######## design 1 ########
Figure 1. Metal 2 (design 1).
Bar = 20 um.
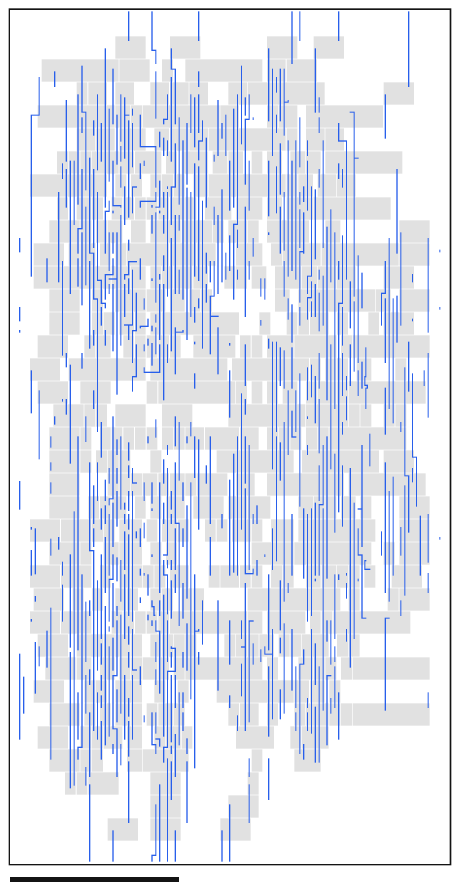

==> src/rtl/pipe_hazard_ctrl.sv <==
// Stall/flush sequencer for the 5-stage pipeline: load-use and branch-operand
// hazards, taken-branch/jump redirects, dmem wait freeze, timeout and stall accounting.
module pipe_hazard_ctrl #(
  parameter int MEM_TIMEOUT = 16,
  parameter int CNT_W       = 16
) (
  input  logic             clk,
  input  logic             rst,
  input  logic [4:0]       id_rs,
  input  logic [4:0]       id_rt,
  input  logic             id_reads_rs,
  input  logic             id_reads_rt,
  input  logic             id_branch,
  input  logic             id_equal,
  input  logic             id_jump,
  input  logic             ex_mem_read,
  input  logic             ex_reg_write,
  input  logic [4:0]       ex_write_reg,
  input  logic             mem_mem_read,
  input  logic [4:0]       mem_write_reg,
  input  logic             dmem_req,
  input  logic             dmem_ready,
  output logic             pc_write,
  output logic             ifid_write,
  output logic             ifid_flush,
  output logic             idex_bubble,
  output logic             pipe_hold,
  output logic [1:0]       pc_src,
  output logic [1:0]       state,
  output logic [CNT_W-1:0] stall_cycles,
  output logic             mem_timeout
);

  // state | meaning (action taken in the previous cycle)
  // RUN      | normal advance
  // STALL    | bubble inserted for a load-use / branch-operand hazard
  // REDIRECT | taken branch or jump, IF/ID flushed
  // WAIT     | whole pipe frozen on data memory
  typedef enum logic [1:0] {
    ST_RUN      = 2'b00,
    ST_STALL    = 2'b01,
    ST_REDIRECT = 2'b10,
    ST_WAIT     = 2'b11
  } state_e;

  state_e             state_q, state_d;
  logic [CNT_W-1:0]   wait_q, wait_d;
  logic [CNT_W-1:0]   stall_q, stall_d;
  logic               timeout_q, timeout_d;

  logic ex_match, mem_match, lu_haz, br_haz, mstall;

  // Register $0 never creates a dependency.
  assign ex_match  = (ex_write_reg != 5'd0) &&
                     ((id_reads_rs && ex_write_reg == id_rs) ||
                      (id_reads_rt && ex_write_reg == id_rt));
  assign mem_match = (mem_write_reg != 5'd0) &&
                     ((id_reads_rs && mem_write_reg == id_rs) ||
                      (id_reads_rt && mem_write_reg == id_rt));

  assign lu_haz = ex_mem_read && ex_match;
  assign br_haz = id_branch && ((ex_reg_write && ex_match) || (mem_mem_read && mem_match));
  assign mstall = dmem_req && !dmem_ready;

  always_comb begin
    state_d     = ST_RUN;
    pc_write    = 1'b1;
    ifid_write  = 1'b1;
    ifid_flush  = 1'b0;
    idex_bubble = 1'b0;
    pipe_hold   = 1'b0;
    pc_src      = 2'b00;
    if (rst) begin
      pc_write    = 1'b0;
      ifid_write  = 1'b0;
      ifid_flush  = 1'b1;
      idex_bubble = 1'b1;
    end else if (mstall) begin
      pc_write   = 1'b0;
      ifid_write = 1'b0;
      pipe_hold  = 1'b1;
      state_d    = ST_WAIT;
    end else if (lu_haz || br_haz) begin
      // A hazard also masks a redirect: branch operands are not valid yet.
      pc_write    = 1'b0;
      ifid_write  = 1'b0;
      idex_bubble = 1'b1;
      state_d     = ST_STALL;
    end else if (id_branch && id_equal) begin
      pc_src     = 2'b01;
      ifid_flush = 1'b1;
      state_d    = ST_REDIRECT;
    end else if (id_jump && !id_branch) begin
      pc_src     = 2'b10;
      ifid_flush = 1'b1;
      state_d    = ST_REDIRECT;
    end
  end

  // Wait counter parks at MEM_TIMEOUT; the flag is sticky so no wrap concerns.
  always_comb begin
    wait_d = '0;
    if (mstall) begin
      wait_d = (wait_q >= CNT_W'(MEM_TIMEOUT)) ? wait_q : wait_q + 1'b1;
    end
    timeout_d = timeout_q || (wait_d == CNT_W'(MEM_TIMEOUT));
    stall_d   = (!pc_write && stall_q != '1) ? stall_q + 1'b1 : stall_q;
  end

  always_ff @(posedge clk or posedge rst) begin
    if (rst) begin
      state_q   <= ST_RUN;
      wait_q    <= '0;
      stall_q   <= '0;
      timeout_q <= 1'b0;
    end else begin
      state_q   <= state_d;
      wait_q    <= wait_d;
      stall_q   <= stall_d;
      timeout_q <= timeout_d;
    end
  end

  assign state        = state_q;
  assign stall_cycles = stall_q;
  assign mem_timeout  = timeout_q;

endmodule

==> config.mk <==
export PLATFORM = sky130hd
export DESIGN_NAME = pipe_hazard_ctrl
export DESIGN_NICKNAME = d
export VERILOG_FILES = /design/src/rtl/pipe_hazard_ctrl.sv
export SDC_FILE = /design/constraint.sdc
export NUM_CORES = 1
export LEC_CHECK = 0
export ABC_AREA = 1
export CAP_MARGIN = 20
export CORE_AREA = 2 2 50 99
export DETAILED_ROUTE_END_ITERATION = 8
export DIE_AREA = 0 0 52 101
export GPL_ROUTABILITY_DRIVEN = 0
export PLACE_DENSITY = 0.9
export SETUP_SLACK_MARGIN = 0.2
export SLEW_MARGIN = 20
export SYNTH_ARGS = -nofsm -noshare
export SYNTH_HDL_FRONTEND = slang
export SYNTH_SLANG_ARGS = --single-unit
==> constraint.sdc <==
create_clock -name clk -period 3.42 [get_ports clk]
set_input_delay 0.342 -clock clk [delete_from_list [all_inputs] [get_ports clk]]
set_output_delay 0.342 -clock clk [all_outputs]
set_load 0.02 [all_outputs]
######## design 2 ########
==> config.mk <==
export PLATFORM = sky130hd
export DESIGN_NAME = hp_div
export DESIGN_NICKNAME = d
export VERILOG_FILES = /design/src/rtl/hp_div.sv
export SDC_FILE = /design/constraint.sdc
export NUM_CORES = 1
export LEC_CHECK = 0
export CAP_MARGIN = 10
export CORE_UTILIZATION = 63
export CTS_BUF_LIST = sky130_fd_sc_hd__clkbuf_2
export DETAILED_ROUTE_END_ITERATION = 16
export GPL_TIMING_DRIVEN = 1
export PLACE_DENSITY = 0.89
export SLEW_MARGIN = 20
export SYNTH_ARGS = -nofsm -noshare
export SYNTH_HDL_FRONTEND = slang
export SYNTH_SLANG_ARGS = --single-unit
==> constraint.sdc <==
create_clock -name clk -period 8.5 [get_ports clk]
set_input_delay 1.7 -clock clk [delete_from_list [all_inputs] [get_ports clk]]
set_output_delay 1.7 -clock clk [all_outputs]
set_load 0.01 [all_outputs]
==> src/rtl/hp_div.sv <==
// hp_div - sequential IEEE 754 binary16 divider, p = a / b.
//
// Decodes both operands on capture, resolves special operands immediately,
// then normalises subnormal significands (NORM), runs a restoring divider
// (DIV) and packs the quotient with range handling (PACK).
//
// Ports:
//   clk, rst              clock (rising edge), asynchronous active-high reset
//   in_valid / in_ready   operand handshake; in_ready is high only when idle
//   a, b                  dividend / divisor, binary16
//   out_valid / out_ready result handshake
//   p                     quotient, binary16
//   Snan .. Subnormal     one-hot class of p, valid while out_valid is high
//
// Build option: define HP_DIV_RNE_EN for 13 iterations with round to nearest,
// ties to even; otherwise 12 iterations with truncation toward zero.
module hp_div (
   input  logic        clk,
   input  logic        rst,
   input  logic        in_valid,
   output logic        in_ready,
   input  logic [15:0] a,
   input  logic [15:0] b,
   output logic        out_valid,
   input  logic        out_ready,
   output logic [15:0] p,
   output logic        Snan,
   output logic        Qnan,
   output logic        Inf,
   output logic        Zero,
   output logic        Normal,
   output logic        Subnormal
);
`ifdef HP_DIV_RNE_EN
   localparam int N = 13;
`else
   localparam int N = 12;
`endif

   localparam logic [2:0] S_IDLE = 3'd0;
   localparam logic [2:0] S_NORM = 3'd1;
   localparam logic [2:0] S_DIV  = 3'd2;
   localparam logic [2:0] S_PACK = 3'd3;
   localparam logic [2:0] S_DONE = 3'd4;

   // Flag vector order: {Snan, Qnan, Inf, Zero, Normal, Subnormal}
   localparam logic [5:0] F_SNAN = 6'b100000;
   localparam logic [5:0] F_QNAN = 6'b010000;
   localparam logic [5:0] F_INF  = 6'b001000;
   localparam logic [5:0] F_ZERO = 6'b000100;
   localparam logic [5:0] F_NORM = 6'b000010;
   localparam logic [5:0] F_SUB  = 6'b000001;

   logic [2:0]        state_q, state_d;
   logic              sign_q, sign_d;
   logic signed [6:0] ea_q, ea_d, eb_q, eb_d;
   logic [10:0]       as_q, as_d, bs_q, bs_d;
   logic [11:0]       r_q, r_d;
   logic [N-1:0]      q_q, q_d;
   logic [3:0]        cnt_q, cnt_d;
   logic [15:0]       p_q, p_d;
   logic [5:0]        flags_q, flags_d;

   // Operand decode
   logic a_max, b_max, a_nan, b_nan, a_snan, b_snan, a_qnan, b_qnan;
   logic a_inf, b_inf, a_zero, b_zero;
   logic signed [6:0] a_exp, b_exp;
   logic [10:0]       a_sig, b_sig;

   assign a_max  = (a[14:10] == 5'h1F);
   assign b_max  = (b[14:10] == 5'h1F);
   assign a_nan  = a_max & (a[9:0] != 10'h0);
   assign b_nan  = b_max & (b[9:0] != 10'h0);
   assign a_snan = a_nan & ~a[9];
   assign b_snan = b_nan & ~b[9];
   assign a_qnan = a_nan & a[9];
   assign b_qnan = b_nan & b[9];
   assign a_inf  = a_max & (a[9:0] == 10'h0);
   assign b_inf  = b_max & (b[9:0] == 10'h0);
   assign a_zero = (a[14:0] == 15'h0);
   assign b_zero = (b[14:0] == 15'h0);
   assign a_exp  = (a[14:10] == 5'h00) ? -7'sd14 : $signed({2'b00, a[14:10]}) - 7'sd15;
   assign b_exp  = (b[14:10] == 5'h00) ? -7'sd14 : $signed({2'b00, b[14:10]}) - 7'sd15;
   assign a_sig  = {a[14:10] != 5'h00, a[9:0]};
   assign b_sig  = {b[14:10] != 5'h00, b[9:0]};

   // One normalisation step: only significands without the hidden bit move
   logic [10:0]       as_n, bs_n;
   logic signed [6:0] ea_n, eb_n;
   always_comb begin
      as_n = as_q[10] ? as_q : {as_q[9:0], 1'b0};
      bs_n = bs_q[10] ? bs_q : {bs_q[9:0], 1'b0};
      ea_n = as_q[10] ? ea_q : ea_q - 7'sd1;
      eb_n = bs_q[10] ? eb_q : eb_q - 7'sd1;
   end

   // One restoring division step
   logic        q_bit;
   logic [11:0] r_sub;
   always_comb begin
      q_bit = (r_q >= {1'b0, bs_q});
      r_sub = q_bit ? (r_q - {1'b0, bs_q}) : r_q;
   end

   // Pack: exponent/significand selection, optional rounding, range handling
   logic signed [6:0] e_pk;
   logic [10:0]       sig_pk, sub_pk;
   logic [6:0]        sh;
   logic [4:0]        e_field;
   logic [15:0]       pack_p;
   logic [5:0]        pack_flags;
`ifdef HP_DIV_RNE_EN
   logic        guard, sticky, lost;
   logic [11:0] ext_pk, ext_sh;
`endif
   always_comb begin
      e_pk = ea_q - eb_q;
      if (q_q[N-1]) begin
         sig_pk = q_q[N-1 -: 11];
      end else begin
         sig_pk = q_q[N-2 -: 11];
         e_pk   = e_pk - 7'sd1;
      end
`ifdef HP_DIV_RNE_EN
      if (q_q[N-1]) begin
         guard  = q_q[1];
         sticky = q_q[0] | (r_q != 12'h0);
      end else begin
         guard  = q_q[0];
         sticky = (r_q != 12'h0);
      end
      // Rounding in the normal range; a carry out renormalises to 1.0 * 2^(e+1)
      if ((e_pk >= -7'sd14) && guard && (sticky || sig_pk[0])) begin
         if (sig_pk == 11'h7FF) begin
            sig_pk = 11'h400;
            e_pk   = e_pk + 7'sd1;
         end else begin
            sig_pk = sig_pk + 11'd1;
         end
      end
`endif
      sh      = -7'sd14 - e_pk;
      e_field = e_pk[4:0] + 5'd15;
`ifdef HP_DIV_RNE_EN
      // Subnormals round at the shifted position; shifted-out bits join sticky
      ext_pk = {sig_pk, guard};
      lost   = ((ext_pk & ((12'h001 << sh) - 12'h001)) != 12'h000);
      ext_sh = ext_pk >> sh;
      sub_pk = ext_sh[11:1] + {10'h0, ext_sh[0] & (sticky | lost | ext_sh[1])};
`else
      sub_pk = sig_pk >> sh;
`endif
      pack_p     = {sign_q, 15'h0};
      pack_flags = F_ZERO;
      if (e_pk > 7'sd15) begin
         pack_p     = {sign_q, 5'h1F, 10'h000};
         pack_flags = F_INF;
      end else if (e_pk < -7'sd24) begin
         pack_p     = {sign_q, 15'h0};
         pack_flags = F_ZERO;
      end else if (e_pk < -7'sd14) begin
         // sub_pk[10] can only be set by rounding up into the smallest normal
         if (sub_pk != 11'h0) begin
            pack_p     = {sign_q, 4'h0, sub_pk};
            pack_flags = sub_pk[10] ? F_NORM : F_SUB;
         end
      end else begin
         pack_p     = {sign_q, e_field, sig_pk[9:0]};
         pack_flags = F_NORM;
      end
   end

   // Control FSM
   always_comb begin
      state_d = state_q;
      sign_d  = sign_q;
      ea_d    = ea_q;
      eb_d    = eb_q;
      as_d    = as_q;
      bs_d    = bs_q;
      r_d     = r_q;
      q_d     = q_q;
      cnt_d   = cnt_q;
      p_d     = p_q;
      flags_d = flags_q;
      case (state_q)
         S_IDLE: begin
            if (in_valid) begin
               sign_d = a[15] ^ b[15];
               ea_d   = a_exp;
               eb_d   = b_exp;
               as_d   = a_sig;
               bs_d   = b_sig;
               r_d    = {1'b0, a_sig};
               q_d    = '0;
               cnt_d  = 4'd0;
               state_d = S_DONE;
               if (a_snan) begin
                  p_d = a;  flags_d = F_SNAN;
               end else if (b_snan) begin
                  p_d = b;  flags_d = F_SNAN;
               end else if (a_qnan) begin
                  p_d = a;  flags_d = F_QNAN;
               end else if (b_qnan) begin
                  p_d = b;  flags_d = F_QNAN;
               end else if ((a_inf && b_inf) || (a_zero && b_zero)) begin
                  p_d = {a[15] ^ b[15], 6'b111111, 9'h000};  flags_d = F_QNAN;
               end else if (a_inf || b_zero) begin
                  p_d = {a[15] ^ b[15], 5'h1F, 10'h000};  flags_d = F_INF;
               end else if (a_zero || b_inf) begin
                  p_d = {a[15] ^ b[15], 15'h0000};  flags_d = F_ZERO;
               end else if (a_sig[10] && b_sig[10]) begin
                  state_d = S_DIV;
               end else begin
                  state_d = S_NORM;
               end
            end
         end
         S_NORM: begin
            as_d = as_n;
            bs_d = bs_n;
            ea_d = ea_n;
            eb_d = eb_n;
            // Leave as soon as the step just taken normalises both operands
            if (as_n[10] && bs_n[10]) begin
               r_d     = {1'b0, as_n};
               q_d     = '0;
               cnt_d   = 4'd0;
               state_d = S_DIV;
            end
         end
         S_DIV: begin
            // r_sub < bSig, so the doubled remainder still fits in 12 bits
            r_d   = r_sub << 1;
            q_d   = {q_q[N-2:0], q_bit};
            cnt_d = cnt_q + 4'd1;
            if (cnt_q == 4'(N - 1)) state_d = S_PACK;
         end
         S_PACK: begin
            p_d     = pack_p;
            flags_d = pack_flags;
            state_d = S_DONE;
         end
         S_DONE: begin
            if (out_ready) state_d = S_IDLE;
         end
         default: state_d = S_IDLE;
      endcase
   end

   always_ff @(posedge clk or posedge rst) begin
      if (rst) begin
         state_q <= S_IDLE;
         sign_q  <= 1'b0;
         ea_q    <= '0;
         eb_q    <= '0;
         as_q    <= '0;
         bs_q    <= '0;
         r_q     <= '0;
         q_q     <= '0;
         cnt_q   <= '0;
         p_q     <= '0;
         flags_q <= '0;
      end else begin
         state_q <= state_d;
         sign_q  <= sign_d;
         ea_q    <= ea_d;
         eb_q    <= eb_d;
         as_q    <= as_d;
         bs_q    <= bs_d;
         r_q     <= r_d;
         q_q     <= q_d;
         cnt_q   <= cnt_d;
         p_q     <= p_d;
         flags_q <= flags_d;
      end
   end

   assign in_ready  = (state_q == S_IDLE);
   assign out_valid = (state_q == S_DONE);
   assign p         = p_q;
   assign {Snan, Qnan, Inf, Zero, Normal, Subnormal} = flags_q;
endmodule

######## design 3 ########
File: src/rtl/iq_pkg.sv
// Shared definitions for the inverse-quantisation row sequencer.
// Holds block_type codes, FSM state encoding, the output row payload and
// small helpers for block classification and the level-scale table.
package iq_pkg;

    localparam int unsigned COEF_W = 16;
    localparam int unsigned QP_W   = 6;
    localparam int unsigned BT_W   = 3;
    localparam int unsigned ROW_W  = 2;
    localparam int unsigned LS_W   = 5;

    localparam logic [BT_W-1:0] BT_I16_DC    = 3'd1;
    localparam logic [BT_W-1:0] BT_I16_AC    = 3'd2;
    localparam logic [BT_W-1:0] BT_LUMA4X4   = 3'd3;
    localparam logic [BT_W-1:0] BT_CHROMA_DC = 3'd5;
    localparam logic [BT_W-1:0] BT_CHROMA_AC = 3'd6;

    // Level-scale position classes within a 4x4 block
    localparam logic [1:0] LS_EVEN  = 2'd0;
    localparam logic [1:0] LS_ODD   = 2'd1;
    localparam logic [1:0] LS_MIXED = 2'd2;

    typedef enum logic [1:0] {
        ST_IDLE = 2'd0,
        ST_RD   = 2'd1,
        ST_CALC = 2'd2,
        ST_OUT  = 2'd3
    } iq_state_t;

    // One dequantised row as presented to the inverse transform
    typedef struct packed {
        logic [ROW_W-1:0]  row;
        logic              last;
        logic [COEF_W-1:0] p_3;
        logic [COEF_W-1:0] p_2;
        logic [COEF_W-1:0] p_1;
        logic [COEF_W-1:0] p_0;
    } iq_row_t;

    function automatic logic bt_legal(input logic [BT_W-1:0] bt);
        return (bt == BT_I16_DC) || (bt == BT_I16_AC) || (bt == BT_LUMA4X4) ||
               (bt == BT_CHROMA_DC) || (bt == BT_CHROMA_AC);
    endfunction

    function automatic logic bt_is_chroma(input logic [BT_W-1:0] bt);
        return (bt == BT_CHROMA_DC) || (bt == BT_CHROMA_AC);
    endfunction

    // DC-only blocks scale every coefficient with the (0,0) level scale
    function automatic logic bt_is_dc(input logic [BT_W-1:0] bt);
        return (bt == BT_I16_DC) || (bt == BT_CHROMA_DC);
    endfunction

    // AC blocks whose (0,0) coefficient comes from the separate DC path
    function automatic logic bt_has_dc(input logic [BT_W-1:0] bt);
        return (bt == BT_I16_AC) || (bt == BT_CHROMA_AC);
    endfunction

    // Chroma DC is a 2x2 packed into row 0
    function automatic logic [ROW_W-1:0] bt_last_row(input logic [BT_W-1:0] bt);
        return (bt == BT_CHROMA_DC) ? 2'd0 : 2'd3;
    endfunction

    function automatic logic [1:0] ls_class(input logic row_odd, input logic col_odd);
        if (!row_odd && !col_odd) return LS_EVEN;
        if (row_odd && col_odd)   return LS_ODD;
        return LS_MIXED;
    endfunction

    // Level scale indexed by qp%6 and position class
    function automatic logic [LS_W-1:0] level_scale(input logic [2:0] m, input logic [1:0] cls);
        logic [LS_W-1:0] v;
        v = 5'd0;
        case (cls)
            LS_EVEN: begin
                case (m)
                    3'd0:    v = 5'd10;
                    3'd1:    v = 5'd11;
                    3'd2:    v = 5'd13;
                    3'd3:    v = 5'd14;
                    3'd4:    v = 5'd16;
                    default: v = 5'd18;
                endcase
            end
            LS_ODD: begin
                case (m)
                    3'd0:    v = 5'd16;
                    3'd1:    v = 5'd18;
                    3'd2:    v = 5'd20;
                    3'd3:    v = 5'd23;
                    3'd4:    v = 5'd25;
                    default: v = 5'd29;
                endcase
            end
            default: begin
                case (m)
                    3'd0:    v = 5'd13;
                    3'd1:    v = 5'd14;
                    3'd2:    v = 5'd16;
                    3'd3:    v = 5'd18;
                    3'd4:    v = 5'd20;
                    default: v = 5'd23;
                endcase
            end
        endcase
        return v;
    endfunction

    // Row produced without reading the buffer when the whole block is zero
    function automatic iq_row_t zero_row(input logic [BT_W-1:0] bt, input logic [ROW_W-1:0] row,
                                         input logic [COEF_W-1:0] dc);
        iq_row_t r;
        r      = '0;
        r.row  = row;
        r.last = (row == bt_last_row(bt));
        if (bt_has_dc(bt) && (row == 2'd0)) r.p_0 = dc;
        return r;
    endfunction

endpackage

File: src/rtl/transform_inverse_quant.sv
// Combinational dequantiser for one coefficient row.
// Ports: i_block_type / i_qp / i_counter select the scale; i_p_in_0..3 are the
// signed row coefficients; o_p_out_0..3 the 16-bit dequantised results.
// Scaling: c * LS(qp%6, pos) << qp/6; luma DC then >>>2, chroma DC >>>1
// (DC blocks always use the (0,0) scale). For AC blocks with a separate DC,
// position (0,0) is passed through unchanged. Results wrap to 16 bits.
module transform_inverse_quant
    import iq_pkg::*;
(
    input  logic [BT_W-1:0]   i_block_type,
    input  logic [QP_W-1:0]   i_qp,
    input  logic [ROW_W-1:0]  i_counter,
    input  logic [COEF_W-1:0] i_p_in_0,
    input  logic [COEF_W-1:0] i_p_in_1,
    input  logic [COEF_W-1:0] i_p_in_2,
    input  logic [COEF_W-1:0] i_p_in_3,
    output logic [COEF_W-1:0] o_p_out_0,
    output logic [COEF_W-1:0] o_p_out_1,
    output logic [COEF_W-1:0] o_p_out_2,
    output logic [COEF_W-1:0] o_p_out_3
);

    localparam int unsigned PROD_W = 32;

    logic [2:0]        w_qp_mod;
    logic [3:0]        w_qp_div;
    logic [COEF_W-1:0] w_in  [4];
    logic [COEF_W-1:0] w_out [4];

    assign w_qp_div = 4'(i_qp / 6'd6);
    assign w_qp_mod = 3'(i_qp % 6'd6);

    assign w_in[0] = i_p_in_0;
    assign w_in[1] = i_p_in_1;
    assign w_in[2] = i_p_in_2;
    assign w_in[3] = i_p_in_3;

    function automatic logic [COEF_W-1:0] scale_coef(input logic [COEF_W-1:0] c,
                                                     input logic [LS_W-1:0]   ls,
                                                     input logic [3:0]        sh,
                                                     input logic [BT_W-1:0]   bt);
        logic signed [PROD_W-1:0] v;
        v = PROD_W'($signed(c)) * $signed(PROD_W'(ls));
        v = v <<< sh;
        if (bt == BT_I16_DC)         v = v >>> 2;
        else if (bt == BT_CHROMA_DC) v = v >>> 1;
        return v[COEF_W-1:0];
    endfunction

    // Per-column scale selection and DC passthrough
    always_comb begin
        for (int k = 0; k < 4; k++) begin
            w_out[k] = '0;
            if (bt_has_dc(i_block_type) && (i_counter == 2'd0) && (k == 0)) begin
                w_out[k] = w_in[k];
            end else if (bt_is_dc(i_block_type)) begin
                w_out[k] = scale_coef(w_in[k], level_scale(w_qp_mod, LS_EVEN), w_qp_div, i_block_type);
            end else begin
                w_out[k] = scale_coef(w_in[k],
                                      level_scale(w_qp_mod, ls_class(i_counter[0], 1'(k % 2))),
                                      w_qp_div, i_block_type);
            end
        end
    end

    assign o_p_out_0 = w_out[0];
    assign o_p_out_1 = w_out[1];
    assign o_p_out_2 = w_out[2];
    assign o_p_out_3 = w_out[3];

endmodule

File: src/rtl/inverse_quant_seq.sv
// Row sequencer for inverse quantisation of one coefficient block.
// Ports: start/block_type/qp_luma/qp_chroma/dc_in/all_zero describe a block
// (latched at start); coeff_rd_en/coeff_rd_row/coeff_rd_data_0..3 read the
// coefficient buffer (data one cycle after the strobe); out_valid/out_ready/
// out_row/out_last/out_p_0..3 carry dequantised rows; busy, done and err
// report block progress.
// Build option IQ_ZERO_SKIP_EN: blocks flagged all_zero bypass the buffer
// read and datapath, emitting zero rows (DC kept for AC-with-DC types).
module inverse_quant_seq
    import iq_pkg::*;
(
    input  logic              clk,
    input  logic              rst_n,
    input  logic              start,
    input  logic [BT_W-1:0]   block_type,
    input  logic [QP_W-1:0]   qp_luma,
    input  logic [QP_W-1:0]   qp_chroma,
    input  logic [COEF_W-1:0] dc_in,
    input  logic              all_zero,
    output logic              coeff_rd_en,
    output logic [ROW_W-1:0]  coeff_rd_row,
    input  logic [COEF_W-1:0] coeff_rd_data_0,
    input  logic [COEF_W-1:0] coeff_rd_data_1,
    input  logic [COEF_W-1:0] coeff_rd_data_2,
    input  logic [COEF_W-1:0] coeff_rd_data_3,
    output logic              out_valid,
    input  logic              out_ready,
    output logic [ROW_W-1:0]  out_row,
    output logic              out_last,
    output logic [COEF_W-1:0] out_p_0,
    output logic [COEF_W-1:0] out_p_1,
    output logic [COEF_W-1:0] out_p_2,
    output logic [COEF_W-1:0] out_p_3,
    output logic              busy,
    output logic              done,
    output logic              err
);

    iq_state_t         r_state, w_nxt_state;
    logic [ROW_W-1:0]  r_row, w_nxt_row;
    logic [BT_W-1:0]   r_bt;
    logic [QP_W-1:0]   r_qp;
    logic [COEF_W-1:0] r_dc;
    iq_row_t           r_out, w_nxt_out;
    logic              r_rd_en, w_nxt_rd_en;
    logic [ROW_W-1:0]  r_rd_row;
    logic              r_out_valid, w_nxt_out_valid;
    logic              r_busy;
    logic              r_done, w_nxt_done;
    logic              r_err, w_nxt_err;
    logic              w_latch;
    logic              w_skip_start;
    logic              w_skip_blk;
    logic [COEF_W-1:0] w_dp_in_0;
    logic [COEF_W-1:0] w_dp_p_0, w_dp_p_1, w_dp_p_2, w_dp_p_3;

`ifdef IQ_ZERO_SKIP_EN
    logic r_zero;
    assign w_skip_start = all_zero;
    assign w_skip_blk   = r_zero;
`else
    logic w_unused_all_zero;
    assign w_unused_all_zero = all_zero;
    assign w_skip_start      = 1'b0;
    assign w_skip_blk        = 1'b0;
`endif

    // Row 0 of AC-with-DC blocks takes its (0,0) term from the latched DC
    assign w_dp_in_0 = (bt_has_dc(r_bt) && (r_row == 2'd0)) ? r_dc : coeff_rd_data_0;

    transform_inverse_quant u_tiq (
        .i_block_type (r_bt),
        .i_qp         (r_qp),
        .i_counter    (r_row),
        .i_p_in_0     (w_dp_in_0),
        .i_p_in_1     (coeff_rd_data_1),
        .i_p_in_2     (coeff_rd_data_2),
        .i_p_in_3     (coeff_rd_data_3),
        .o_p_out_0    (w_dp_p_0),
        .o_p_out_1    (w_dp_p_1),
        .o_p_out_2    (w_dp_p_2),
        .o_p_out_3    (w_dp_p_3)
    );

    // Next-state and next-output decode
    always_comb begin
        w_nxt_state     = r_state;
        w_nxt_row       = r_row;
        w_nxt_out       = r_out;
        w_nxt_rd_en     = 1'b0;
        w_nxt_out_valid = 1'b0;
        w_nxt_done      = 1'b0;
        w_nxt_err       = 1'b0;
        w_latch         = 1'b0;
        case (r_state)
            ST_IDLE: begin
                if (start) begin
                    if (bt_legal(block_type)) begin
                        w_latch = 1'b1;
                        if (w_skip_start) begin
                            w_nxt_state     = ST_OUT;
                            w_nxt_out_valid = 1'b1;
                            w_nxt_out       = zero_row(block_type, 2'd0, dc_in);
                        end else begin
                            w_nxt_state = ST_RD;
                            w_nxt_rd_en = 1'b1;
                        end
                    end else begin
                        w_nxt_err = 1'b1;
                    end
                end
            end
            ST_RD: begin
                w_nxt_state = ST_CALC;
            end
            ST_CALC: begin
                w_nxt_state     = ST_OUT;
                w_nxt_out_valid = 1'b1;
                w_nxt_out.row   = r_row;
                w_nxt_out.last  = (r_row == bt_last_row(r_bt));
                w_nxt_out.p_0   = w_dp_p_0;
                w_nxt_out.p_1   = w_dp_p_1;
                w_nxt_out.p_2   = w_dp_p_2;
                w_nxt_out.p_3   = w_dp_p_3;
            end
            ST_OUT: begin
                w_nxt_out_valid = 1'b1;
                if (out_ready) begin
                    if (r_row == bt_last_row(r_bt)) begin
                        w_nxt_row       = '0;
                        w_nxt_state     = ST_IDLE;
                        w_nxt_out_valid = 1'b0;
                        w_nxt_done      = 1'b1;
                    end else begin
                        w_nxt_row = 2'(r_row + 2'd1);
                        if (w_skip_blk) begin
                            w_nxt_out = zero_row(r_bt, w_nxt_row, r_dc);
                        end else begin
                            w_nxt_state     = ST_RD;
                            w_nxt_out_valid = 1'b0;
                            w_nxt_rd_en     = 1'b1;
                        end
                    end
                end
            end
            default: begin
                w_nxt_state = ST_IDLE;
            end
        endcase
    end

    // State and row counter
    always_ff @(posedge clk or negedge rst_n) begin
        if (!rst_n) begin
            r_state <= ST_IDLE;
            r_row   <= '0;
        end else begin
            r_state <= w_nxt_state;
            r_row   <= w_nxt_row;
        end
    end

    // Block controls captured at start
    always_ff @(posedge clk or negedge rst_n) begin
        if (!rst_n) begin
            r_bt <= '0;
            r_qp <= '0;
            r_dc <= '0;
`ifdef IQ_ZERO_SKIP_EN
            r_zero <= 1'b0;
`endif
        end else if (w_latch) begin
            r_bt <= block_type;
            r_qp <= bt_is_chroma(block_type) ? qp_chroma : qp_luma;
            r_dc <= dc_in;
`ifdef IQ_ZERO_SKIP_EN
            r_zero <= all_zero;
`endif
        end
    end

    // Registered outputs
    always_ff @(posedge clk or negedge rst_n) begin
        if (!rst_n) begin
            r_rd_en     <= 1'b0;
            r_rd_row    <= '0;
            r_out_valid <= 1'b0;
            r_out       <= '0;
            r_busy      <= 1'b0;
            r_done      <= 1'b0;
            r_err       <= 1'b0;
        end else begin
            r_rd_en     <= w_nxt_rd_en;
            r_rd_row    <= w_nxt_row;
            r_out_valid <= w_nxt_out_valid;
            r_out       <= w_nxt_out;
            r_busy      <= (w_nxt_state != ST_IDLE);
            r_done      <= w_nxt_done;
            r_err       <= w_nxt_err;
        end
    end

    assign coeff_rd_en  = r_rd_en;
    assign coeff_rd_row = r_rd_row;
    assign out_valid    = r_out_valid;
    assign out_row      = r_out.row;
    assign out_last     = r_out.last;
    assign out_p_0      = r_out.p_0;
    assign out_p_1      = r_out.p_1;
    assign out_p_2      = r_out.p_2;
    assign out_p_3      = r_out.p_3;
    assign busy         = r_busy;
    assign done         = r_done;
    assign err          = r_err;

endmodule

File: config.mk
export PLATFORM = sky130hd
export DESIGN_NAME = inverse_quant_seq
export DESIGN_NICKNAME = d
export VERILOG_FILES = /design/src/rtl/iq_pkg.sv /design/src/rtl/transform_inverse_quant.sv /design/src/rtl/inverse_quant_seq.sv
export SDC_FILE = /design/constraint.sdc
export NUM_CORES = 2
export LEC_CHECK = 0
export ABC_CLOCK_PERIOD_IN_PS = 9830
export CORE_UTILIZATION = 64
export CTS_BUF_LIST = sky130_fd_sc_hd__clkbuf_8
export CTS_CLUSTER_SIZE = 40
export DETAILED_ROUTE_END_ITERATION = 8
export MAX_ROUTING_LAYER = met4
export PLACE_DENSITY = 0.83
export RECOVER_POWER = 50
export SLEW_MARGIN = 10
export SYNTH_ARGS = -nofsm -noshare
export SYNTH_HDL_FRONTEND = slang
export SYNTH_SLANG_ARGS = --single-unit
export TNS_END_PERCENT = 5
File: constraint.sdc
create_clock -name clk -period 9.83 [get_ports clk]
set_clock_uncertainty 0.2 [all_clocks]
set_input_delay 1.966 -clock clk [delete_from_list [all_inputs] [get_ports clk]]
set_output_delay 1.966 -clock clk [all_outputs]
set_load 0.005 [all_outputs]

==> layout pictures side by side <==
Metal 1.
image #1
Bar = 20 um.
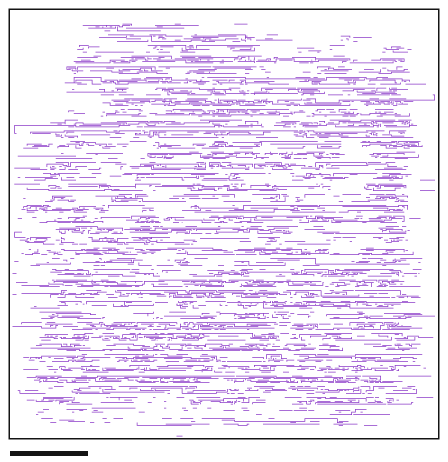
image #2
Bar = 20 um.
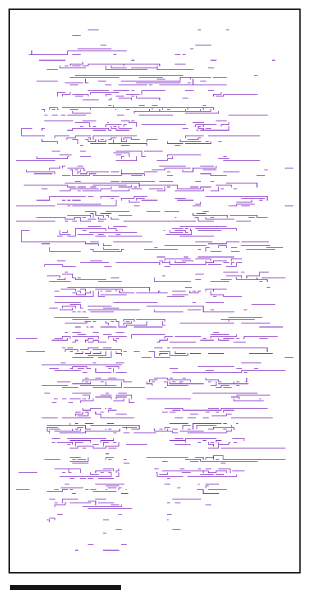
image #3
Bar = 50 um.
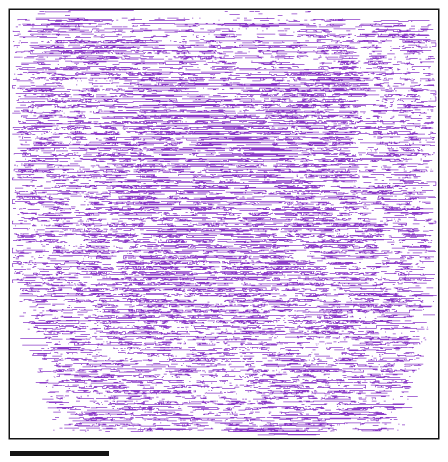
- largest die: image #3
image #1: design 2
image #3: design 3
image #2: design 1

Figure 2. Signal wires on met3 (design 1).
Bar = 20 um.
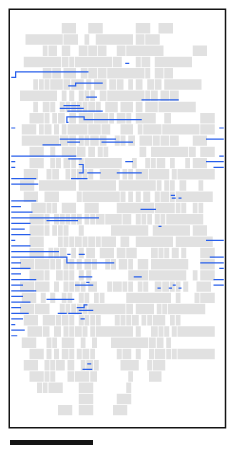
The layer carries 360 um of wire. The wires run mostly horizontal. The longest straight run is 20.9 um.
final wirelength: 6.143 mm
via count: 2438
met3 usage: 4.451%

Notes on Figure 1 above:
The wires run mostly vertical. The longest straight run is 32.3 um. The layer carries 3210 um of wire. 381 nets have wire on it. The layer holds 52% of the routed length.
GR Util met2: 46.06%

==> GITHUB_STEP_SUMMARY, design 1 <==
## Synthesis and layout report

| Metric | Value |
|---|---|
| Nonclk inv count | `64` |
| Post-DP HPWL | `4.607 mm` |
| Register share after synthesis | `between 30% and 40%` |
| Clock buffer cells | `6` |
| # diodes | `0` |
| CP max FO | `23` |
| Yosys warns | `0` |
| First-pass GRT wire length | `10.47 mm` |
| Count of tool warnings | `28` |
| # IOs | `58` |
| GR Util met1 | `28.75%` |
| Dominant logic cell types in the final layout | `91 x nand2_1, 57 x clkdlybuf4s50_1, 56 x inv_1` |
| DR WL met2 | `between 3 and 4 mm` |
| Yosys cell count | `~350` |
| Cells on worst reg2reg path | `9` |
| Crit-path slowest cell | `clkdlybuf4s50_1` |
| Total clock sinks | `35` |
| Critical path type | `input pin to output pin` |
| Status | `finished, final reports clean` |
| Clock tree root buffer cell | `clkbuf_8` |
| CTS tree | `yes` |
| Signal buffers | `approximately 60` |
| Die area | `5252 um^2` |
| Logic share of the area | `between 30% and 40%` |
[design 1: kinds of logic after synthesis]
| logic type | synth area share (%) |
|---|---|
| AND-OR/OR-AND | 3.330 |
| AND/OR/NAND/NOR | 40.17 |
| flip-flops | 37.00 |
| adder cells (fa/ha/maj) | 1.586 |
| XOR/XNOR | 5.549 |
| buffers and inverters | 12.37 |
[design 1: sequential cells by signal (all words and copies together) (netlist names)]
name / flops
mem_timeout: 1
stall_cycles: 16
state: 2
wait_q: 16
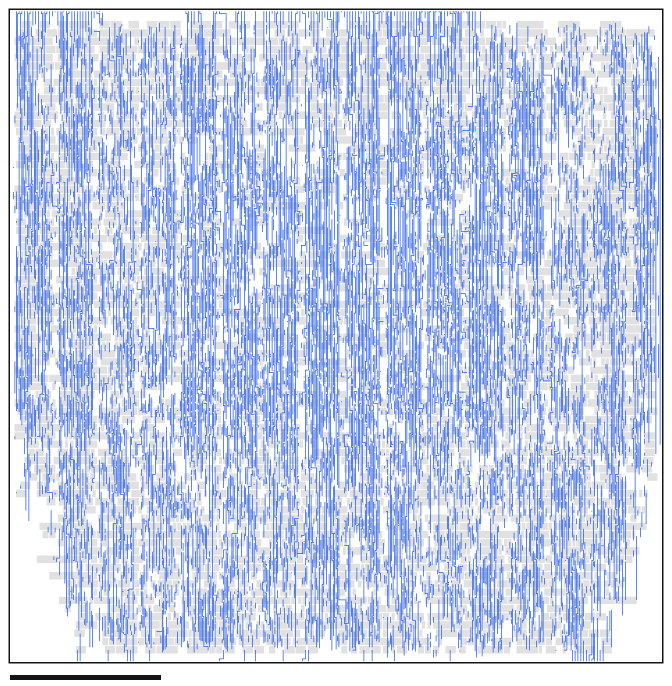
Figure 3: design 3, metal 2.
Bar = 50 um.
The layer holds 46% of the routed length. The layer carries 42.7 mm of wire.
via count: 27664
GR Util met2: 65.36%
final wirelength: 93.22 mm

==> GITHUB_STEP_SUMMARY, design 3 <==
## Synthesis and layout report

| Metric | Value |
|---|---|
| Status | `finished, violations left` |
| Violated checks | `max-capacitance violations, max-slew violations` |
| Dpl cell area | `between 30000 and 40000 um^2` |
| Crit-path slowest cell | `ha_1` |
| CP Capture Type | `flop` |
| TritonCTS buffer count | `9` |
| Cell Type Count | `103` |
| Max Slew Vio Count | `203` |
| DIE HEIGHT | `215.7 um` |
| # hold bufs at CTS | `0` |
| Setup crit end | `out_p_2[12]$_DFFE_PN0P_` |
| Worst-margin pin slew | `a little over 4 ns` |
| RSZ-0062 raised after global routing | `no` |
| NumNets Final | `approximately 4400` |
| Met3 routed WL | `8.009 mm` |
| DR WL met2 | `42.67 mm` |
| Main synth FF type | `dfrtp_1` |
| Endpoints failing setup | `0` |
| Final hold slack | `roughly 0.30 ns` |
| Max_cap viols | `4` |
| Multiplexer share | `6.721%` |
| Post-Route M1 WL | `around 36 mm` |
| Synth top cell by count | `inv_1` |
| DP Worst Slack | `around 1.1 ns` |
| Core Area | `44610 um^2` |
| Yosys warns | `0` |
| Critical path buffers and inverters | `3` |
| Cells on worst reg2reg path | `25` |
| Fp util | `between 60% and 70%` |
| Post-DP HPWL | `70.51 mm` |
| Critical path type | `flop to flop` |
==> design 3: final cells by class <==
type / count / area (um^2) / area share [%]
antenna: 4 / 10.01 / 0.03152
clock buffer: 10 / 137.6 / 0.4335
clock inverter: 6 / 91.34 / 0.2877
inverter: 509 / 1911 / 6.017
multi-input combinational: 2908 / 24050 / 75.75
sequential: 101 / 2527 / 7.960
tap: 592 / 740.7 / 2.333
timing repair buffer: 244 / 2282 / 7.188
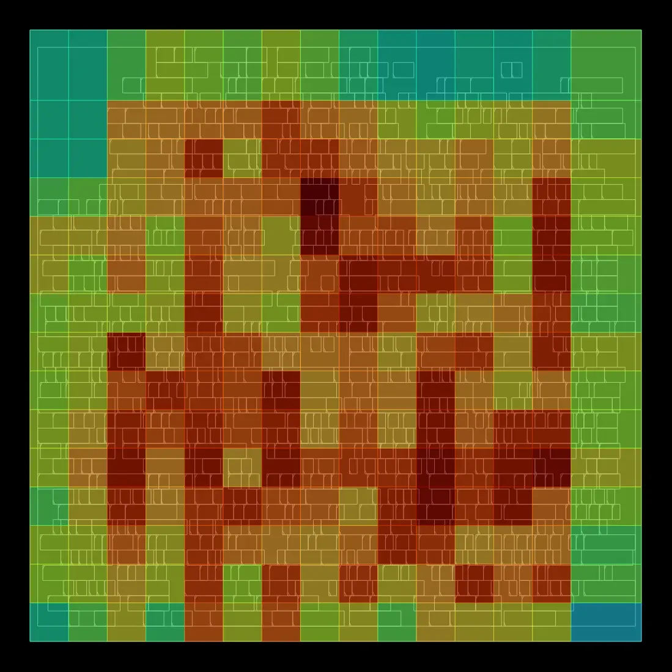
Figure 4: design 2, routing congestion.
GRT Total Usage: 36.29%
GR Util met1: 46.59%
met3 usage: 6.157%

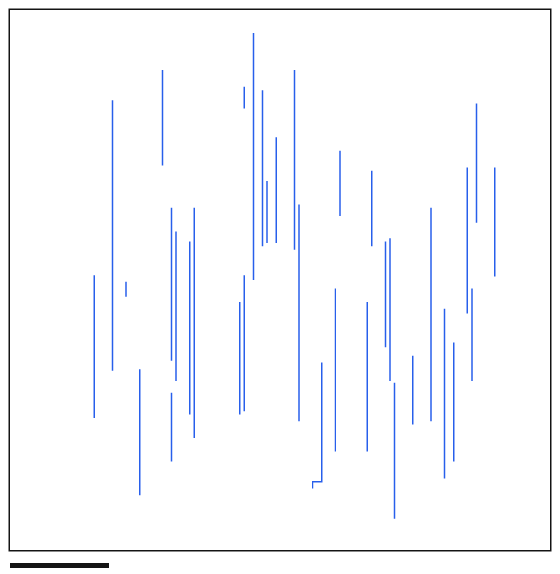
Figure 5: design 2, met4 routing.
Bar = 20 um.
The layer carries 934 um of wire. 33 nets have wire on it. The longest straight run is 54.4 um. The layer holds 4.6% of the routed length. The wires run mostly vertical.
final wirelength: 20.28 mm
via count: 6948

==> GITHUB_STEP_SUMMARY, design 2 <==
## Synthesis and layout report

| Metric | Value |
|---|---|
| Crit-path cells | `inv_1, ha_1, ha_1, nor2b_1, nand3_1, mux2i_4, o211ai_1, xor2_2, a31oi_1, and2_1, nand3_1, a221oi_2` |
| Adder Area Share | `5.914%` |
| Reg clk slew, reported paths | `0.25 ns` |
| CTS Buffer Depth | `2` |
| Critical Path RT | `9.04 ns` |
| First-pass GRT wire length | `32.96 mm` |
| Avg Synthesized Cell Area | `8.394 um^2` |
| Tap cells | `140` |
| Signal buffers | `between 60 and 70` |
| CTS resizes | `0` |
| Seq area share | `between 20% and 30%` |
| H-tree depth | `3` |
| Final core utilization | `71.65%` |
| # hold bufs at CTS | `0` |
| Hold path depth | `2` |
| Count of library flops with an enable pin | `0` |
| Crit path max-delay family | `simple AND/OR/NAND/NOR gates` |
| Status | `finished, final reports clean` |
| Critical path depth | `12` |
| Clock tree root buffer cell | `clkbuf_2` |
| Max Clk Rate | `0.2093 GHz` |
| Yosys warns | `0` |
| Global placement routability congestion | `between 0.9 and 1` |
| Ys flops | `90` |
| Total congestion overflow | `0` |
| Placed Cells | `about 1000` |
| Setup Buffers After CTS | `0` |
| Max_cap viols | `0` |
| XOR/XNOR Area Share | `5.153%` |
| CP Capture Type | `flop` |
| Critical path origin | `ea_q[0]$_DFFE_PP0P_` |
| DIE HEIGHT | `109.2 um` |
| Final hold violation count | `0` |
| Crit-path slowest cell | `ha_1` |
## design 2: layer usage
layer / up-vias / global-route usage, % / routed length [um]
met1: 3331 / 46.59 / 8426
met5: - / 0 / 0
met2: 325 / 58.54 / 9598
li1: 3219 / - / -
met3: 73 / 6.157 / 1324
met4: 0 / 19.33 / 934

######## design 4 ########
Figure 6. Signal wires on met3 (design 4).
Bar = 100 um.
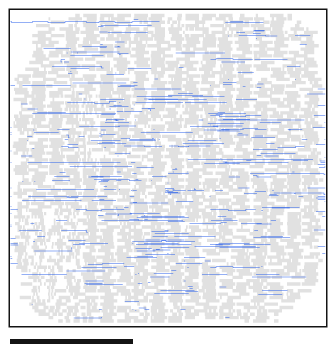

## config.mk

```make
export PLATFORM = sky130hd
export DESIGN_NAME = wb_trace_buffer
export DESIGN_NICKNAME = d
export VERILOG_FILES = /design/src/rtl/pipeline_dbg_pkg.sv /design/src/rtl/trace_ram.sv /design/src/rtl/wb_trace_buffer.sv
export SDC_FILE = /design/constraint.sdc
export NUM_CORES = 1
export LEC_CHECK = 0
export CAP_MARGIN = 20
export CELL_PAD_IN_SITES_DETAIL_PLACEMENT = 1
export CELL_PAD_IN_SITES_GLOBAL_PLACEMENT = 1
export CORE_MARGIN = 2
export CORE_UTILIZATION = 55
export CTS_BUF_LIST = sky130_fd_sc_hd__clkbuf_8
export CTS_CLUSTER_SIZE = 12
export DETAILED_ROUTE_END_ITERATION = 12
export GPL_TIMING_DRIVEN = 0
export PLACE_DENSITY_LB_ADDON = 0.08
export SLEW_MARGIN = 20
export SYNTH_ARGS = -nofsm -noshare
export SYNTH_HDL_FRONTEND = slang
export SYNTH_SLANG_ARGS = --single-unit
```

## constraint.sdc

```tcl
create_clock -name clk -period 4.9 [get_ports clk]
set_input_delay 0.49 -clock clk [delete_from_list [all_inputs] [get_ports clk]]
set_output_delay 0.49 -clock clk [all_outputs]
set_load 0.01 [all_outputs]
```

## src/rtl/pipeline_dbg_pkg.sv

```systemverilog
// -----------------------------------------------------------------------------
// pipeline_dbg_pkg
//   Shared definitions for the MIPS pipeline debug path.
//   - Capture state encoding (IDLE/CAPTURE/POST/DONE), as plain 2-bit constants
//     so older tools and hand-written decoders can use the same values.
//   - Capture mode constants (FREE/STOPFULL/TRIG); code 3 is reserved and
//     behaves like FREE.
//   - Trace entry layout {dest, data, ts} at the pipeline's default widths.
//     Parametrised blocks pack the same field order into a flat vector.
// -----------------------------------------------------------------------------
package pipeline_dbg_pkg;

   // Capture states
   localparam logic [1:0] ST_IDLE    = 2'd0;
   localparam logic [1:0] ST_CAPTURE = 2'd1;
   localparam logic [1:0] ST_POST    = 2'd2;
   localparam logic [1:0] ST_DONE    = 2'd3;

   // Capture modes
   localparam logic [1:0] MODE_FREE     = 2'd0;
   localparam logic [1:0] MODE_STOPFULL = 2'd1;
   localparam logic [1:0] MODE_TRIG     = 2'd2;

   // Default field widths of the pipeline debug stream
   localparam int DBG_ADDR_W = 5;
   localparam int DBG_DATA_W = 32;
   localparam int DBG_TS_W   = 16;

   // One captured writeback, most significant field first
   typedef struct packed {
      logic [DBG_ADDR_W-1:0] dest;
      logic [DBG_DATA_W-1:0] data;
      logic [DBG_TS_W-1:0]   ts;
   } wb_trace_entry_t;

endpackage

```

## src/rtl/trace_ram.sv

```systemverilog
// -----------------------------------------------------------------------------
// trace_ram
//   DEPTH x WIDTH storage for the writeback trace buffer.
//   One synchronous write port, one asynchronous (combinational) read port.
//   The array has no reset: contents are only meaningful for slots that the
//   buffer's pointers/count mark as valid.
// Ports:
//   clk    in  clock
//   we     in  write enable
//   waddr  in  write address
//   wdata  in  write data
//   raddr  in  read address
//   rdata  out read data (combinational from the array)
// -----------------------------------------------------------------------------
module trace_ram #(
   parameter int WIDTH = 53,
   parameter int DEPTH = 16
) (
   input  logic                     clk,
   input  logic                     we,
   input  logic [$clog2(DEPTH)-1:0] waddr,
   input  logic [WIDTH-1:0]         wdata,
   input  logic [$clog2(DEPTH)-1:0] raddr,
   output logic [WIDTH-1:0]         rdata
);

   logic [WIDTH-1:0] mem [DEPTH];

   always_ff @(posedge clk) begin
      if (we) begin
         mem[waddr] <= wdata;
      end
   end

   assign rdata = mem[raddr];

endmodule

```

## src/rtl/wb_trace_buffer.sv

```systemverilog
// -----------------------------------------------------------------------------
// wb_trace_buffer
//   Captures non-$zero register writebacks from the pipeline debug stream,
//   each tagged with a timestamp, into a circular buffer. Supports free-run
//   (wrap), stop-on-full and trigger + post-count capture, then drains the
//   captured entries oldest-first over a valid/ready port once capture is done.
// Ports:
//   clk, reset               clock; asynchronous active-low reset
//   wb_regwrite/dest/data    writeback debug stream
//   mode, trig_dest,
//   post_count               capture configuration, latched on arm
//   arm, stop                single-cycle control pulses (arm wins over stop)
//   rd_valid/ready,
//   rd_dest/data/ts          readout port (fields are 0 while rd_valid=0)
//   state                    capture state (IDLE/CAPTURE/POST/DONE)
//   count                    number of stored entries
//   overflow                 sticky: an entry was overwritten since arm
// -----------------------------------------------------------------------------
module wb_trace_buffer
   import pipeline_dbg_pkg::*;
#(
   parameter int DATA_W = 32,
   parameter int ADDR_W = 5,
   parameter int DEPTH  = 16,
   parameter int TS_W   = 16
) (
   input  logic                     clk,
   input  logic                     reset,
   input  logic                     wb_regwrite,
   input  logic [ADDR_W-1:0]        wb_dest,
   input  logic [DATA_W-1:0]        wb_data,
   input  logic [1:0]               mode,
   input  logic                     arm,
   input  logic                     stop,
   input  logic [ADDR_W-1:0]        trig_dest,
   input  logic [$clog2(DEPTH):0]   post_count,
   output logic                     rd_valid,
   input  logic                     rd_ready,
   output logic [ADDR_W-1:0]        rd_dest,
   output logic [DATA_W-1:0]        rd_data,
   output logic [TS_W-1:0]          rd_ts,
   output logic [1:0]               state,
   output logic [$clog2(DEPTH):0]   count,
   output logic                     overflow
);

   localparam int PW = $clog2(DEPTH);
   localparam int CW = PW + 1;
   localparam int EW = ADDR_W + DATA_W + TS_W;
   localparam logic [CW-1:0] FULL_CNT = CW'(DEPTH);

   // ---------------------------------------------------------------- state
   logic [1:0]        state_q,      state_d;
   logic [PW-1:0]     wr_ptr_q,     wr_ptr_d;
   logic [PW-1:0]     rd_ptr_q,     rd_ptr_d;
   logic [CW-1:0]     count_q,      count_d;
   logic              overflow_q,   overflow_d;
   logic [TS_W-1:0]   ts_q,         ts_d;
   logic [1:0]        mode_q,       mode_d;
   logic [ADDR_W-1:0] trig_dest_q,  trig_dest_d;
   logic [CW-1:0]     post_count_q, post_count_d;
   logic [CW-1:0]     remaining_q,  remaining_d;

   // ---------------------------------------------------------------- decode
   logic          capturing;
   logic          cap_event;
   logic          full;
   logic          wr_en;
   logic          rd_fire;
   logic          is_stopfull;
   logic          is_trig;
   logic [EW-1:0] ram_wdata;
   logic [EW-1:0] ram_rdata;

   assign capturing   = (state_q == ST_CAPTURE) || (state_q == ST_POST);
   assign is_stopfull = (mode_q == MODE_STOPFULL);
   assign is_trig     = (mode_q == MODE_TRIG);
   assign full        = (count_q == FULL_CNT);

   // Events coinciding with arm belong to neither the old nor the new trace.
   assign cap_event   = capturing && !arm && wb_regwrite && (wb_dest != '0);

   // STOPFULL keeps the first DEPTH entries; the other modes overwrite.
   assign wr_en       = cap_event && !(full && is_stopfull);

   assign rd_valid    = (state_q == ST_DONE) && (count_q != '0);
   assign rd_fire     = rd_valid && rd_ready;

   assign ram_wdata   = {wb_dest, wb_data, ts_q};

   // ---------------------------------------------------------------- storage
   trace_ram #(
      .WIDTH (EW),
      .DEPTH (DEPTH)
   ) u_trace_ram (
      .clk   (clk),
      .we    (wr_en),
      .waddr (wr_ptr_q),
      .wdata (ram_wdata),
      .raddr (rd_ptr_q),
      .rdata (ram_rdata)
   );

   // ---------------------------------------------------------------- next state
   always_comb begin
      state_d      = state_q;
      wr_ptr_d     = wr_ptr_q;
      rd_ptr_d     = rd_ptr_q;
      count_d      = count_q;
      overflow_d   = overflow_q;
      ts_d         = ts_q + TS_W'(1);
      mode_d       = mode_q;
      trig_dest_d  = trig_dest_q;
      post_count_d = post_count_q;
      remaining_d  = remaining_q;

      if (arm) begin
         state_d      = ST_CAPTURE;
         wr_ptr_d     = '0;
         rd_ptr_d     = '0;
         count_d      = '0;
         overflow_d   = 1'b0;
         ts_d         = '0;
         mode_d       = mode;
         trig_dest_d  = trig_dest;
         post_count_d = post_count;
         remaining_d  = '0;
      end else begin
         if (wr_en) begin
            wr_ptr_d = wr_ptr_q + PW'(1);
            if (full) begin
               // Oldest entry is overwritten: read side skips past it.
               rd_ptr_d   = rd_ptr_q + PW'(1);
               overflow_d = 1'b1;
            end else begin
               count_d = count_q + CW'(1);
            end
         end

         // Readout only happens in DONE, where no capture can occur.
         if (rd_fire) begin
            rd_ptr_d = rd_ptr_q + PW'(1);
            count_d  = count_q - CW'(1);
         end

         case (state_q)
            ST_CAPTURE: begin
               if (stop) begin
                  state_d = ST_DONE;
               end else if (is_stopfull && wr_en && (count_q == FULL_CNT - CW'(1))) begin
                  // This write fills the buffer.
                  state_d = ST_DONE;
               end else if (is_trig && wr_en && (wb_dest == trig_dest_q)) begin
                  // Trigger entry itself is captured; post_count more follow.
                  if (post_count_q == '0) begin
                     state_d = ST_DONE;
                  end else begin
                     state_d     = ST_POST;
                     remaining_d = post_count_q;
                  end
               end
            end
            ST_POST: begin
               if (wr_en) begin
                  remaining_d = remaining_q - CW'(1);
               end
               if (stop) begin
                  state_d = ST_DONE;
               end else if (wr_en && (remaining_q == CW'(1))) begin
                  state_d = ST_DONE;
               end
            end
            default: begin
               // IDLE and DONE only leave on arm.
            end
         endcase
      end
   end

   // ---------------------------------------------------------------- registers
   always_ff @(posedge clk or negedge reset) begin
      if (!reset) begin
         state_q      <= ST_IDLE;
         wr_ptr_q     <= '0;
         rd_ptr_q     <= '0;
         count_q      <= '0;
         overflow_q   <= 1'b0;
         ts_q         <= '0;
         mode_q       <= MODE_FREE;
         trig_dest_q  <= '0;
         post_count_q <= '0;
         remaining_q  <= '0;
      end else begin
         state_q      <= state_d;
         wr_ptr_q     <= wr_ptr_d;
         rd_ptr_q     <= rd_ptr_d;
         count_q      <= count_d;
         overflow_q   <= overflow_d;
         ts_q         <= ts_d;
         mode_q       <= mode_d;
         trig_dest_q  <= trig_dest_d;
         post_count_q <= post_count_d;
         remaining_q  <= remaining_d;
      end
   end

   // ---------------------------------------------------------------- outputs
   // Fields are forced to zero whenever no entry is being offered.
   assign rd_dest  = rd_valid ? ram_rdata[EW-1 -: ADDR_W]      : '0;
   assign rd_data  = rd_valid ? ram_rdata[TS_W +: DATA_W]      : '0;
   assign rd_ts    = rd_valid ? ram_rdata[TS_W-1:0]            : '0;
   assign state    = state_q;
   assign count    = count_q;
   assign overflow = overflow_q;

endmodule

```

######## design 5 ########
$ cat src/rtl/dmem_bus_ctrl.sv
//------------------------------------------------------------------------------
// dmem_bus_ctrl
//
// Data-side bus controller that sits between a single-cycle CPU datapath and
// (a) a slow, variable-latency data RAM and (b) a small on-chip MMIO page.
// It decodes the load/store address, runs a req/ack handshake with the RAM,
// stalls the datapath while a RAM access is outstanding, owns the LED register
// and a free-running cycle counter, and traps hung RAM accesses with a timeout.
//
// Ports:
//   clk, reset     - system clock (all state on posedge), synchronous active-high reset
//   cpu_addr       - byte address from the datapath ALU (bits [1:0] ignored)
//   cpu_wdata      - store data
//   cpu_rd/cpu_wr  - load / store in the current instruction (both = store)
//   cpu_rdata      - load data to the write-back mux (0 when no valid return)
//   cpu_stall      - hold PC/regfile; datapath enable = ~cpu_stall
//   mem_req        - registered RAM request
//   mem_we         - RAM write strobe, valid with mem_req
//   mem_addr       - RAM word address
//   mem_wdata      - RAM write data
//   mem_ack        - RAM completion, one-cycle pulse
//   mem_rdata      - RAM read data, valid with mem_ack
//   led            - LED register (MMIO +0)
//   bus_err        - sticky timeout flag (MMIO +8, write 1 to clear)
//   dbg_state      - current FSM state (0 IDLE, 1 WAIT, 2 DONE)
//
// RAM handshake: mem_req rises the cycle after the access is decoded and stays
// high, with mem_we/mem_addr/mem_wdata held stable, until the edge at which
// mem_ack is sampled high (or the timeout fires). mem_ack is only honoured
// while a request is outstanding; a pulse at any other time is dropped.
//
// The RAM window must be smaller than the address space
// (DMEM_AW + 2 < Dbits) for the decode below to be meaningful.
//------------------------------------------------------------------------------
module dmem_bus_ctrl #(
    parameter int unsigned      Dbits     = 32,
    parameter logic [Dbits-1:0] DMEM_BASE = 32'h1001_0000,
    parameter int unsigned      DMEM_AW   = 10,
    parameter logic [Dbits-1:0] MMIO_BASE = 32'h1003_0000,
    parameter int unsigned      TIMEOUT   = 16,
    // Reset value of the cycle counter; 0 in normal use, non-zero only to
    // exercise the wrap without running 2^32 cycles.
    parameter logic [31:0]      CNT_INIT  = 32'h0
) (
    input  logic               clk,
    input  logic               reset,
    input  logic [Dbits-1:0]   cpu_addr,
    input  logic [Dbits-1:0]   cpu_wdata,
    input  logic               cpu_rd,
    input  logic               cpu_wr,
    output logic [Dbits-1:0]   cpu_rdata,
    output logic               cpu_stall,
    output logic               mem_req,
    output logic               mem_we,
    output logic [DMEM_AW-1:0] mem_addr,
    output logic [Dbits-1:0]   mem_wdata,
    input  logic               mem_ack,
    input  logic [Dbits-1:0]   mem_rdata,
    output logic [15:0]        led,
    output logic               bus_err,
    output logic [1:0]         dbg_state
);

    typedef enum logic [1:0] {
        S_IDLE = 2'd0,
        S_WAIT = 2'd1,
        S_DONE = 2'd2
    } state_t;

    localparam logic [Dbits-1:0] DMEM_SIZE = Dbits'(1) << (DMEM_AW + 2);
    localparam int unsigned      TO_W      = (TIMEOUT > 2) ? $clog2(TIMEOUT) : 1;
    localparam logic [TO_W-1:0]  TO_LAST   = TO_W'(TIMEOUT - 1);
    localparam logic [Dbits-1:0] ABORT_VAL = Dbits'(32'hDEAD_BEEF);

    // Registers
    state_t              r_state;
    logic                r_mem_req;
    logic                r_mem_we;
    logic [DMEM_AW-1:0]  r_mem_addr;
    logic [Dbits-1:0]    r_mem_wdata;
    logic [Dbits-1:0]    r_rdata;
    logic [TO_W-1:0]     r_to_cnt;
    logic [15:0]         r_led;
    logic                r_bus_err;
    logic [31:0]         r_cycle_cnt;

    // Combinational signals
    logic [Dbits-1:0]    w_dmem_off;
    logic                w_dmem_hit;
    logic                w_mmio_hit;
    logic                w_access;
    logic                w_load_only;
    logic [1:0]          w_mmio_sel;
    logic                w_mmio_wr;
    logic [Dbits-1:0]    w_mmio_rdata;
    state_t              w_state_next;
    logic                w_stall;
    logic [Dbits-1:0]    w_rdata;
    logic                w_launch;
    logic                w_ack_take;
    logic                w_timeout;

    //--------------------------------------------------------------------------
    // Address decode. Offsetting from the base and comparing against the
    // window size avoids an overflowing upper-bound constant.
    //--------------------------------------------------------------------------
    assign w_dmem_off  = cpu_addr - DMEM_BASE;
    assign w_dmem_hit  = (w_dmem_off < DMEM_SIZE);
    assign w_mmio_hit  = (cpu_addr[Dbits-1:4] == MMIO_BASE[Dbits-1:4]);
    assign w_access    = cpu_rd | cpu_wr;
    assign w_load_only = cpu_rd & ~cpu_wr;
    assign w_mmio_sel  = cpu_addr[3:2];

    // MMIO side effects only take place from IDLE: in DONE the datapath still
    // presents the completed RAM instruction, which cannot be an MMIO access.
    assign w_mmio_wr   = (r_state == S_IDLE) && cpu_wr && w_mmio_hit;

    always_comb begin
        w_mmio_rdata = '0;
        case (w_mmio_sel)
            2'd0:    w_mmio_rdata = Dbits'({16'b0, r_led});
            2'd1:    w_mmio_rdata = Dbits'(r_cycle_cnt);
            2'd2:    w_mmio_rdata = Dbits'(r_bus_err);
            default: w_mmio_rdata = '0;
        endcase
    end

    //--------------------------------------------------------------------------
    // FSM next-state and outputs
    //--------------------------------------------------------------------------
    always_comb begin
        w_state_next = r_state;
        w_stall      = 1'b0;
        w_rdata      = '0;
        w_launch     = 1'b0;
        w_ack_take   = 1'b0;
        w_timeout    = 1'b0;
        case (r_state)
            S_IDLE: begin
                if (w_access && w_dmem_hit) begin
                    // Stall in the decode cycle itself so the datapath never
                    // commits before the RAM has answered.
                    w_stall      = 1'b1;
                    w_launch     = 1'b1;
                    w_state_next = S_WAIT;
                end else if (w_load_only && w_mmio_hit) begin
                    w_rdata = w_mmio_rdata;
                end
            end
            S_WAIT: begin
                w_stall = 1'b1;
                // Ack has priority over the timeout on the same cycle.
                if (mem_ack) begin
                    w_ack_take   = 1'b1;
                    w_state_next = S_DONE;
                end else if (r_to_cnt == TO_LAST) begin
                    w_timeout    = 1'b1;
                    w_state_next = S_DONE;
                end
            end
            S_DONE: begin
                // The datapath retires the instruction on this edge; its
                // cpu_rd/cpu_wr are not re-launched.
                w_state_next = S_IDLE;
                if (!r_mem_we) begin
                    w_rdata = r_rdata;
                end
            end
            default: w_state_next = S_IDLE;
        endcase
    end

    //--------------------------------------------------------------------------
    // State register and datapath registers
    //--------------------------------------------------------------------------
    always_ff @(posedge clk) begin
        if (reset) begin
            r_state     <= S_IDLE;
            r_mem_req   <= 1'b0;
            r_mem_we    <= 1'b0;
            r_mem_addr  <= '0;
            r_mem_wdata <= '0;
            r_rdata     <= '0;
            r_to_cnt    <= '0;
            r_led       <= '0;
            r_bus_err   <= 1'b0;
            r_cycle_cnt <= CNT_INIT;
        end else begin
            r_state     <= w_state_next;
            r_cycle_cnt <= r_cycle_cnt + 32'd1;

            if (w_launch) begin
                r_mem_req   <= 1'b1;
                r_mem_we    <= cpu_wr;
                r_mem_addr  <= cpu_addr[DMEM_AW+1:2];
                r_mem_wdata <= cpu_wdata;
                r_to_cnt    <= '0;
            end else if (r_state == S_WAIT) begin
                r_to_cnt <= r_to_cnt + TO_W'(1);
                if (w_ack_take) begin
                    r_mem_req <= 1'b0;
                    r_rdata   <= mem_rdata;
                end else if (w_timeout) begin
                    r_mem_req <= 1'b0;
                    r_rdata   <= ABORT_VAL;
                end
            end

            if (w_mmio_wr && (w_mmio_sel == 2'd0)) begin
                r_led <= cpu_wdata[15:0];
            end

            // Set has priority over a software clear in the same cycle.
            if (w_timeout) begin
                r_bus_err <= 1'b1;
            end else if (w_mmio_wr && (w_mmio_sel == 2'd2) && cpu_wdata[0]) begin
                r_bus_err <= 1'b0;
            end
        end
    end

    assign cpu_rdata = w_rdata;
    assign cpu_stall = w_stall;
    assign mem_req   = r_mem_req;
    assign mem_we    = r_mem_we;
    assign mem_addr  = r_mem_addr;
    assign mem_wdata = r_mem_wdata;
    assign led       = r_led;
    assign bus_err   = r_bus_err;
    assign dbg_state = r_state;

endmodule

$ cat config.mk
export PLATFORM = sky130hd
export DESIGN_NAME = dmem_bus_ctrl
export DESIGN_NICKNAME = d
export VERILOG_FILES = /design/src/rtl/dmem_bus_ctrl.sv
export SDC_FILE = /design/constraint.sdc
export NUM_CORES = 1
export LEC_CHECK = 0
export ABC_AREA = 1
export CAP_MARGIN = 20
export CORE_MARGIN = 4
export CORE_UTILIZATION = 40
export CTS_CLUSTER_SIZE = 16
export DETAILED_ROUTE_END_ITERATION = 8
export GPL_ROUTABILITY_DRIVEN = 0
export PLACE_DENSITY_LB_ADDON = 0.1
export SLEW_MARGIN = 10
export SYNTH_ARGS = -nofsm -noshare
export SYNTH_HDL_FRONTEND = slang
export SYNTH_SLANG_ARGS = --single-unit
export TNS_END_PERCENT = 5
$ cat constraint.sdc
create_clock -name clk -period 2.98 [get_ports clk]
set_input_delay 0.596 -clock clk [delete_from_list [all_inputs] [get_ports clk]]
set_output_delay 0.596 -clock clk [all_outputs]
set_load 0.01 [all_outputs]
######## design 6 ########
[config.mk]
export PLATFORM = sky130hd
export DESIGN_NAME = wb_arbiter
export DESIGN_NICKNAME = d
export VERILOG_FILES = /design/src/rtl/wb_arbiter.sv
export SDC_FILE = /design/constraint.sdc
export NUM_CORES = 1
export LEC_CHECK = 0
export ABC_AREA = 1
export CORE_ASPECT_RATIO = 0.8
export CORE_UTILIZATION = 60
export DETAILED_ROUTE_END_ITERATION = 7
export DONT_BUFFER_PORTS = 1
export PLACE_DENSITY_LB_ADDON = 0.05
export SLEW_MARGIN = 20
export SYNTH_ARGS = -nofsm -noshare
export SYNTH_HDL_FRONTEND = slang
export SYNTH_SLANG_ARGS = --single-unit
[constraint.sdc]
create_clock -name clk -period 3.7 [get_ports clk]
set_clock_uncertainty 0.2 [all_clocks]
set_input_delay 0.74 -clock clk [delete_from_list [all_inputs] [get_ports clk]]
set_output_delay 0.74 -clock clk [all_outputs]
set_load 0.02 [all_outputs]
[src/rtl/wb_arbiter.sv]
// Writeback arbiter: merges ALU and load results into one regfile write port
// through an in-order FIFO, and exports a per-register pending-write mask.
module wb_arbiter #(
  parameter int DATA_WIDTH    = 16,
  parameter int REGADDR_WIDTH = 3,
  parameter int FIFO_DEPTH    = 4,
  parameter int DROP_R0       = 1,
  localparam int NUM_REGS     = 1 << REGADDR_WIDTH,
  localparam int CNT_W        = $clog2(FIFO_DEPTH) + 1
) (
  input  logic                     clk,
  input  logic                     reset,
  input  logic                     alu_valid,
  output logic                     alu_ready,
  input  logic [REGADDR_WIDTH-1:0] alu_rd,
  input  logic [DATA_WIDTH-1:0]    alu_data,
  input  logic                     mem_valid,
  output logic                     mem_ready,
  input  logic [REGADDR_WIDTH-1:0] mem_rd,
  input  logic [DATA_WIDTH-1:0]    mem_data,
  input  logic                     wb_stall,
  output logic                     reg_write,
  output logic [REGADDR_WIDTH-1:0] write_reg,
  output logic [DATA_WIDTH-1:0]    write_data,
  output logic [CNT_W-1:0]         fifo_count,
  output logic [NUM_REGS-1:0]      pending_mask
);

  localparam int PTR_W = $clog2(FIFO_DEPTH);

  logic [REGADDR_WIDTH-1:0] rd_mem_q   [FIFO_DEPTH];
  logic [DATA_WIDTH-1:0]    data_mem_q [FIFO_DEPTH];

  logic [PTR_W-1:0]         wr_ptr_q, wr_ptr_d;
  logic [PTR_W-1:0]         rd_ptr_q, rd_ptr_d;
  logic [CNT_W-1:0]         count_q, count_d;
  logic                     reg_write_q, reg_write_d;
  logic [REGADDR_WIDTH-1:0] write_reg_q, write_reg_d;
  logic [DATA_WIDTH-1:0]    write_data_q, write_data_d;

  logic                     full, empty;
  logic                     mem_fire, alu_fire, accept, drop, push, pop;
  logic [REGADDR_WIDTH-1:0] push_rd;
  logic [DATA_WIDTH-1:0]    push_data;
  logic [PTR_W-1:0]         scan_idx;
  logic [NUM_REGS-1:0]      pending;

  assign full  = (count_q == CNT_W'(FIFO_DEPTH));
  assign empty = (count_q == '0);

  // Ready looks only at occupancy, so a same-cycle pop never opens a slot for a push.
  assign mem_ready = !reset && !full;
  assign alu_ready = !reset && !full && !mem_valid;

  assign mem_fire  = mem_valid && mem_ready;
  assign alu_fire  = alu_valid && alu_ready;
  assign accept    = mem_fire || alu_fire;
  assign push_rd   = mem_fire ? mem_rd   : alu_rd;
  assign push_data = mem_fire ? mem_data : alu_data;
  assign drop      = (DROP_R0 != 0) && (push_rd == '0);
  assign push      = accept && !drop;
  assign pop       = !empty && !wb_stall;

  always_comb begin
    wr_ptr_d     = wr_ptr_q;
    rd_ptr_d     = rd_ptr_q;
    count_d      = count_q;
    reg_write_d  = 1'b0;
    write_reg_d  = write_reg_q;
    write_data_d = write_data_q;
    if (push) begin
      wr_ptr_d = wr_ptr_q + PTR_W'(1);
    end
    if (pop) begin
      rd_ptr_d     = rd_ptr_q + PTR_W'(1);
      reg_write_d  = 1'b1;
      write_reg_d  = rd_mem_q[rd_ptr_q];
      write_data_d = data_mem_q[rd_ptr_q];
    end
    case ({push, pop})
      2'b10:   count_d = count_q + CNT_W'(1);
      2'b01:   count_d = count_q - CNT_W'(1);
      default: count_d = count_q;
    endcase
  end

  always_ff @(posedge clk or posedge reset) begin
    if (reset) begin
      wr_ptr_q     <= '0;
      rd_ptr_q     <= '0;
      count_q      <= '0;
      reg_write_q  <= 1'b0;
      write_reg_q  <= '0;
      write_data_q <= '0;
    end else begin
      wr_ptr_q     <= wr_ptr_d;
      rd_ptr_q     <= rd_ptr_d;
      count_q      <= count_d;
      reg_write_q  <= reg_write_d;
      write_reg_q  <= write_reg_d;
      write_data_q <= write_data_d;
    end
  end

  // Storage needs no reset: occupancy is tracked solely by the pointers and count.
  always_ff @(posedge clk) begin
    if (push) begin
      rd_mem_q[wr_ptr_q]   <= push_rd;
      data_mem_q[wr_ptr_q] <= push_data;
    end
  end

  always_comb begin
    pending  = '0;
    scan_idx = '0;
    for (int i = 0; i < FIFO_DEPTH; i++) begin
      scan_idx = rd_ptr_q + PTR_W'(i);
      if (CNT_W'(i) < count_q) begin
        pending[rd_mem_q[scan_idx]] = 1'b1;
      end
    end
    if (reg_write_q) begin
      pending[write_reg_q] = 1'b1;
    end
    if (DROP_R0 != 0) begin
      pending[0] = 1'b0;
    end
  end

  assign reg_write    = reg_write_q;
  assign write_reg    = write_reg_q;
  assign write_data   = write_data_q;
  assign fifo_count   = count_q;
  assign pending_mask = pending;

endmodule

######## design 7 ########
$ cat src/rtl/laccp_calib_pkg.sv
// Shared definitions for the LACCP calibration-delay sequencer.
package laccp_calib_pkg;

  // Default operand / result widths of the offset calculation datapath
  localparam int kCalibDelayWidth      = 12;
  localparam int kWidthLaccpFineOffset = 16;

  // Sequencer FSM states
  typedef enum logic [2:0] {
    ST_IDLE    = 3'd0,
    ST_WAIT_RX = 3'd1,
    ST_SETTLE  = 3'd2,
    ST_SAMPLE  = 3'd3,
    ST_CHECK   = 3'd4,
    ST_DONE    = 3'd5,
    ST_ERR     = 3'd6
  } state_t;

  // Abort reasons reported on err_code
  localparam logic [1:0] ERR_NONE    = 2'b00;
  localparam logic [1:0] ERR_TIMEOUT = 2'b01;
  localparam logic [1:0] ERR_SPREAD  = 2'b10;
  localparam logic [1:0] ERR_LINK    = 2'b11;

endpackage

$ cat src/rtl/calib_delay_sequencer_stats.sv
// Sample statistics: signed running sum plus min/max of the accepted samples.
module calib_sample_stats #(
  parameter int kDataWidth = 16,
  parameter int kAccWidth  = 18
) (
  input  logic                         CLK,
  input  logic                         nRST,
  input  logic                         i_clear,
  input  logic                         i_en,
  input  logic signed [kDataWidth-1:0] i_data,
  output logic signed [kAccWidth-1:0]  o_sum,
  output logic signed [kDataWidth-1:0] o_min,
  output logic signed [kDataWidth-1:0] o_max
);
  import laccp_calib_pkg::*;

  // Clear seeds min/max at the opposite extremes so the first sample wins both
  localparam logic signed [kDataWidth-1:0] LP_POS_MAX = {1'b0, {(kDataWidth-1){1'b1}}};
  localparam logic signed [kDataWidth-1:0] LP_NEG_MAX = {1'b1, {(kDataWidth-1){1'b0}}};

  logic signed [kAccWidth-1:0]  r_sum;
  logic signed [kDataWidth-1:0] r_min;
  logic signed [kDataWidth-1:0] r_max;
  logic signed [kAccWidth-1:0]  w_data_ext;

  assign w_data_ext = {{(kAccWidth-kDataWidth){i_data[kDataWidth-1]}}, i_data};

  // Accumulate and track extremes; clear wins over a same-cycle sample
  always_ff @(posedge CLK or negedge nRST) begin
    if (!nRST) begin
      r_sum <= '0;
      r_min <= '0;
      r_max <= '0;
    end else if (i_clear) begin
      r_sum <= '0;
      r_min <= LP_POS_MAX;
      r_max <= LP_NEG_MAX;
    end else if (i_en) begin
      r_sum <= r_sum + w_data_ext;
      if (i_data < r_min) r_min <= i_data;
      if (i_data > r_max) r_max <= i_data;
    end
  end

  assign o_sum = r_sum;
  assign o_min = r_min;
  assign o_max = r_max;

endmodule

$ cat src/rtl/calib_delay_sequencer.sv
// Sequences the LACCP calibration-delay offset datapath: captures partner
// calib words, waits the datapath latency, averages 2^kNumAvgLog2 results,
// checks their spread and publishes one fine offset.
module calib_delay_sequencer #(
  parameter int kCalibDelayWidth      = laccp_calib_pkg::kCalibDelayWidth,
  parameter int kWidthLaccpFineOffset = laccp_calib_pkg::kWidthLaccpFineOffset,
  parameter int kCalcLatency          = 2,
  parameter int kNumAvgLog2           = 2,
  parameter int kMaxSpread            = 8,
  parameter int kTimeoutWidth         = 16
) (
  input  logic                                CLK,
  input  logic                                nRST,
  input  logic                                start,
  input  logic                                link_up,
  input  logic                                rx_calib_valid,
  input  logic signed [kCalibDelayWidth-1:0]  rx_calib_delay,
  output logic signed [kCalibDelayWidth-1:0]  calc_calibdelay_rx,
  input  logic signed [kWidthLaccpFineOffset-1:0] calc_result,
  output logic signed [kWidthLaccpFineOffset-1:0] fine_offset,
  output logic                                fine_offset_valid,
  output logic                                busy,
  output logic                                error,
  output logic [1:0]                          err_code
);
  import laccp_calib_pkg::*;

  localparam int FW  = kWidthLaccpFineOffset;
  localparam int CW  = kCalibDelayWidth;
  localparam int AW  = FW + kNumAvgLog2;
  localparam int NCW = kNumAvgLog2 + 1;
  localparam int SW  = $clog2(kCalcLatency + 1) + 1;
  localparam int TW  = kTimeoutWidth;

  localparam logic [NCW-1:0]   LP_LAST_SAMPLE = NCW'((1 << kNumAvgLog2) - 1);
  localparam logic [SW-1:0]    LP_SETTLE_LAST = SW'(kCalcLatency);
  localparam logic signed [FW:0] LP_MAX_SPREAD = (FW+1)'(kMaxSpread);

  state_t                r_state;
  logic [TW-1:0]         r_timer;
  logic [SW-1:0]         r_settle;
  logic [NCW-1:0]        r_count;
  logic signed [CW-1:0]  r_operand;
  logic signed [FW-1:0]  r_fine;
  logic                  r_fine_vld;
  logic                  r_busy;
  logic                  r_error;
  logic [1:0]            r_err_code;

  logic                  w_clear;
  logic                  w_sample_en;
  logic                  w_link_abort;
  logic signed [AW-1:0]  w_sum;
  logic signed [FW-1:0]  w_min;
  logic signed [FW-1:0]  w_max;
  logic signed [FW:0]    w_spread;
  logic                  w_unused_sum_lsb;

  // Stats are cleared on an accepted start and fed once per SAMPLE cycle
  assign w_clear     = (r_state == ST_IDLE) && start && link_up;
  assign w_sample_en = (r_state == ST_SAMPLE) && link_up;

  // Link loss aborts any in-flight measurement phase
  assign w_link_abort = !link_up &&
                        ((r_state == ST_WAIT_RX) || (r_state == ST_SETTLE) ||
                         (r_state == ST_SAMPLE)  || (r_state == ST_CHECK));

  // One extra bit so max-min of two FW-bit signed values cannot wrap
  assign w_spread = {w_max[FW-1], w_max} - {w_min[FW-1], w_min};

  // Average drops the low bits (floor division by 2^kNumAvgLog2)
  assign w_unused_sum_lsb = ^w_sum[kNumAvgLog2-1:0];

  calib_sample_stats #(
    .kDataWidth (FW),
    .kAccWidth  (AW)
  ) u_stats (
    .CLK     (CLK),
    .nRST    (nRST),
    .i_clear (w_clear),
    .i_en    (w_sample_en),
    .i_data  (calc_result),
    .o_sum   (w_sum),
    .o_min   (w_min),
    .o_max   (w_max)
  );

  // Measurement FSM with registered outputs, timer and settle counter
  always_ff @(posedge CLK or negedge nRST) begin
    if (!nRST) begin
      r_state    <= ST_IDLE;
      r_timer    <= '0;
      r_settle   <= '0;
      r_count    <= '0;
      r_operand  <= '0;
      r_fine     <= '0;
      r_fine_vld <= 1'b0;
      r_busy     <= 1'b0;
      r_error    <= 1'b0;
      r_err_code <= ERR_NONE;
    end else begin
      r_fine_vld <= 1'b0;
      r_error    <= 1'b0;
      if (w_link_abort) begin
        r_state    <= ST_ERR;
        r_error    <= 1'b1;
        r_err_code <= ERR_LINK;
      end else begin
        case (r_state)
          ST_IDLE: begin
            if (start && link_up) begin
              r_state    <= ST_WAIT_RX;
              r_busy     <= 1'b1;
              r_timer    <= '0;
              r_count    <= '0;
              r_err_code <= ERR_NONE;
            end
          end
          ST_WAIT_RX: begin
            if (rx_calib_valid) begin
              r_operand <= rx_calib_delay;
              r_timer   <= '0;
              r_settle  <= '0;
              r_state   <= ST_SETTLE;
            end else if (&r_timer) begin
              r_state    <= ST_ERR;
              r_error    <= 1'b1;
              r_err_code <= ERR_TIMEOUT;
            end else begin
              r_timer <= r_timer + TW'(1);
            end
          end
          ST_SETTLE: begin
            // Operand is frozen here; late strobes are simply not looked at
            if (r_settle == LP_SETTLE_LAST) r_state  <= ST_SAMPLE;
            else                            r_settle <= r_settle + SW'(1);
          end
          ST_SAMPLE: begin
            r_count <= r_count + NCW'(1);
            r_state <= (r_count == LP_LAST_SAMPLE) ? ST_CHECK : ST_WAIT_RX;
          end
          ST_CHECK: begin
            if (w_spread > LP_MAX_SPREAD) begin
              r_state    <= ST_ERR;
              r_error    <= 1'b1;
              r_err_code <= ERR_SPREAD;
            end else begin
              r_fine     <= w_sum[AW-1:kNumAvgLog2];
              r_fine_vld <= 1'b1;
              r_state    <= ST_DONE;
            end
          end
          ST_DONE: begin
            r_state <= ST_IDLE;
            r_busy  <= 1'b0;
          end
          ST_ERR: begin
            r_state <= ST_IDLE;
            r_busy  <= 1'b0;
          end
          default: begin
            r_state <= ST_IDLE;
            r_busy  <= 1'b0;
          end
        endcase
      end
    end
  end

  assign calc_calibdelay_rx = r_operand;
  assign fine_offset        = r_fine;
  assign fine_offset_valid  = r_fine_vld;
  assign busy               = r_busy;
  assign error              = r_error;
  assign err_code           = r_err_code;

endmodule
$ cat config.mk
export PLATFORM = sky130hd
export DESIGN_NAME = calib_delay_sequencer
export DESIGN_NICKNAME = d
export VERILOG_FILES = /design/src/rtl/laccp_calib_pkg.sv /design/src/rtl/calib_delay_sequencer_stats.sv /design/src/rtl/calib_delay_sequencer.sv
export SDC_FILE = /design/constraint.sdc
export NUM_CORES = 1
export LEC_CHECK = 0
export CORE_UTILIZATION = 60
export CTS_BUF_LIST = sky130_fd_sc_hd__clkbuf_4
export DETAILED_ROUTE_END_ITERATION = 10
export PLACE_DENSITY = 0.8
export SYNTH_ARGS = -nofsm -noshare
export SYNTH_HDL_FRONTEND = slang
export SYNTH_SLANG_ARGS = --single-unit
$ cat constraint.sdc
create_clock -name CLK -period 9.15 [get_ports CLK]
set_clock_uncertainty 0.05 [all_clocks]
set_input_delay 1.3725 -clock CLK [delete_from_list [all_inputs] [get_ports CLK]]
set_output_delay 1.3725 -clock CLK [all_outputs]
set_load 0.01 [all_outputs]
Figure 7. Metal 1 (design 5).
Bar = 50 um.
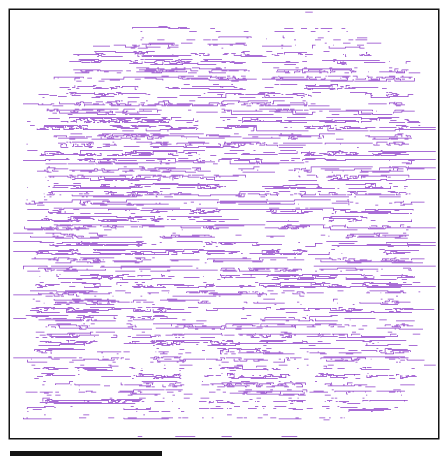
The wires run mostly horizontal. 1319 nets have wire on it. The layer carries 10300 um of wire. The longest straight run is 40.0 um. The layer holds 44% of the routed length.
final wirelength: 23.32 mm
GR Util met1: 30.06%
via count: 7750

==> GITHUB_STEP_SUMMARY, design 5 <==
## Synthesis and layout report

| Metric | Value |
|---|---|
| Status | `finished, final reports clean` |
| Area grow syn2layout | `42.78%` |
| Crit path max-delay family | `buffers and inverters` |
| Avg Synthesized Cell Area | `6.310 um^2` |
| Fin crit share | `96.21%` |
| Max Clk Rate | `0.3488 GHz` |
| Count of library flops with an enable pin | `0` |
| Routed WL per cell | `14.80 um` |
| Top area cell types | `dfxtp_1 37%, nand2_1 13%, inv_1 12%` |
| Final core utilization | `about three fifths` |
| Synth top cell by count | `nand2_1` |
| Worst R2R Setup Slack | `0.81 ns` |
| CP Capture Type | `output pin` |
| Startpoint Class | `input pin` |
| Leading area contributor after synthesis | `dfxtp_1` |
| Total power | `4.035 mW` |
| DIE HEIGHT | `140.9 um` |
| Critical Path RT | `2.38 ns` |
| Logic share of the area | `32.89%` |
| Async set-or-reset flop fraction in the synthesized netlist | `0%` |
| Fp util | `40.86%` |
| Setup crit end | `cpu_rdata[12]` |
[design 5: routing by layer]
| metal | vias up | GRT usage [%] | wire [um] |
|---|---|---|---|
| li1 | 3989 | - | - |
| met1 | 3497 | 30.06 | 10290 |
| met2 | 225 | 38.31 | 11080 |
| met3 | 39 | 4.172 | 1322 |
| met4 | 0 | 8.414 | 622 |
| met5 | - | 0 | 0 |
[design 5: cell families after synthesis]
kind of cell    Yosys count  share of synthesized area (%)
flops                   131                          37.11
simple gates            550                          34.76
buf+inv                 303                          16.64
fa+ha+maj                 2                         0.3541
compound gates          128                          10.39
xor+xnor                  6                         0.7436
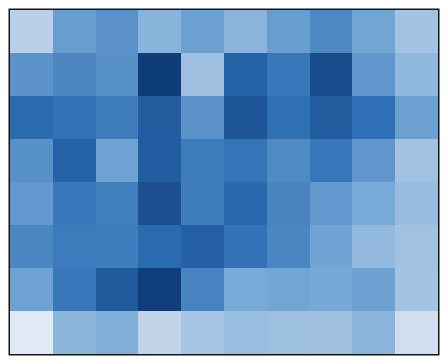
Figure 8: design 6, cell density map.
10 x 8 tiles, from white (low) to dark blue (high), 0 to 100% covered.
19% of the tiles are over 75% full. The fullest tile reaches 95%. The mean over all tiles is 60%.
fp util: 62.86%
Core Area: 8055 um^2
final core utilization: 66.85%

==> GITHUB_STEP_SUMMARY, design 6 <==
## Synthesis and layout report

| Metric | Value |
|---|---|
| Max Slew Vio Count | `0` |
| Main synth FF type | `edfxtp_1` |
| Synth top cell by count | `nand2_1` |
| Max reg flops | `around 64` |
| Main logic family after synthesis | `simple AND/OR/NAND/NOR gates` |
| Status | `finished, final reports clean` |
| Peak supply drop | `0.4626 mV` |
| Async set-or-reset flop fraction in the synthesized netlist | `26.21%` |
| Critical path buffers and inverters | `1` |
| Reg with most FFs | `data_mem_q` |
| Combinational share of power | `42.2%` |
| DRT iter0 DRCs | `187` |
| Count of tool warnings | `32` |
| Post-route cell area | `about 5400 um^2` |
| TritonCTS buffer count | `9` |
| Iteration tally of the first detailed-router pass | `5` |
| Total clock sinks | `103` |
==> design 6: layer usage <==
layer	wire length, um	share of wire, %	up-vias	GRT usage (%)
li1	-	-	1778	-
met1	4698	44	1632	33.10
met2	5154	49	121	42.56
met3	636	6.0	9	5.435
met4	105	0.99	0	8.579
met5	0	0	-	0
==> design 6: power by group through the flow <==
stage / Clock, mW / Combinational, mW / Sequential [mW]
final: 0.721 / 1.94 / 1.93
after global routing: 0.774 / 2.18 / 1.97
after CTS: 0.732 / 1.94 / 1.93
after detailed placement: 0 / 1.93 / 1.96
after global placement: 0 / 1.89 / 1.95
after floorplan: 0 / 1.59 / 1.87
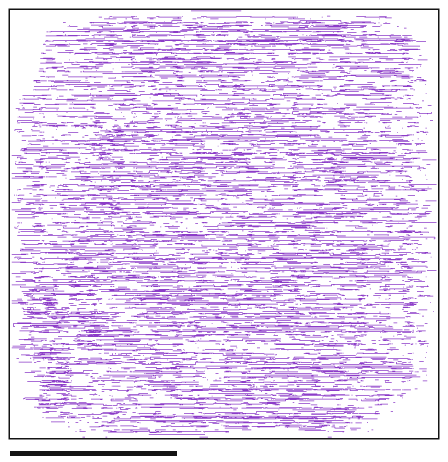
Figure 9: design 4, metal 1.
Bar = 100 um.
The layer holds 42% of the routed length. The wires run mostly horizontal. The longest straight run is 83.7 um.
via count: 16841
final wirelength: 82.91 mm

Notes on Figure 6 above:
The layer carries 5260 um of wire. The layer holds 6.3% of the routed length. The longest straight run is 101 um. 197 nets have wire on it. The wires run mostly horizontal.
met3 usage: 5.674%

==> GITHUB_STEP_SUMMARY, design 4 <==
## Synthesis and layout report

| Metric | Value |
|---|---|
| Status | `finished, final reports clean` |
| Global placement routability congestion | `0.7702` |
| Final hold violation count | `0` |
| Total congestion overflow | `0` |
| Pleak | `12.69 nW` |
| FF+latch area | `roughly 27000 um^2` |
| Cells on worst reg2reg path | `10` |
| DRC | `0` |
| Max Clk Rate | `0.2233 GHz` |
| Register share after synthesis | `between 70% and 80%` |
| GR Util met2 | `41.63%` |
| Startpoint Class | `flop` |
| Final min period | `4.478 ns` |
| Number of global-route vias before repair | `approximately 19000` |
| Dominant logic cell types in the final layout | `848 x edfxtp_1, 265 x mux4_2, 147 x clkbuf_8` |
| Routed WL per cell | `30.20 um` |
| Commonest cells in the netlist | `848 x edfxtp_1, 265 x mux4_2, 56 x nor2b_1, 49 x dfrtp_1, 36 x clkbuf_1` |
| Setup crit end | `rd_data[2]` |
| Initial antenna violation count | `3` |
| Post-DRT Antenna Nets | `0` |
design 4: per-stage QoR:
step	cells	area, um^2	total power, mW
2_1_floorplan	1514	34950	9.581
5_1_grt	2744	40190	16.30
3_3_place_gp	2475	37160	10.12
3_5_place_dp	2493	37620	10.19
4_1_cts	2744	40190	15.90
6_report	2745	40190	15.76
design 4: flip-flops by register name, indices dropped and copies added, names as in the netlist:
signal           count
u_trace_ram.mem    848
overflow             1
state                2
trig_dest_q          5
ts_q                16
mode_q               2
wr_ptr_q             4
rd_ptr_q             4
remaining_q          5
count                5
post_count_q         5
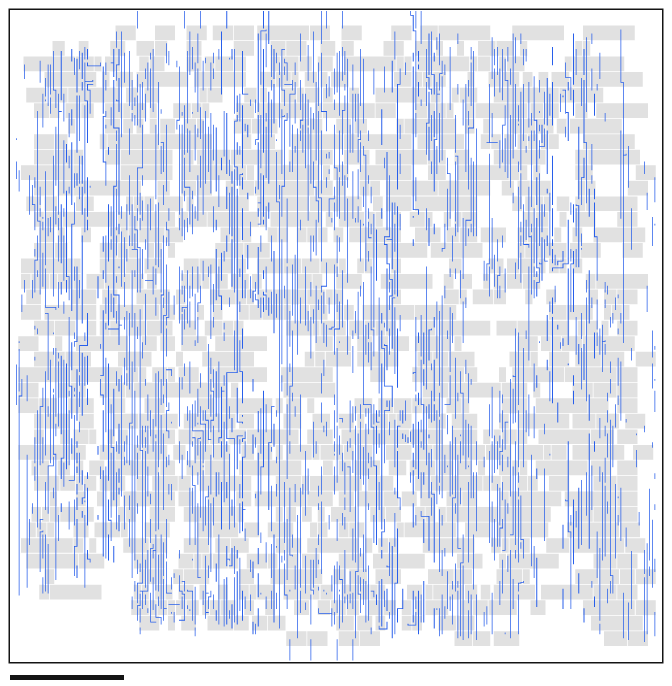
Figure 10: design 7, metal 2.
Bar = 20 um.
861 nets have wire on it. The longest straight run is 74.6 um. The layer holds 48% of the routed length.
final wirelength: 18.07 mm
GR Util met2: 48.69%
via count: 6672

==> GITHUB_STEP_SUMMARY, design 7 <==
## Synthesis and layout report

| Metric | Value |
|---|---|
| Iteration tally of the first detailed-router pass | `5` |
| Critical path buffers and inverters | `1` |
| Most Crowded Layer GR | `met2` |
| Synth top cell by count | `dfrtp_1` |
| Final core utilization | `a little over two thirds` |
| Area grow syn2layout | `12.53%` |
| Startpoint Class | `flop` |
| Multi-input gate area | `4437 um^2` |
| Leading area contributor after synthesis | `dfrtp_1` |
| NumNets Final | `1001` |
| H-tree depth | `3` |
| Logic share of the area | `a little over half` |
| Final min period | `4.502 ns` |
| Top area cell types | `dfrtp_1 36%, ha_1 11%, nand3_1 4.5%` |
| Critical path origin | `u_stats.o_max[0]$_DFFE_PN0P_` |
| Post-DRT Antenna Nets | `0` |
| Nonclk inv count | `just over 60` |
| Dominant logic cell types in the final layout | `108 x dfrtp_1, 69 x nor2_1, 69 x ha_1` |
| Die area | `13030 um^2` |
| Cell Type Count | `roughly 58` |
| Status | `finished, final reports clean` |
| Tap cells | `168` |
| CTS Buffer Depth | `2` |
| Ratio of cells with drive above 1 in the final layout | `roughly 6%` |
| Register share after synthesis | `35.80%` |
| Clock buffer cells | `9` |
| Site row count | `40` |
| Yosys warns | `0` |
| Cells on worst reg2reg path | `12` |
| Via/cell ratio | `6.236` |
| Non-filler cells, final | `around 1100` |
| Commonest cells in the netlist | `108 x dfrtp_1, 69 x ha_1, 69 x nor2_1, 68 x nand3_1, 62 x inv_1` |
| IO Port Bufs | `65` |
| GR Util met1 | `a little under two fifths` |
## design 7: cells by family after synthesis
group	count (synthesis)	share of synthesized area, %
AND/OR/NAND/NOR	286	19.00
flip-flops	108	35.80
AND-OR/OR-AND	234	21.08
buffers and inverters	112	5.834
XOR/XNOR	32	3.713
adder cells (fa/ha/maj)	71	11.97
multiplexers	18	2.602
## design 7: report_power, final
part           leakage, nW  internal, mW  total (mW)  switching, mW
logic                 2.38         0.672        1.64          0.968
clock network        0.101         0.140       0.308          0.168
registers             1.31         0.641       0.776          0.135

==> gallery <==
Signal wires on met3.
Plate I
Bar = 50 um.
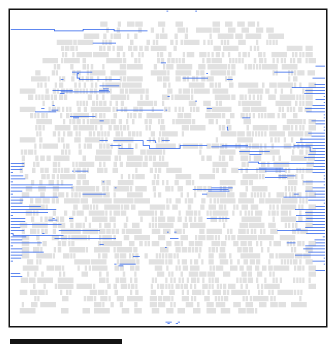
Plate II
Bar = 20 um.
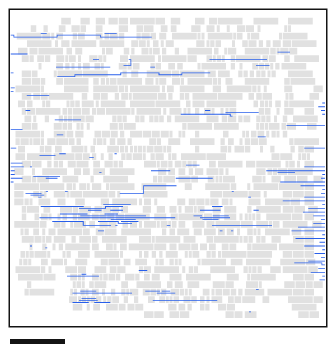
Plate III
Bar = 20 um.
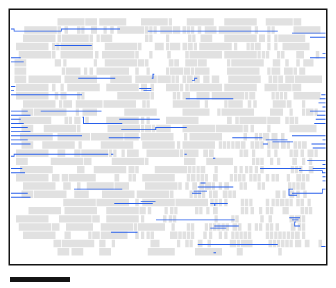
For design 5, see Plate I.
For design 6, see Plate III.
For design 7, see Plate II.
The one with the smallest die is Plate III.
The one with the largest die is Plate I.

Key to Plate I:
The wires run mostly horizontal. The layer carries 1320 um of wire. The layer holds 5.7% of the routed length. The longest straight run is 43.9 um.



==> gallery <==
Met4 routing.
panel A
Bar = 50 um.
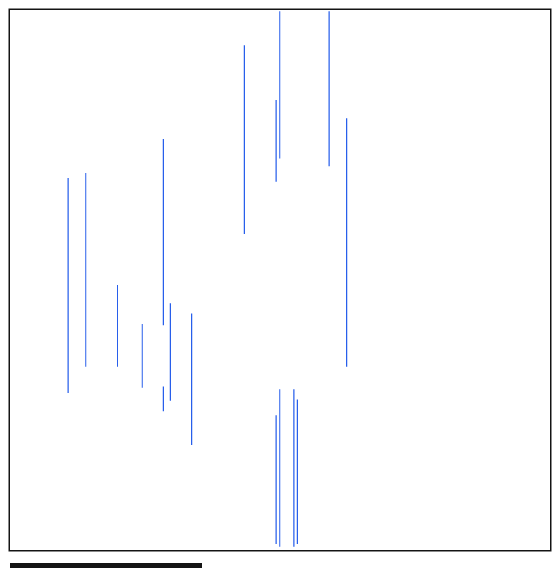
panel B
Bar = 100 um.
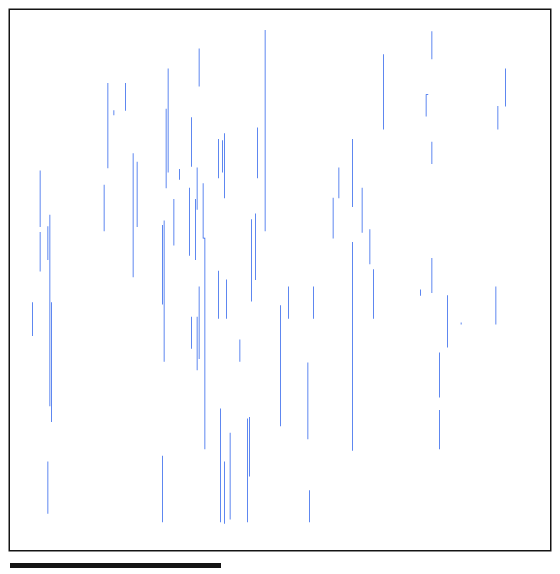
panel C
Bar = 50 um.
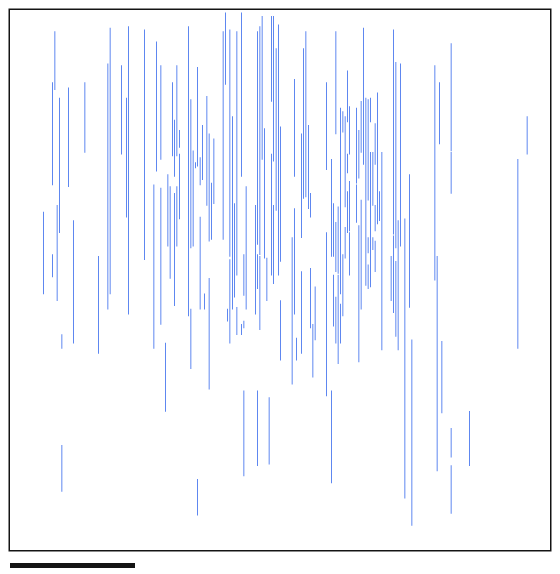
panel D
Bar = 20 um.
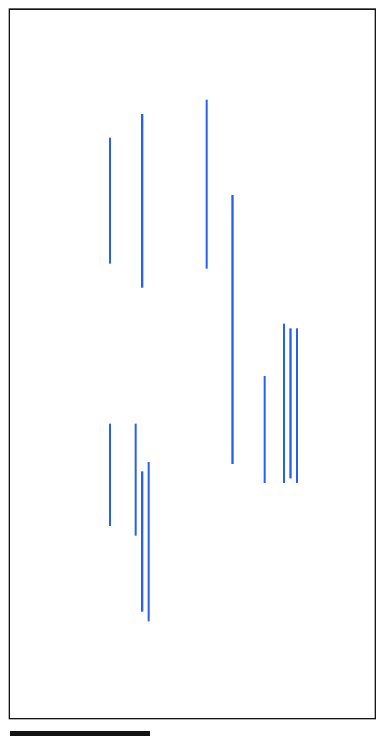
panel E
Bar = 20 um.
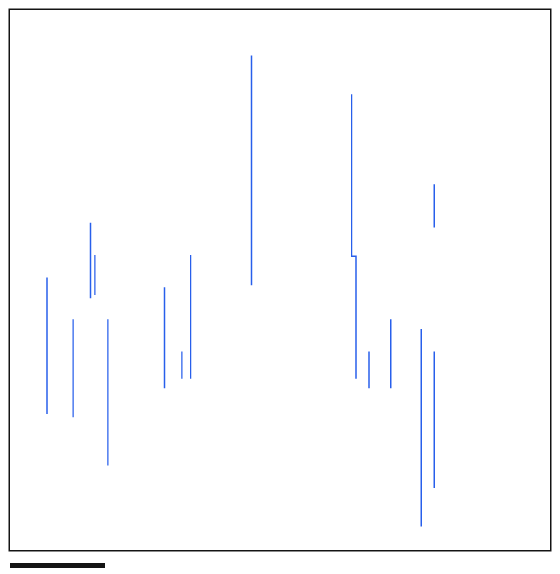
panel A -> design 5
panel B -> design 4
panel D -> design 1
panel E -> design 7
panel C -> design 3

Key to panel A:
The longest straight run is 64.6 um. The layer holds 2.7% of the routed length.


## Gallery

Metal 2.
picture 1
Bar = 100 um.
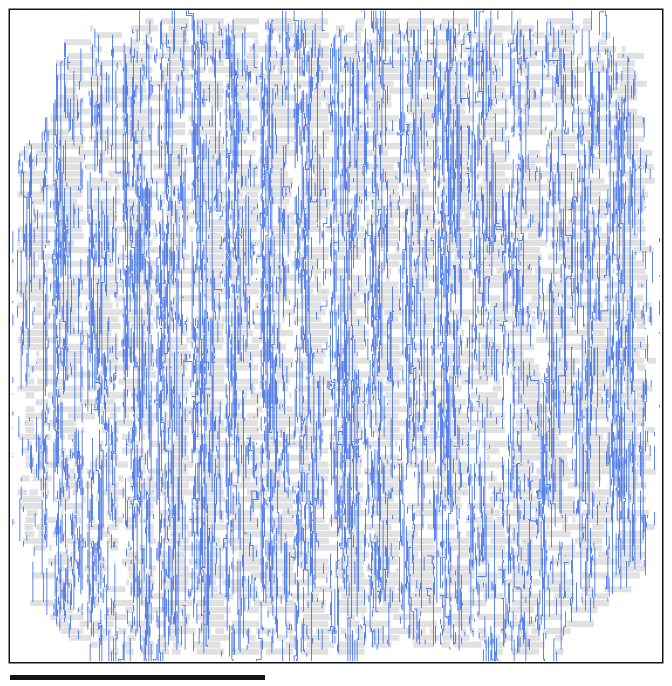
picture 2
Bar = 50 um.
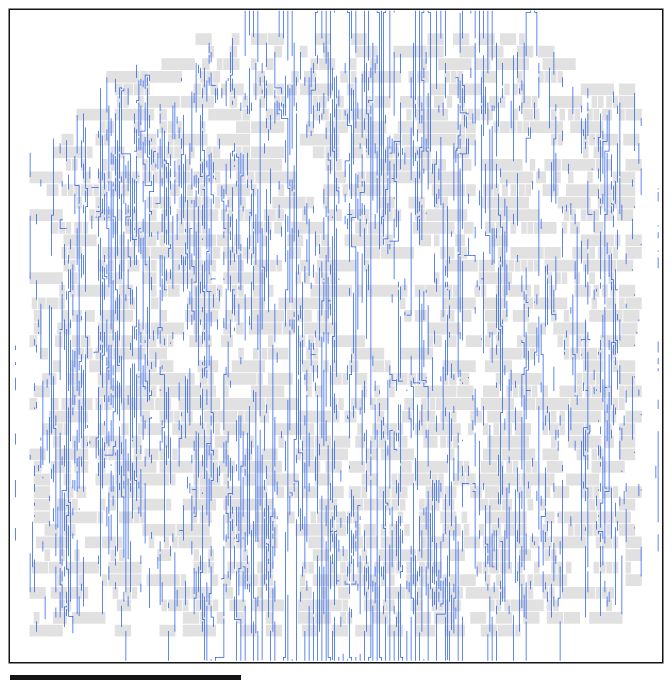
picture 3
Bar = 20 um.
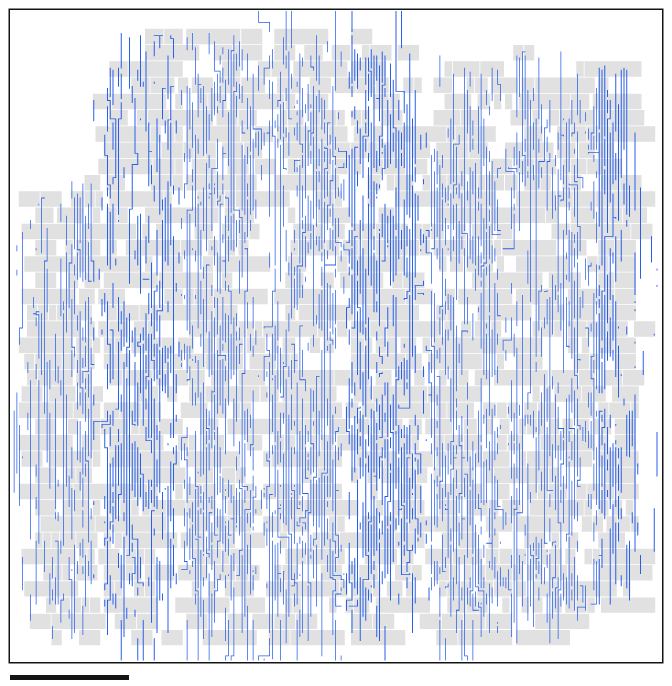
picture 4
Bar = 20 um.
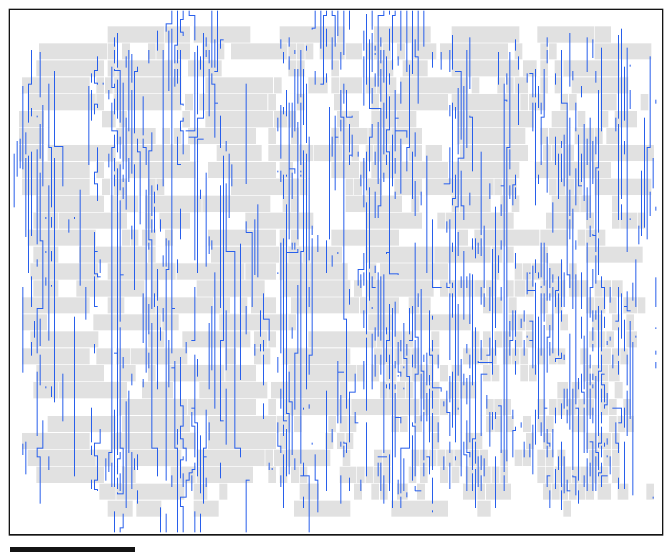
- largest die: picture 1
- smallest die: picture 4
Picture 3 comes from design 2.
Picture 4 comes from design 6.
Picture 1 comes from design 4.
Picture 2 comes from design 5.

Power and IR drop assume default switching activity.
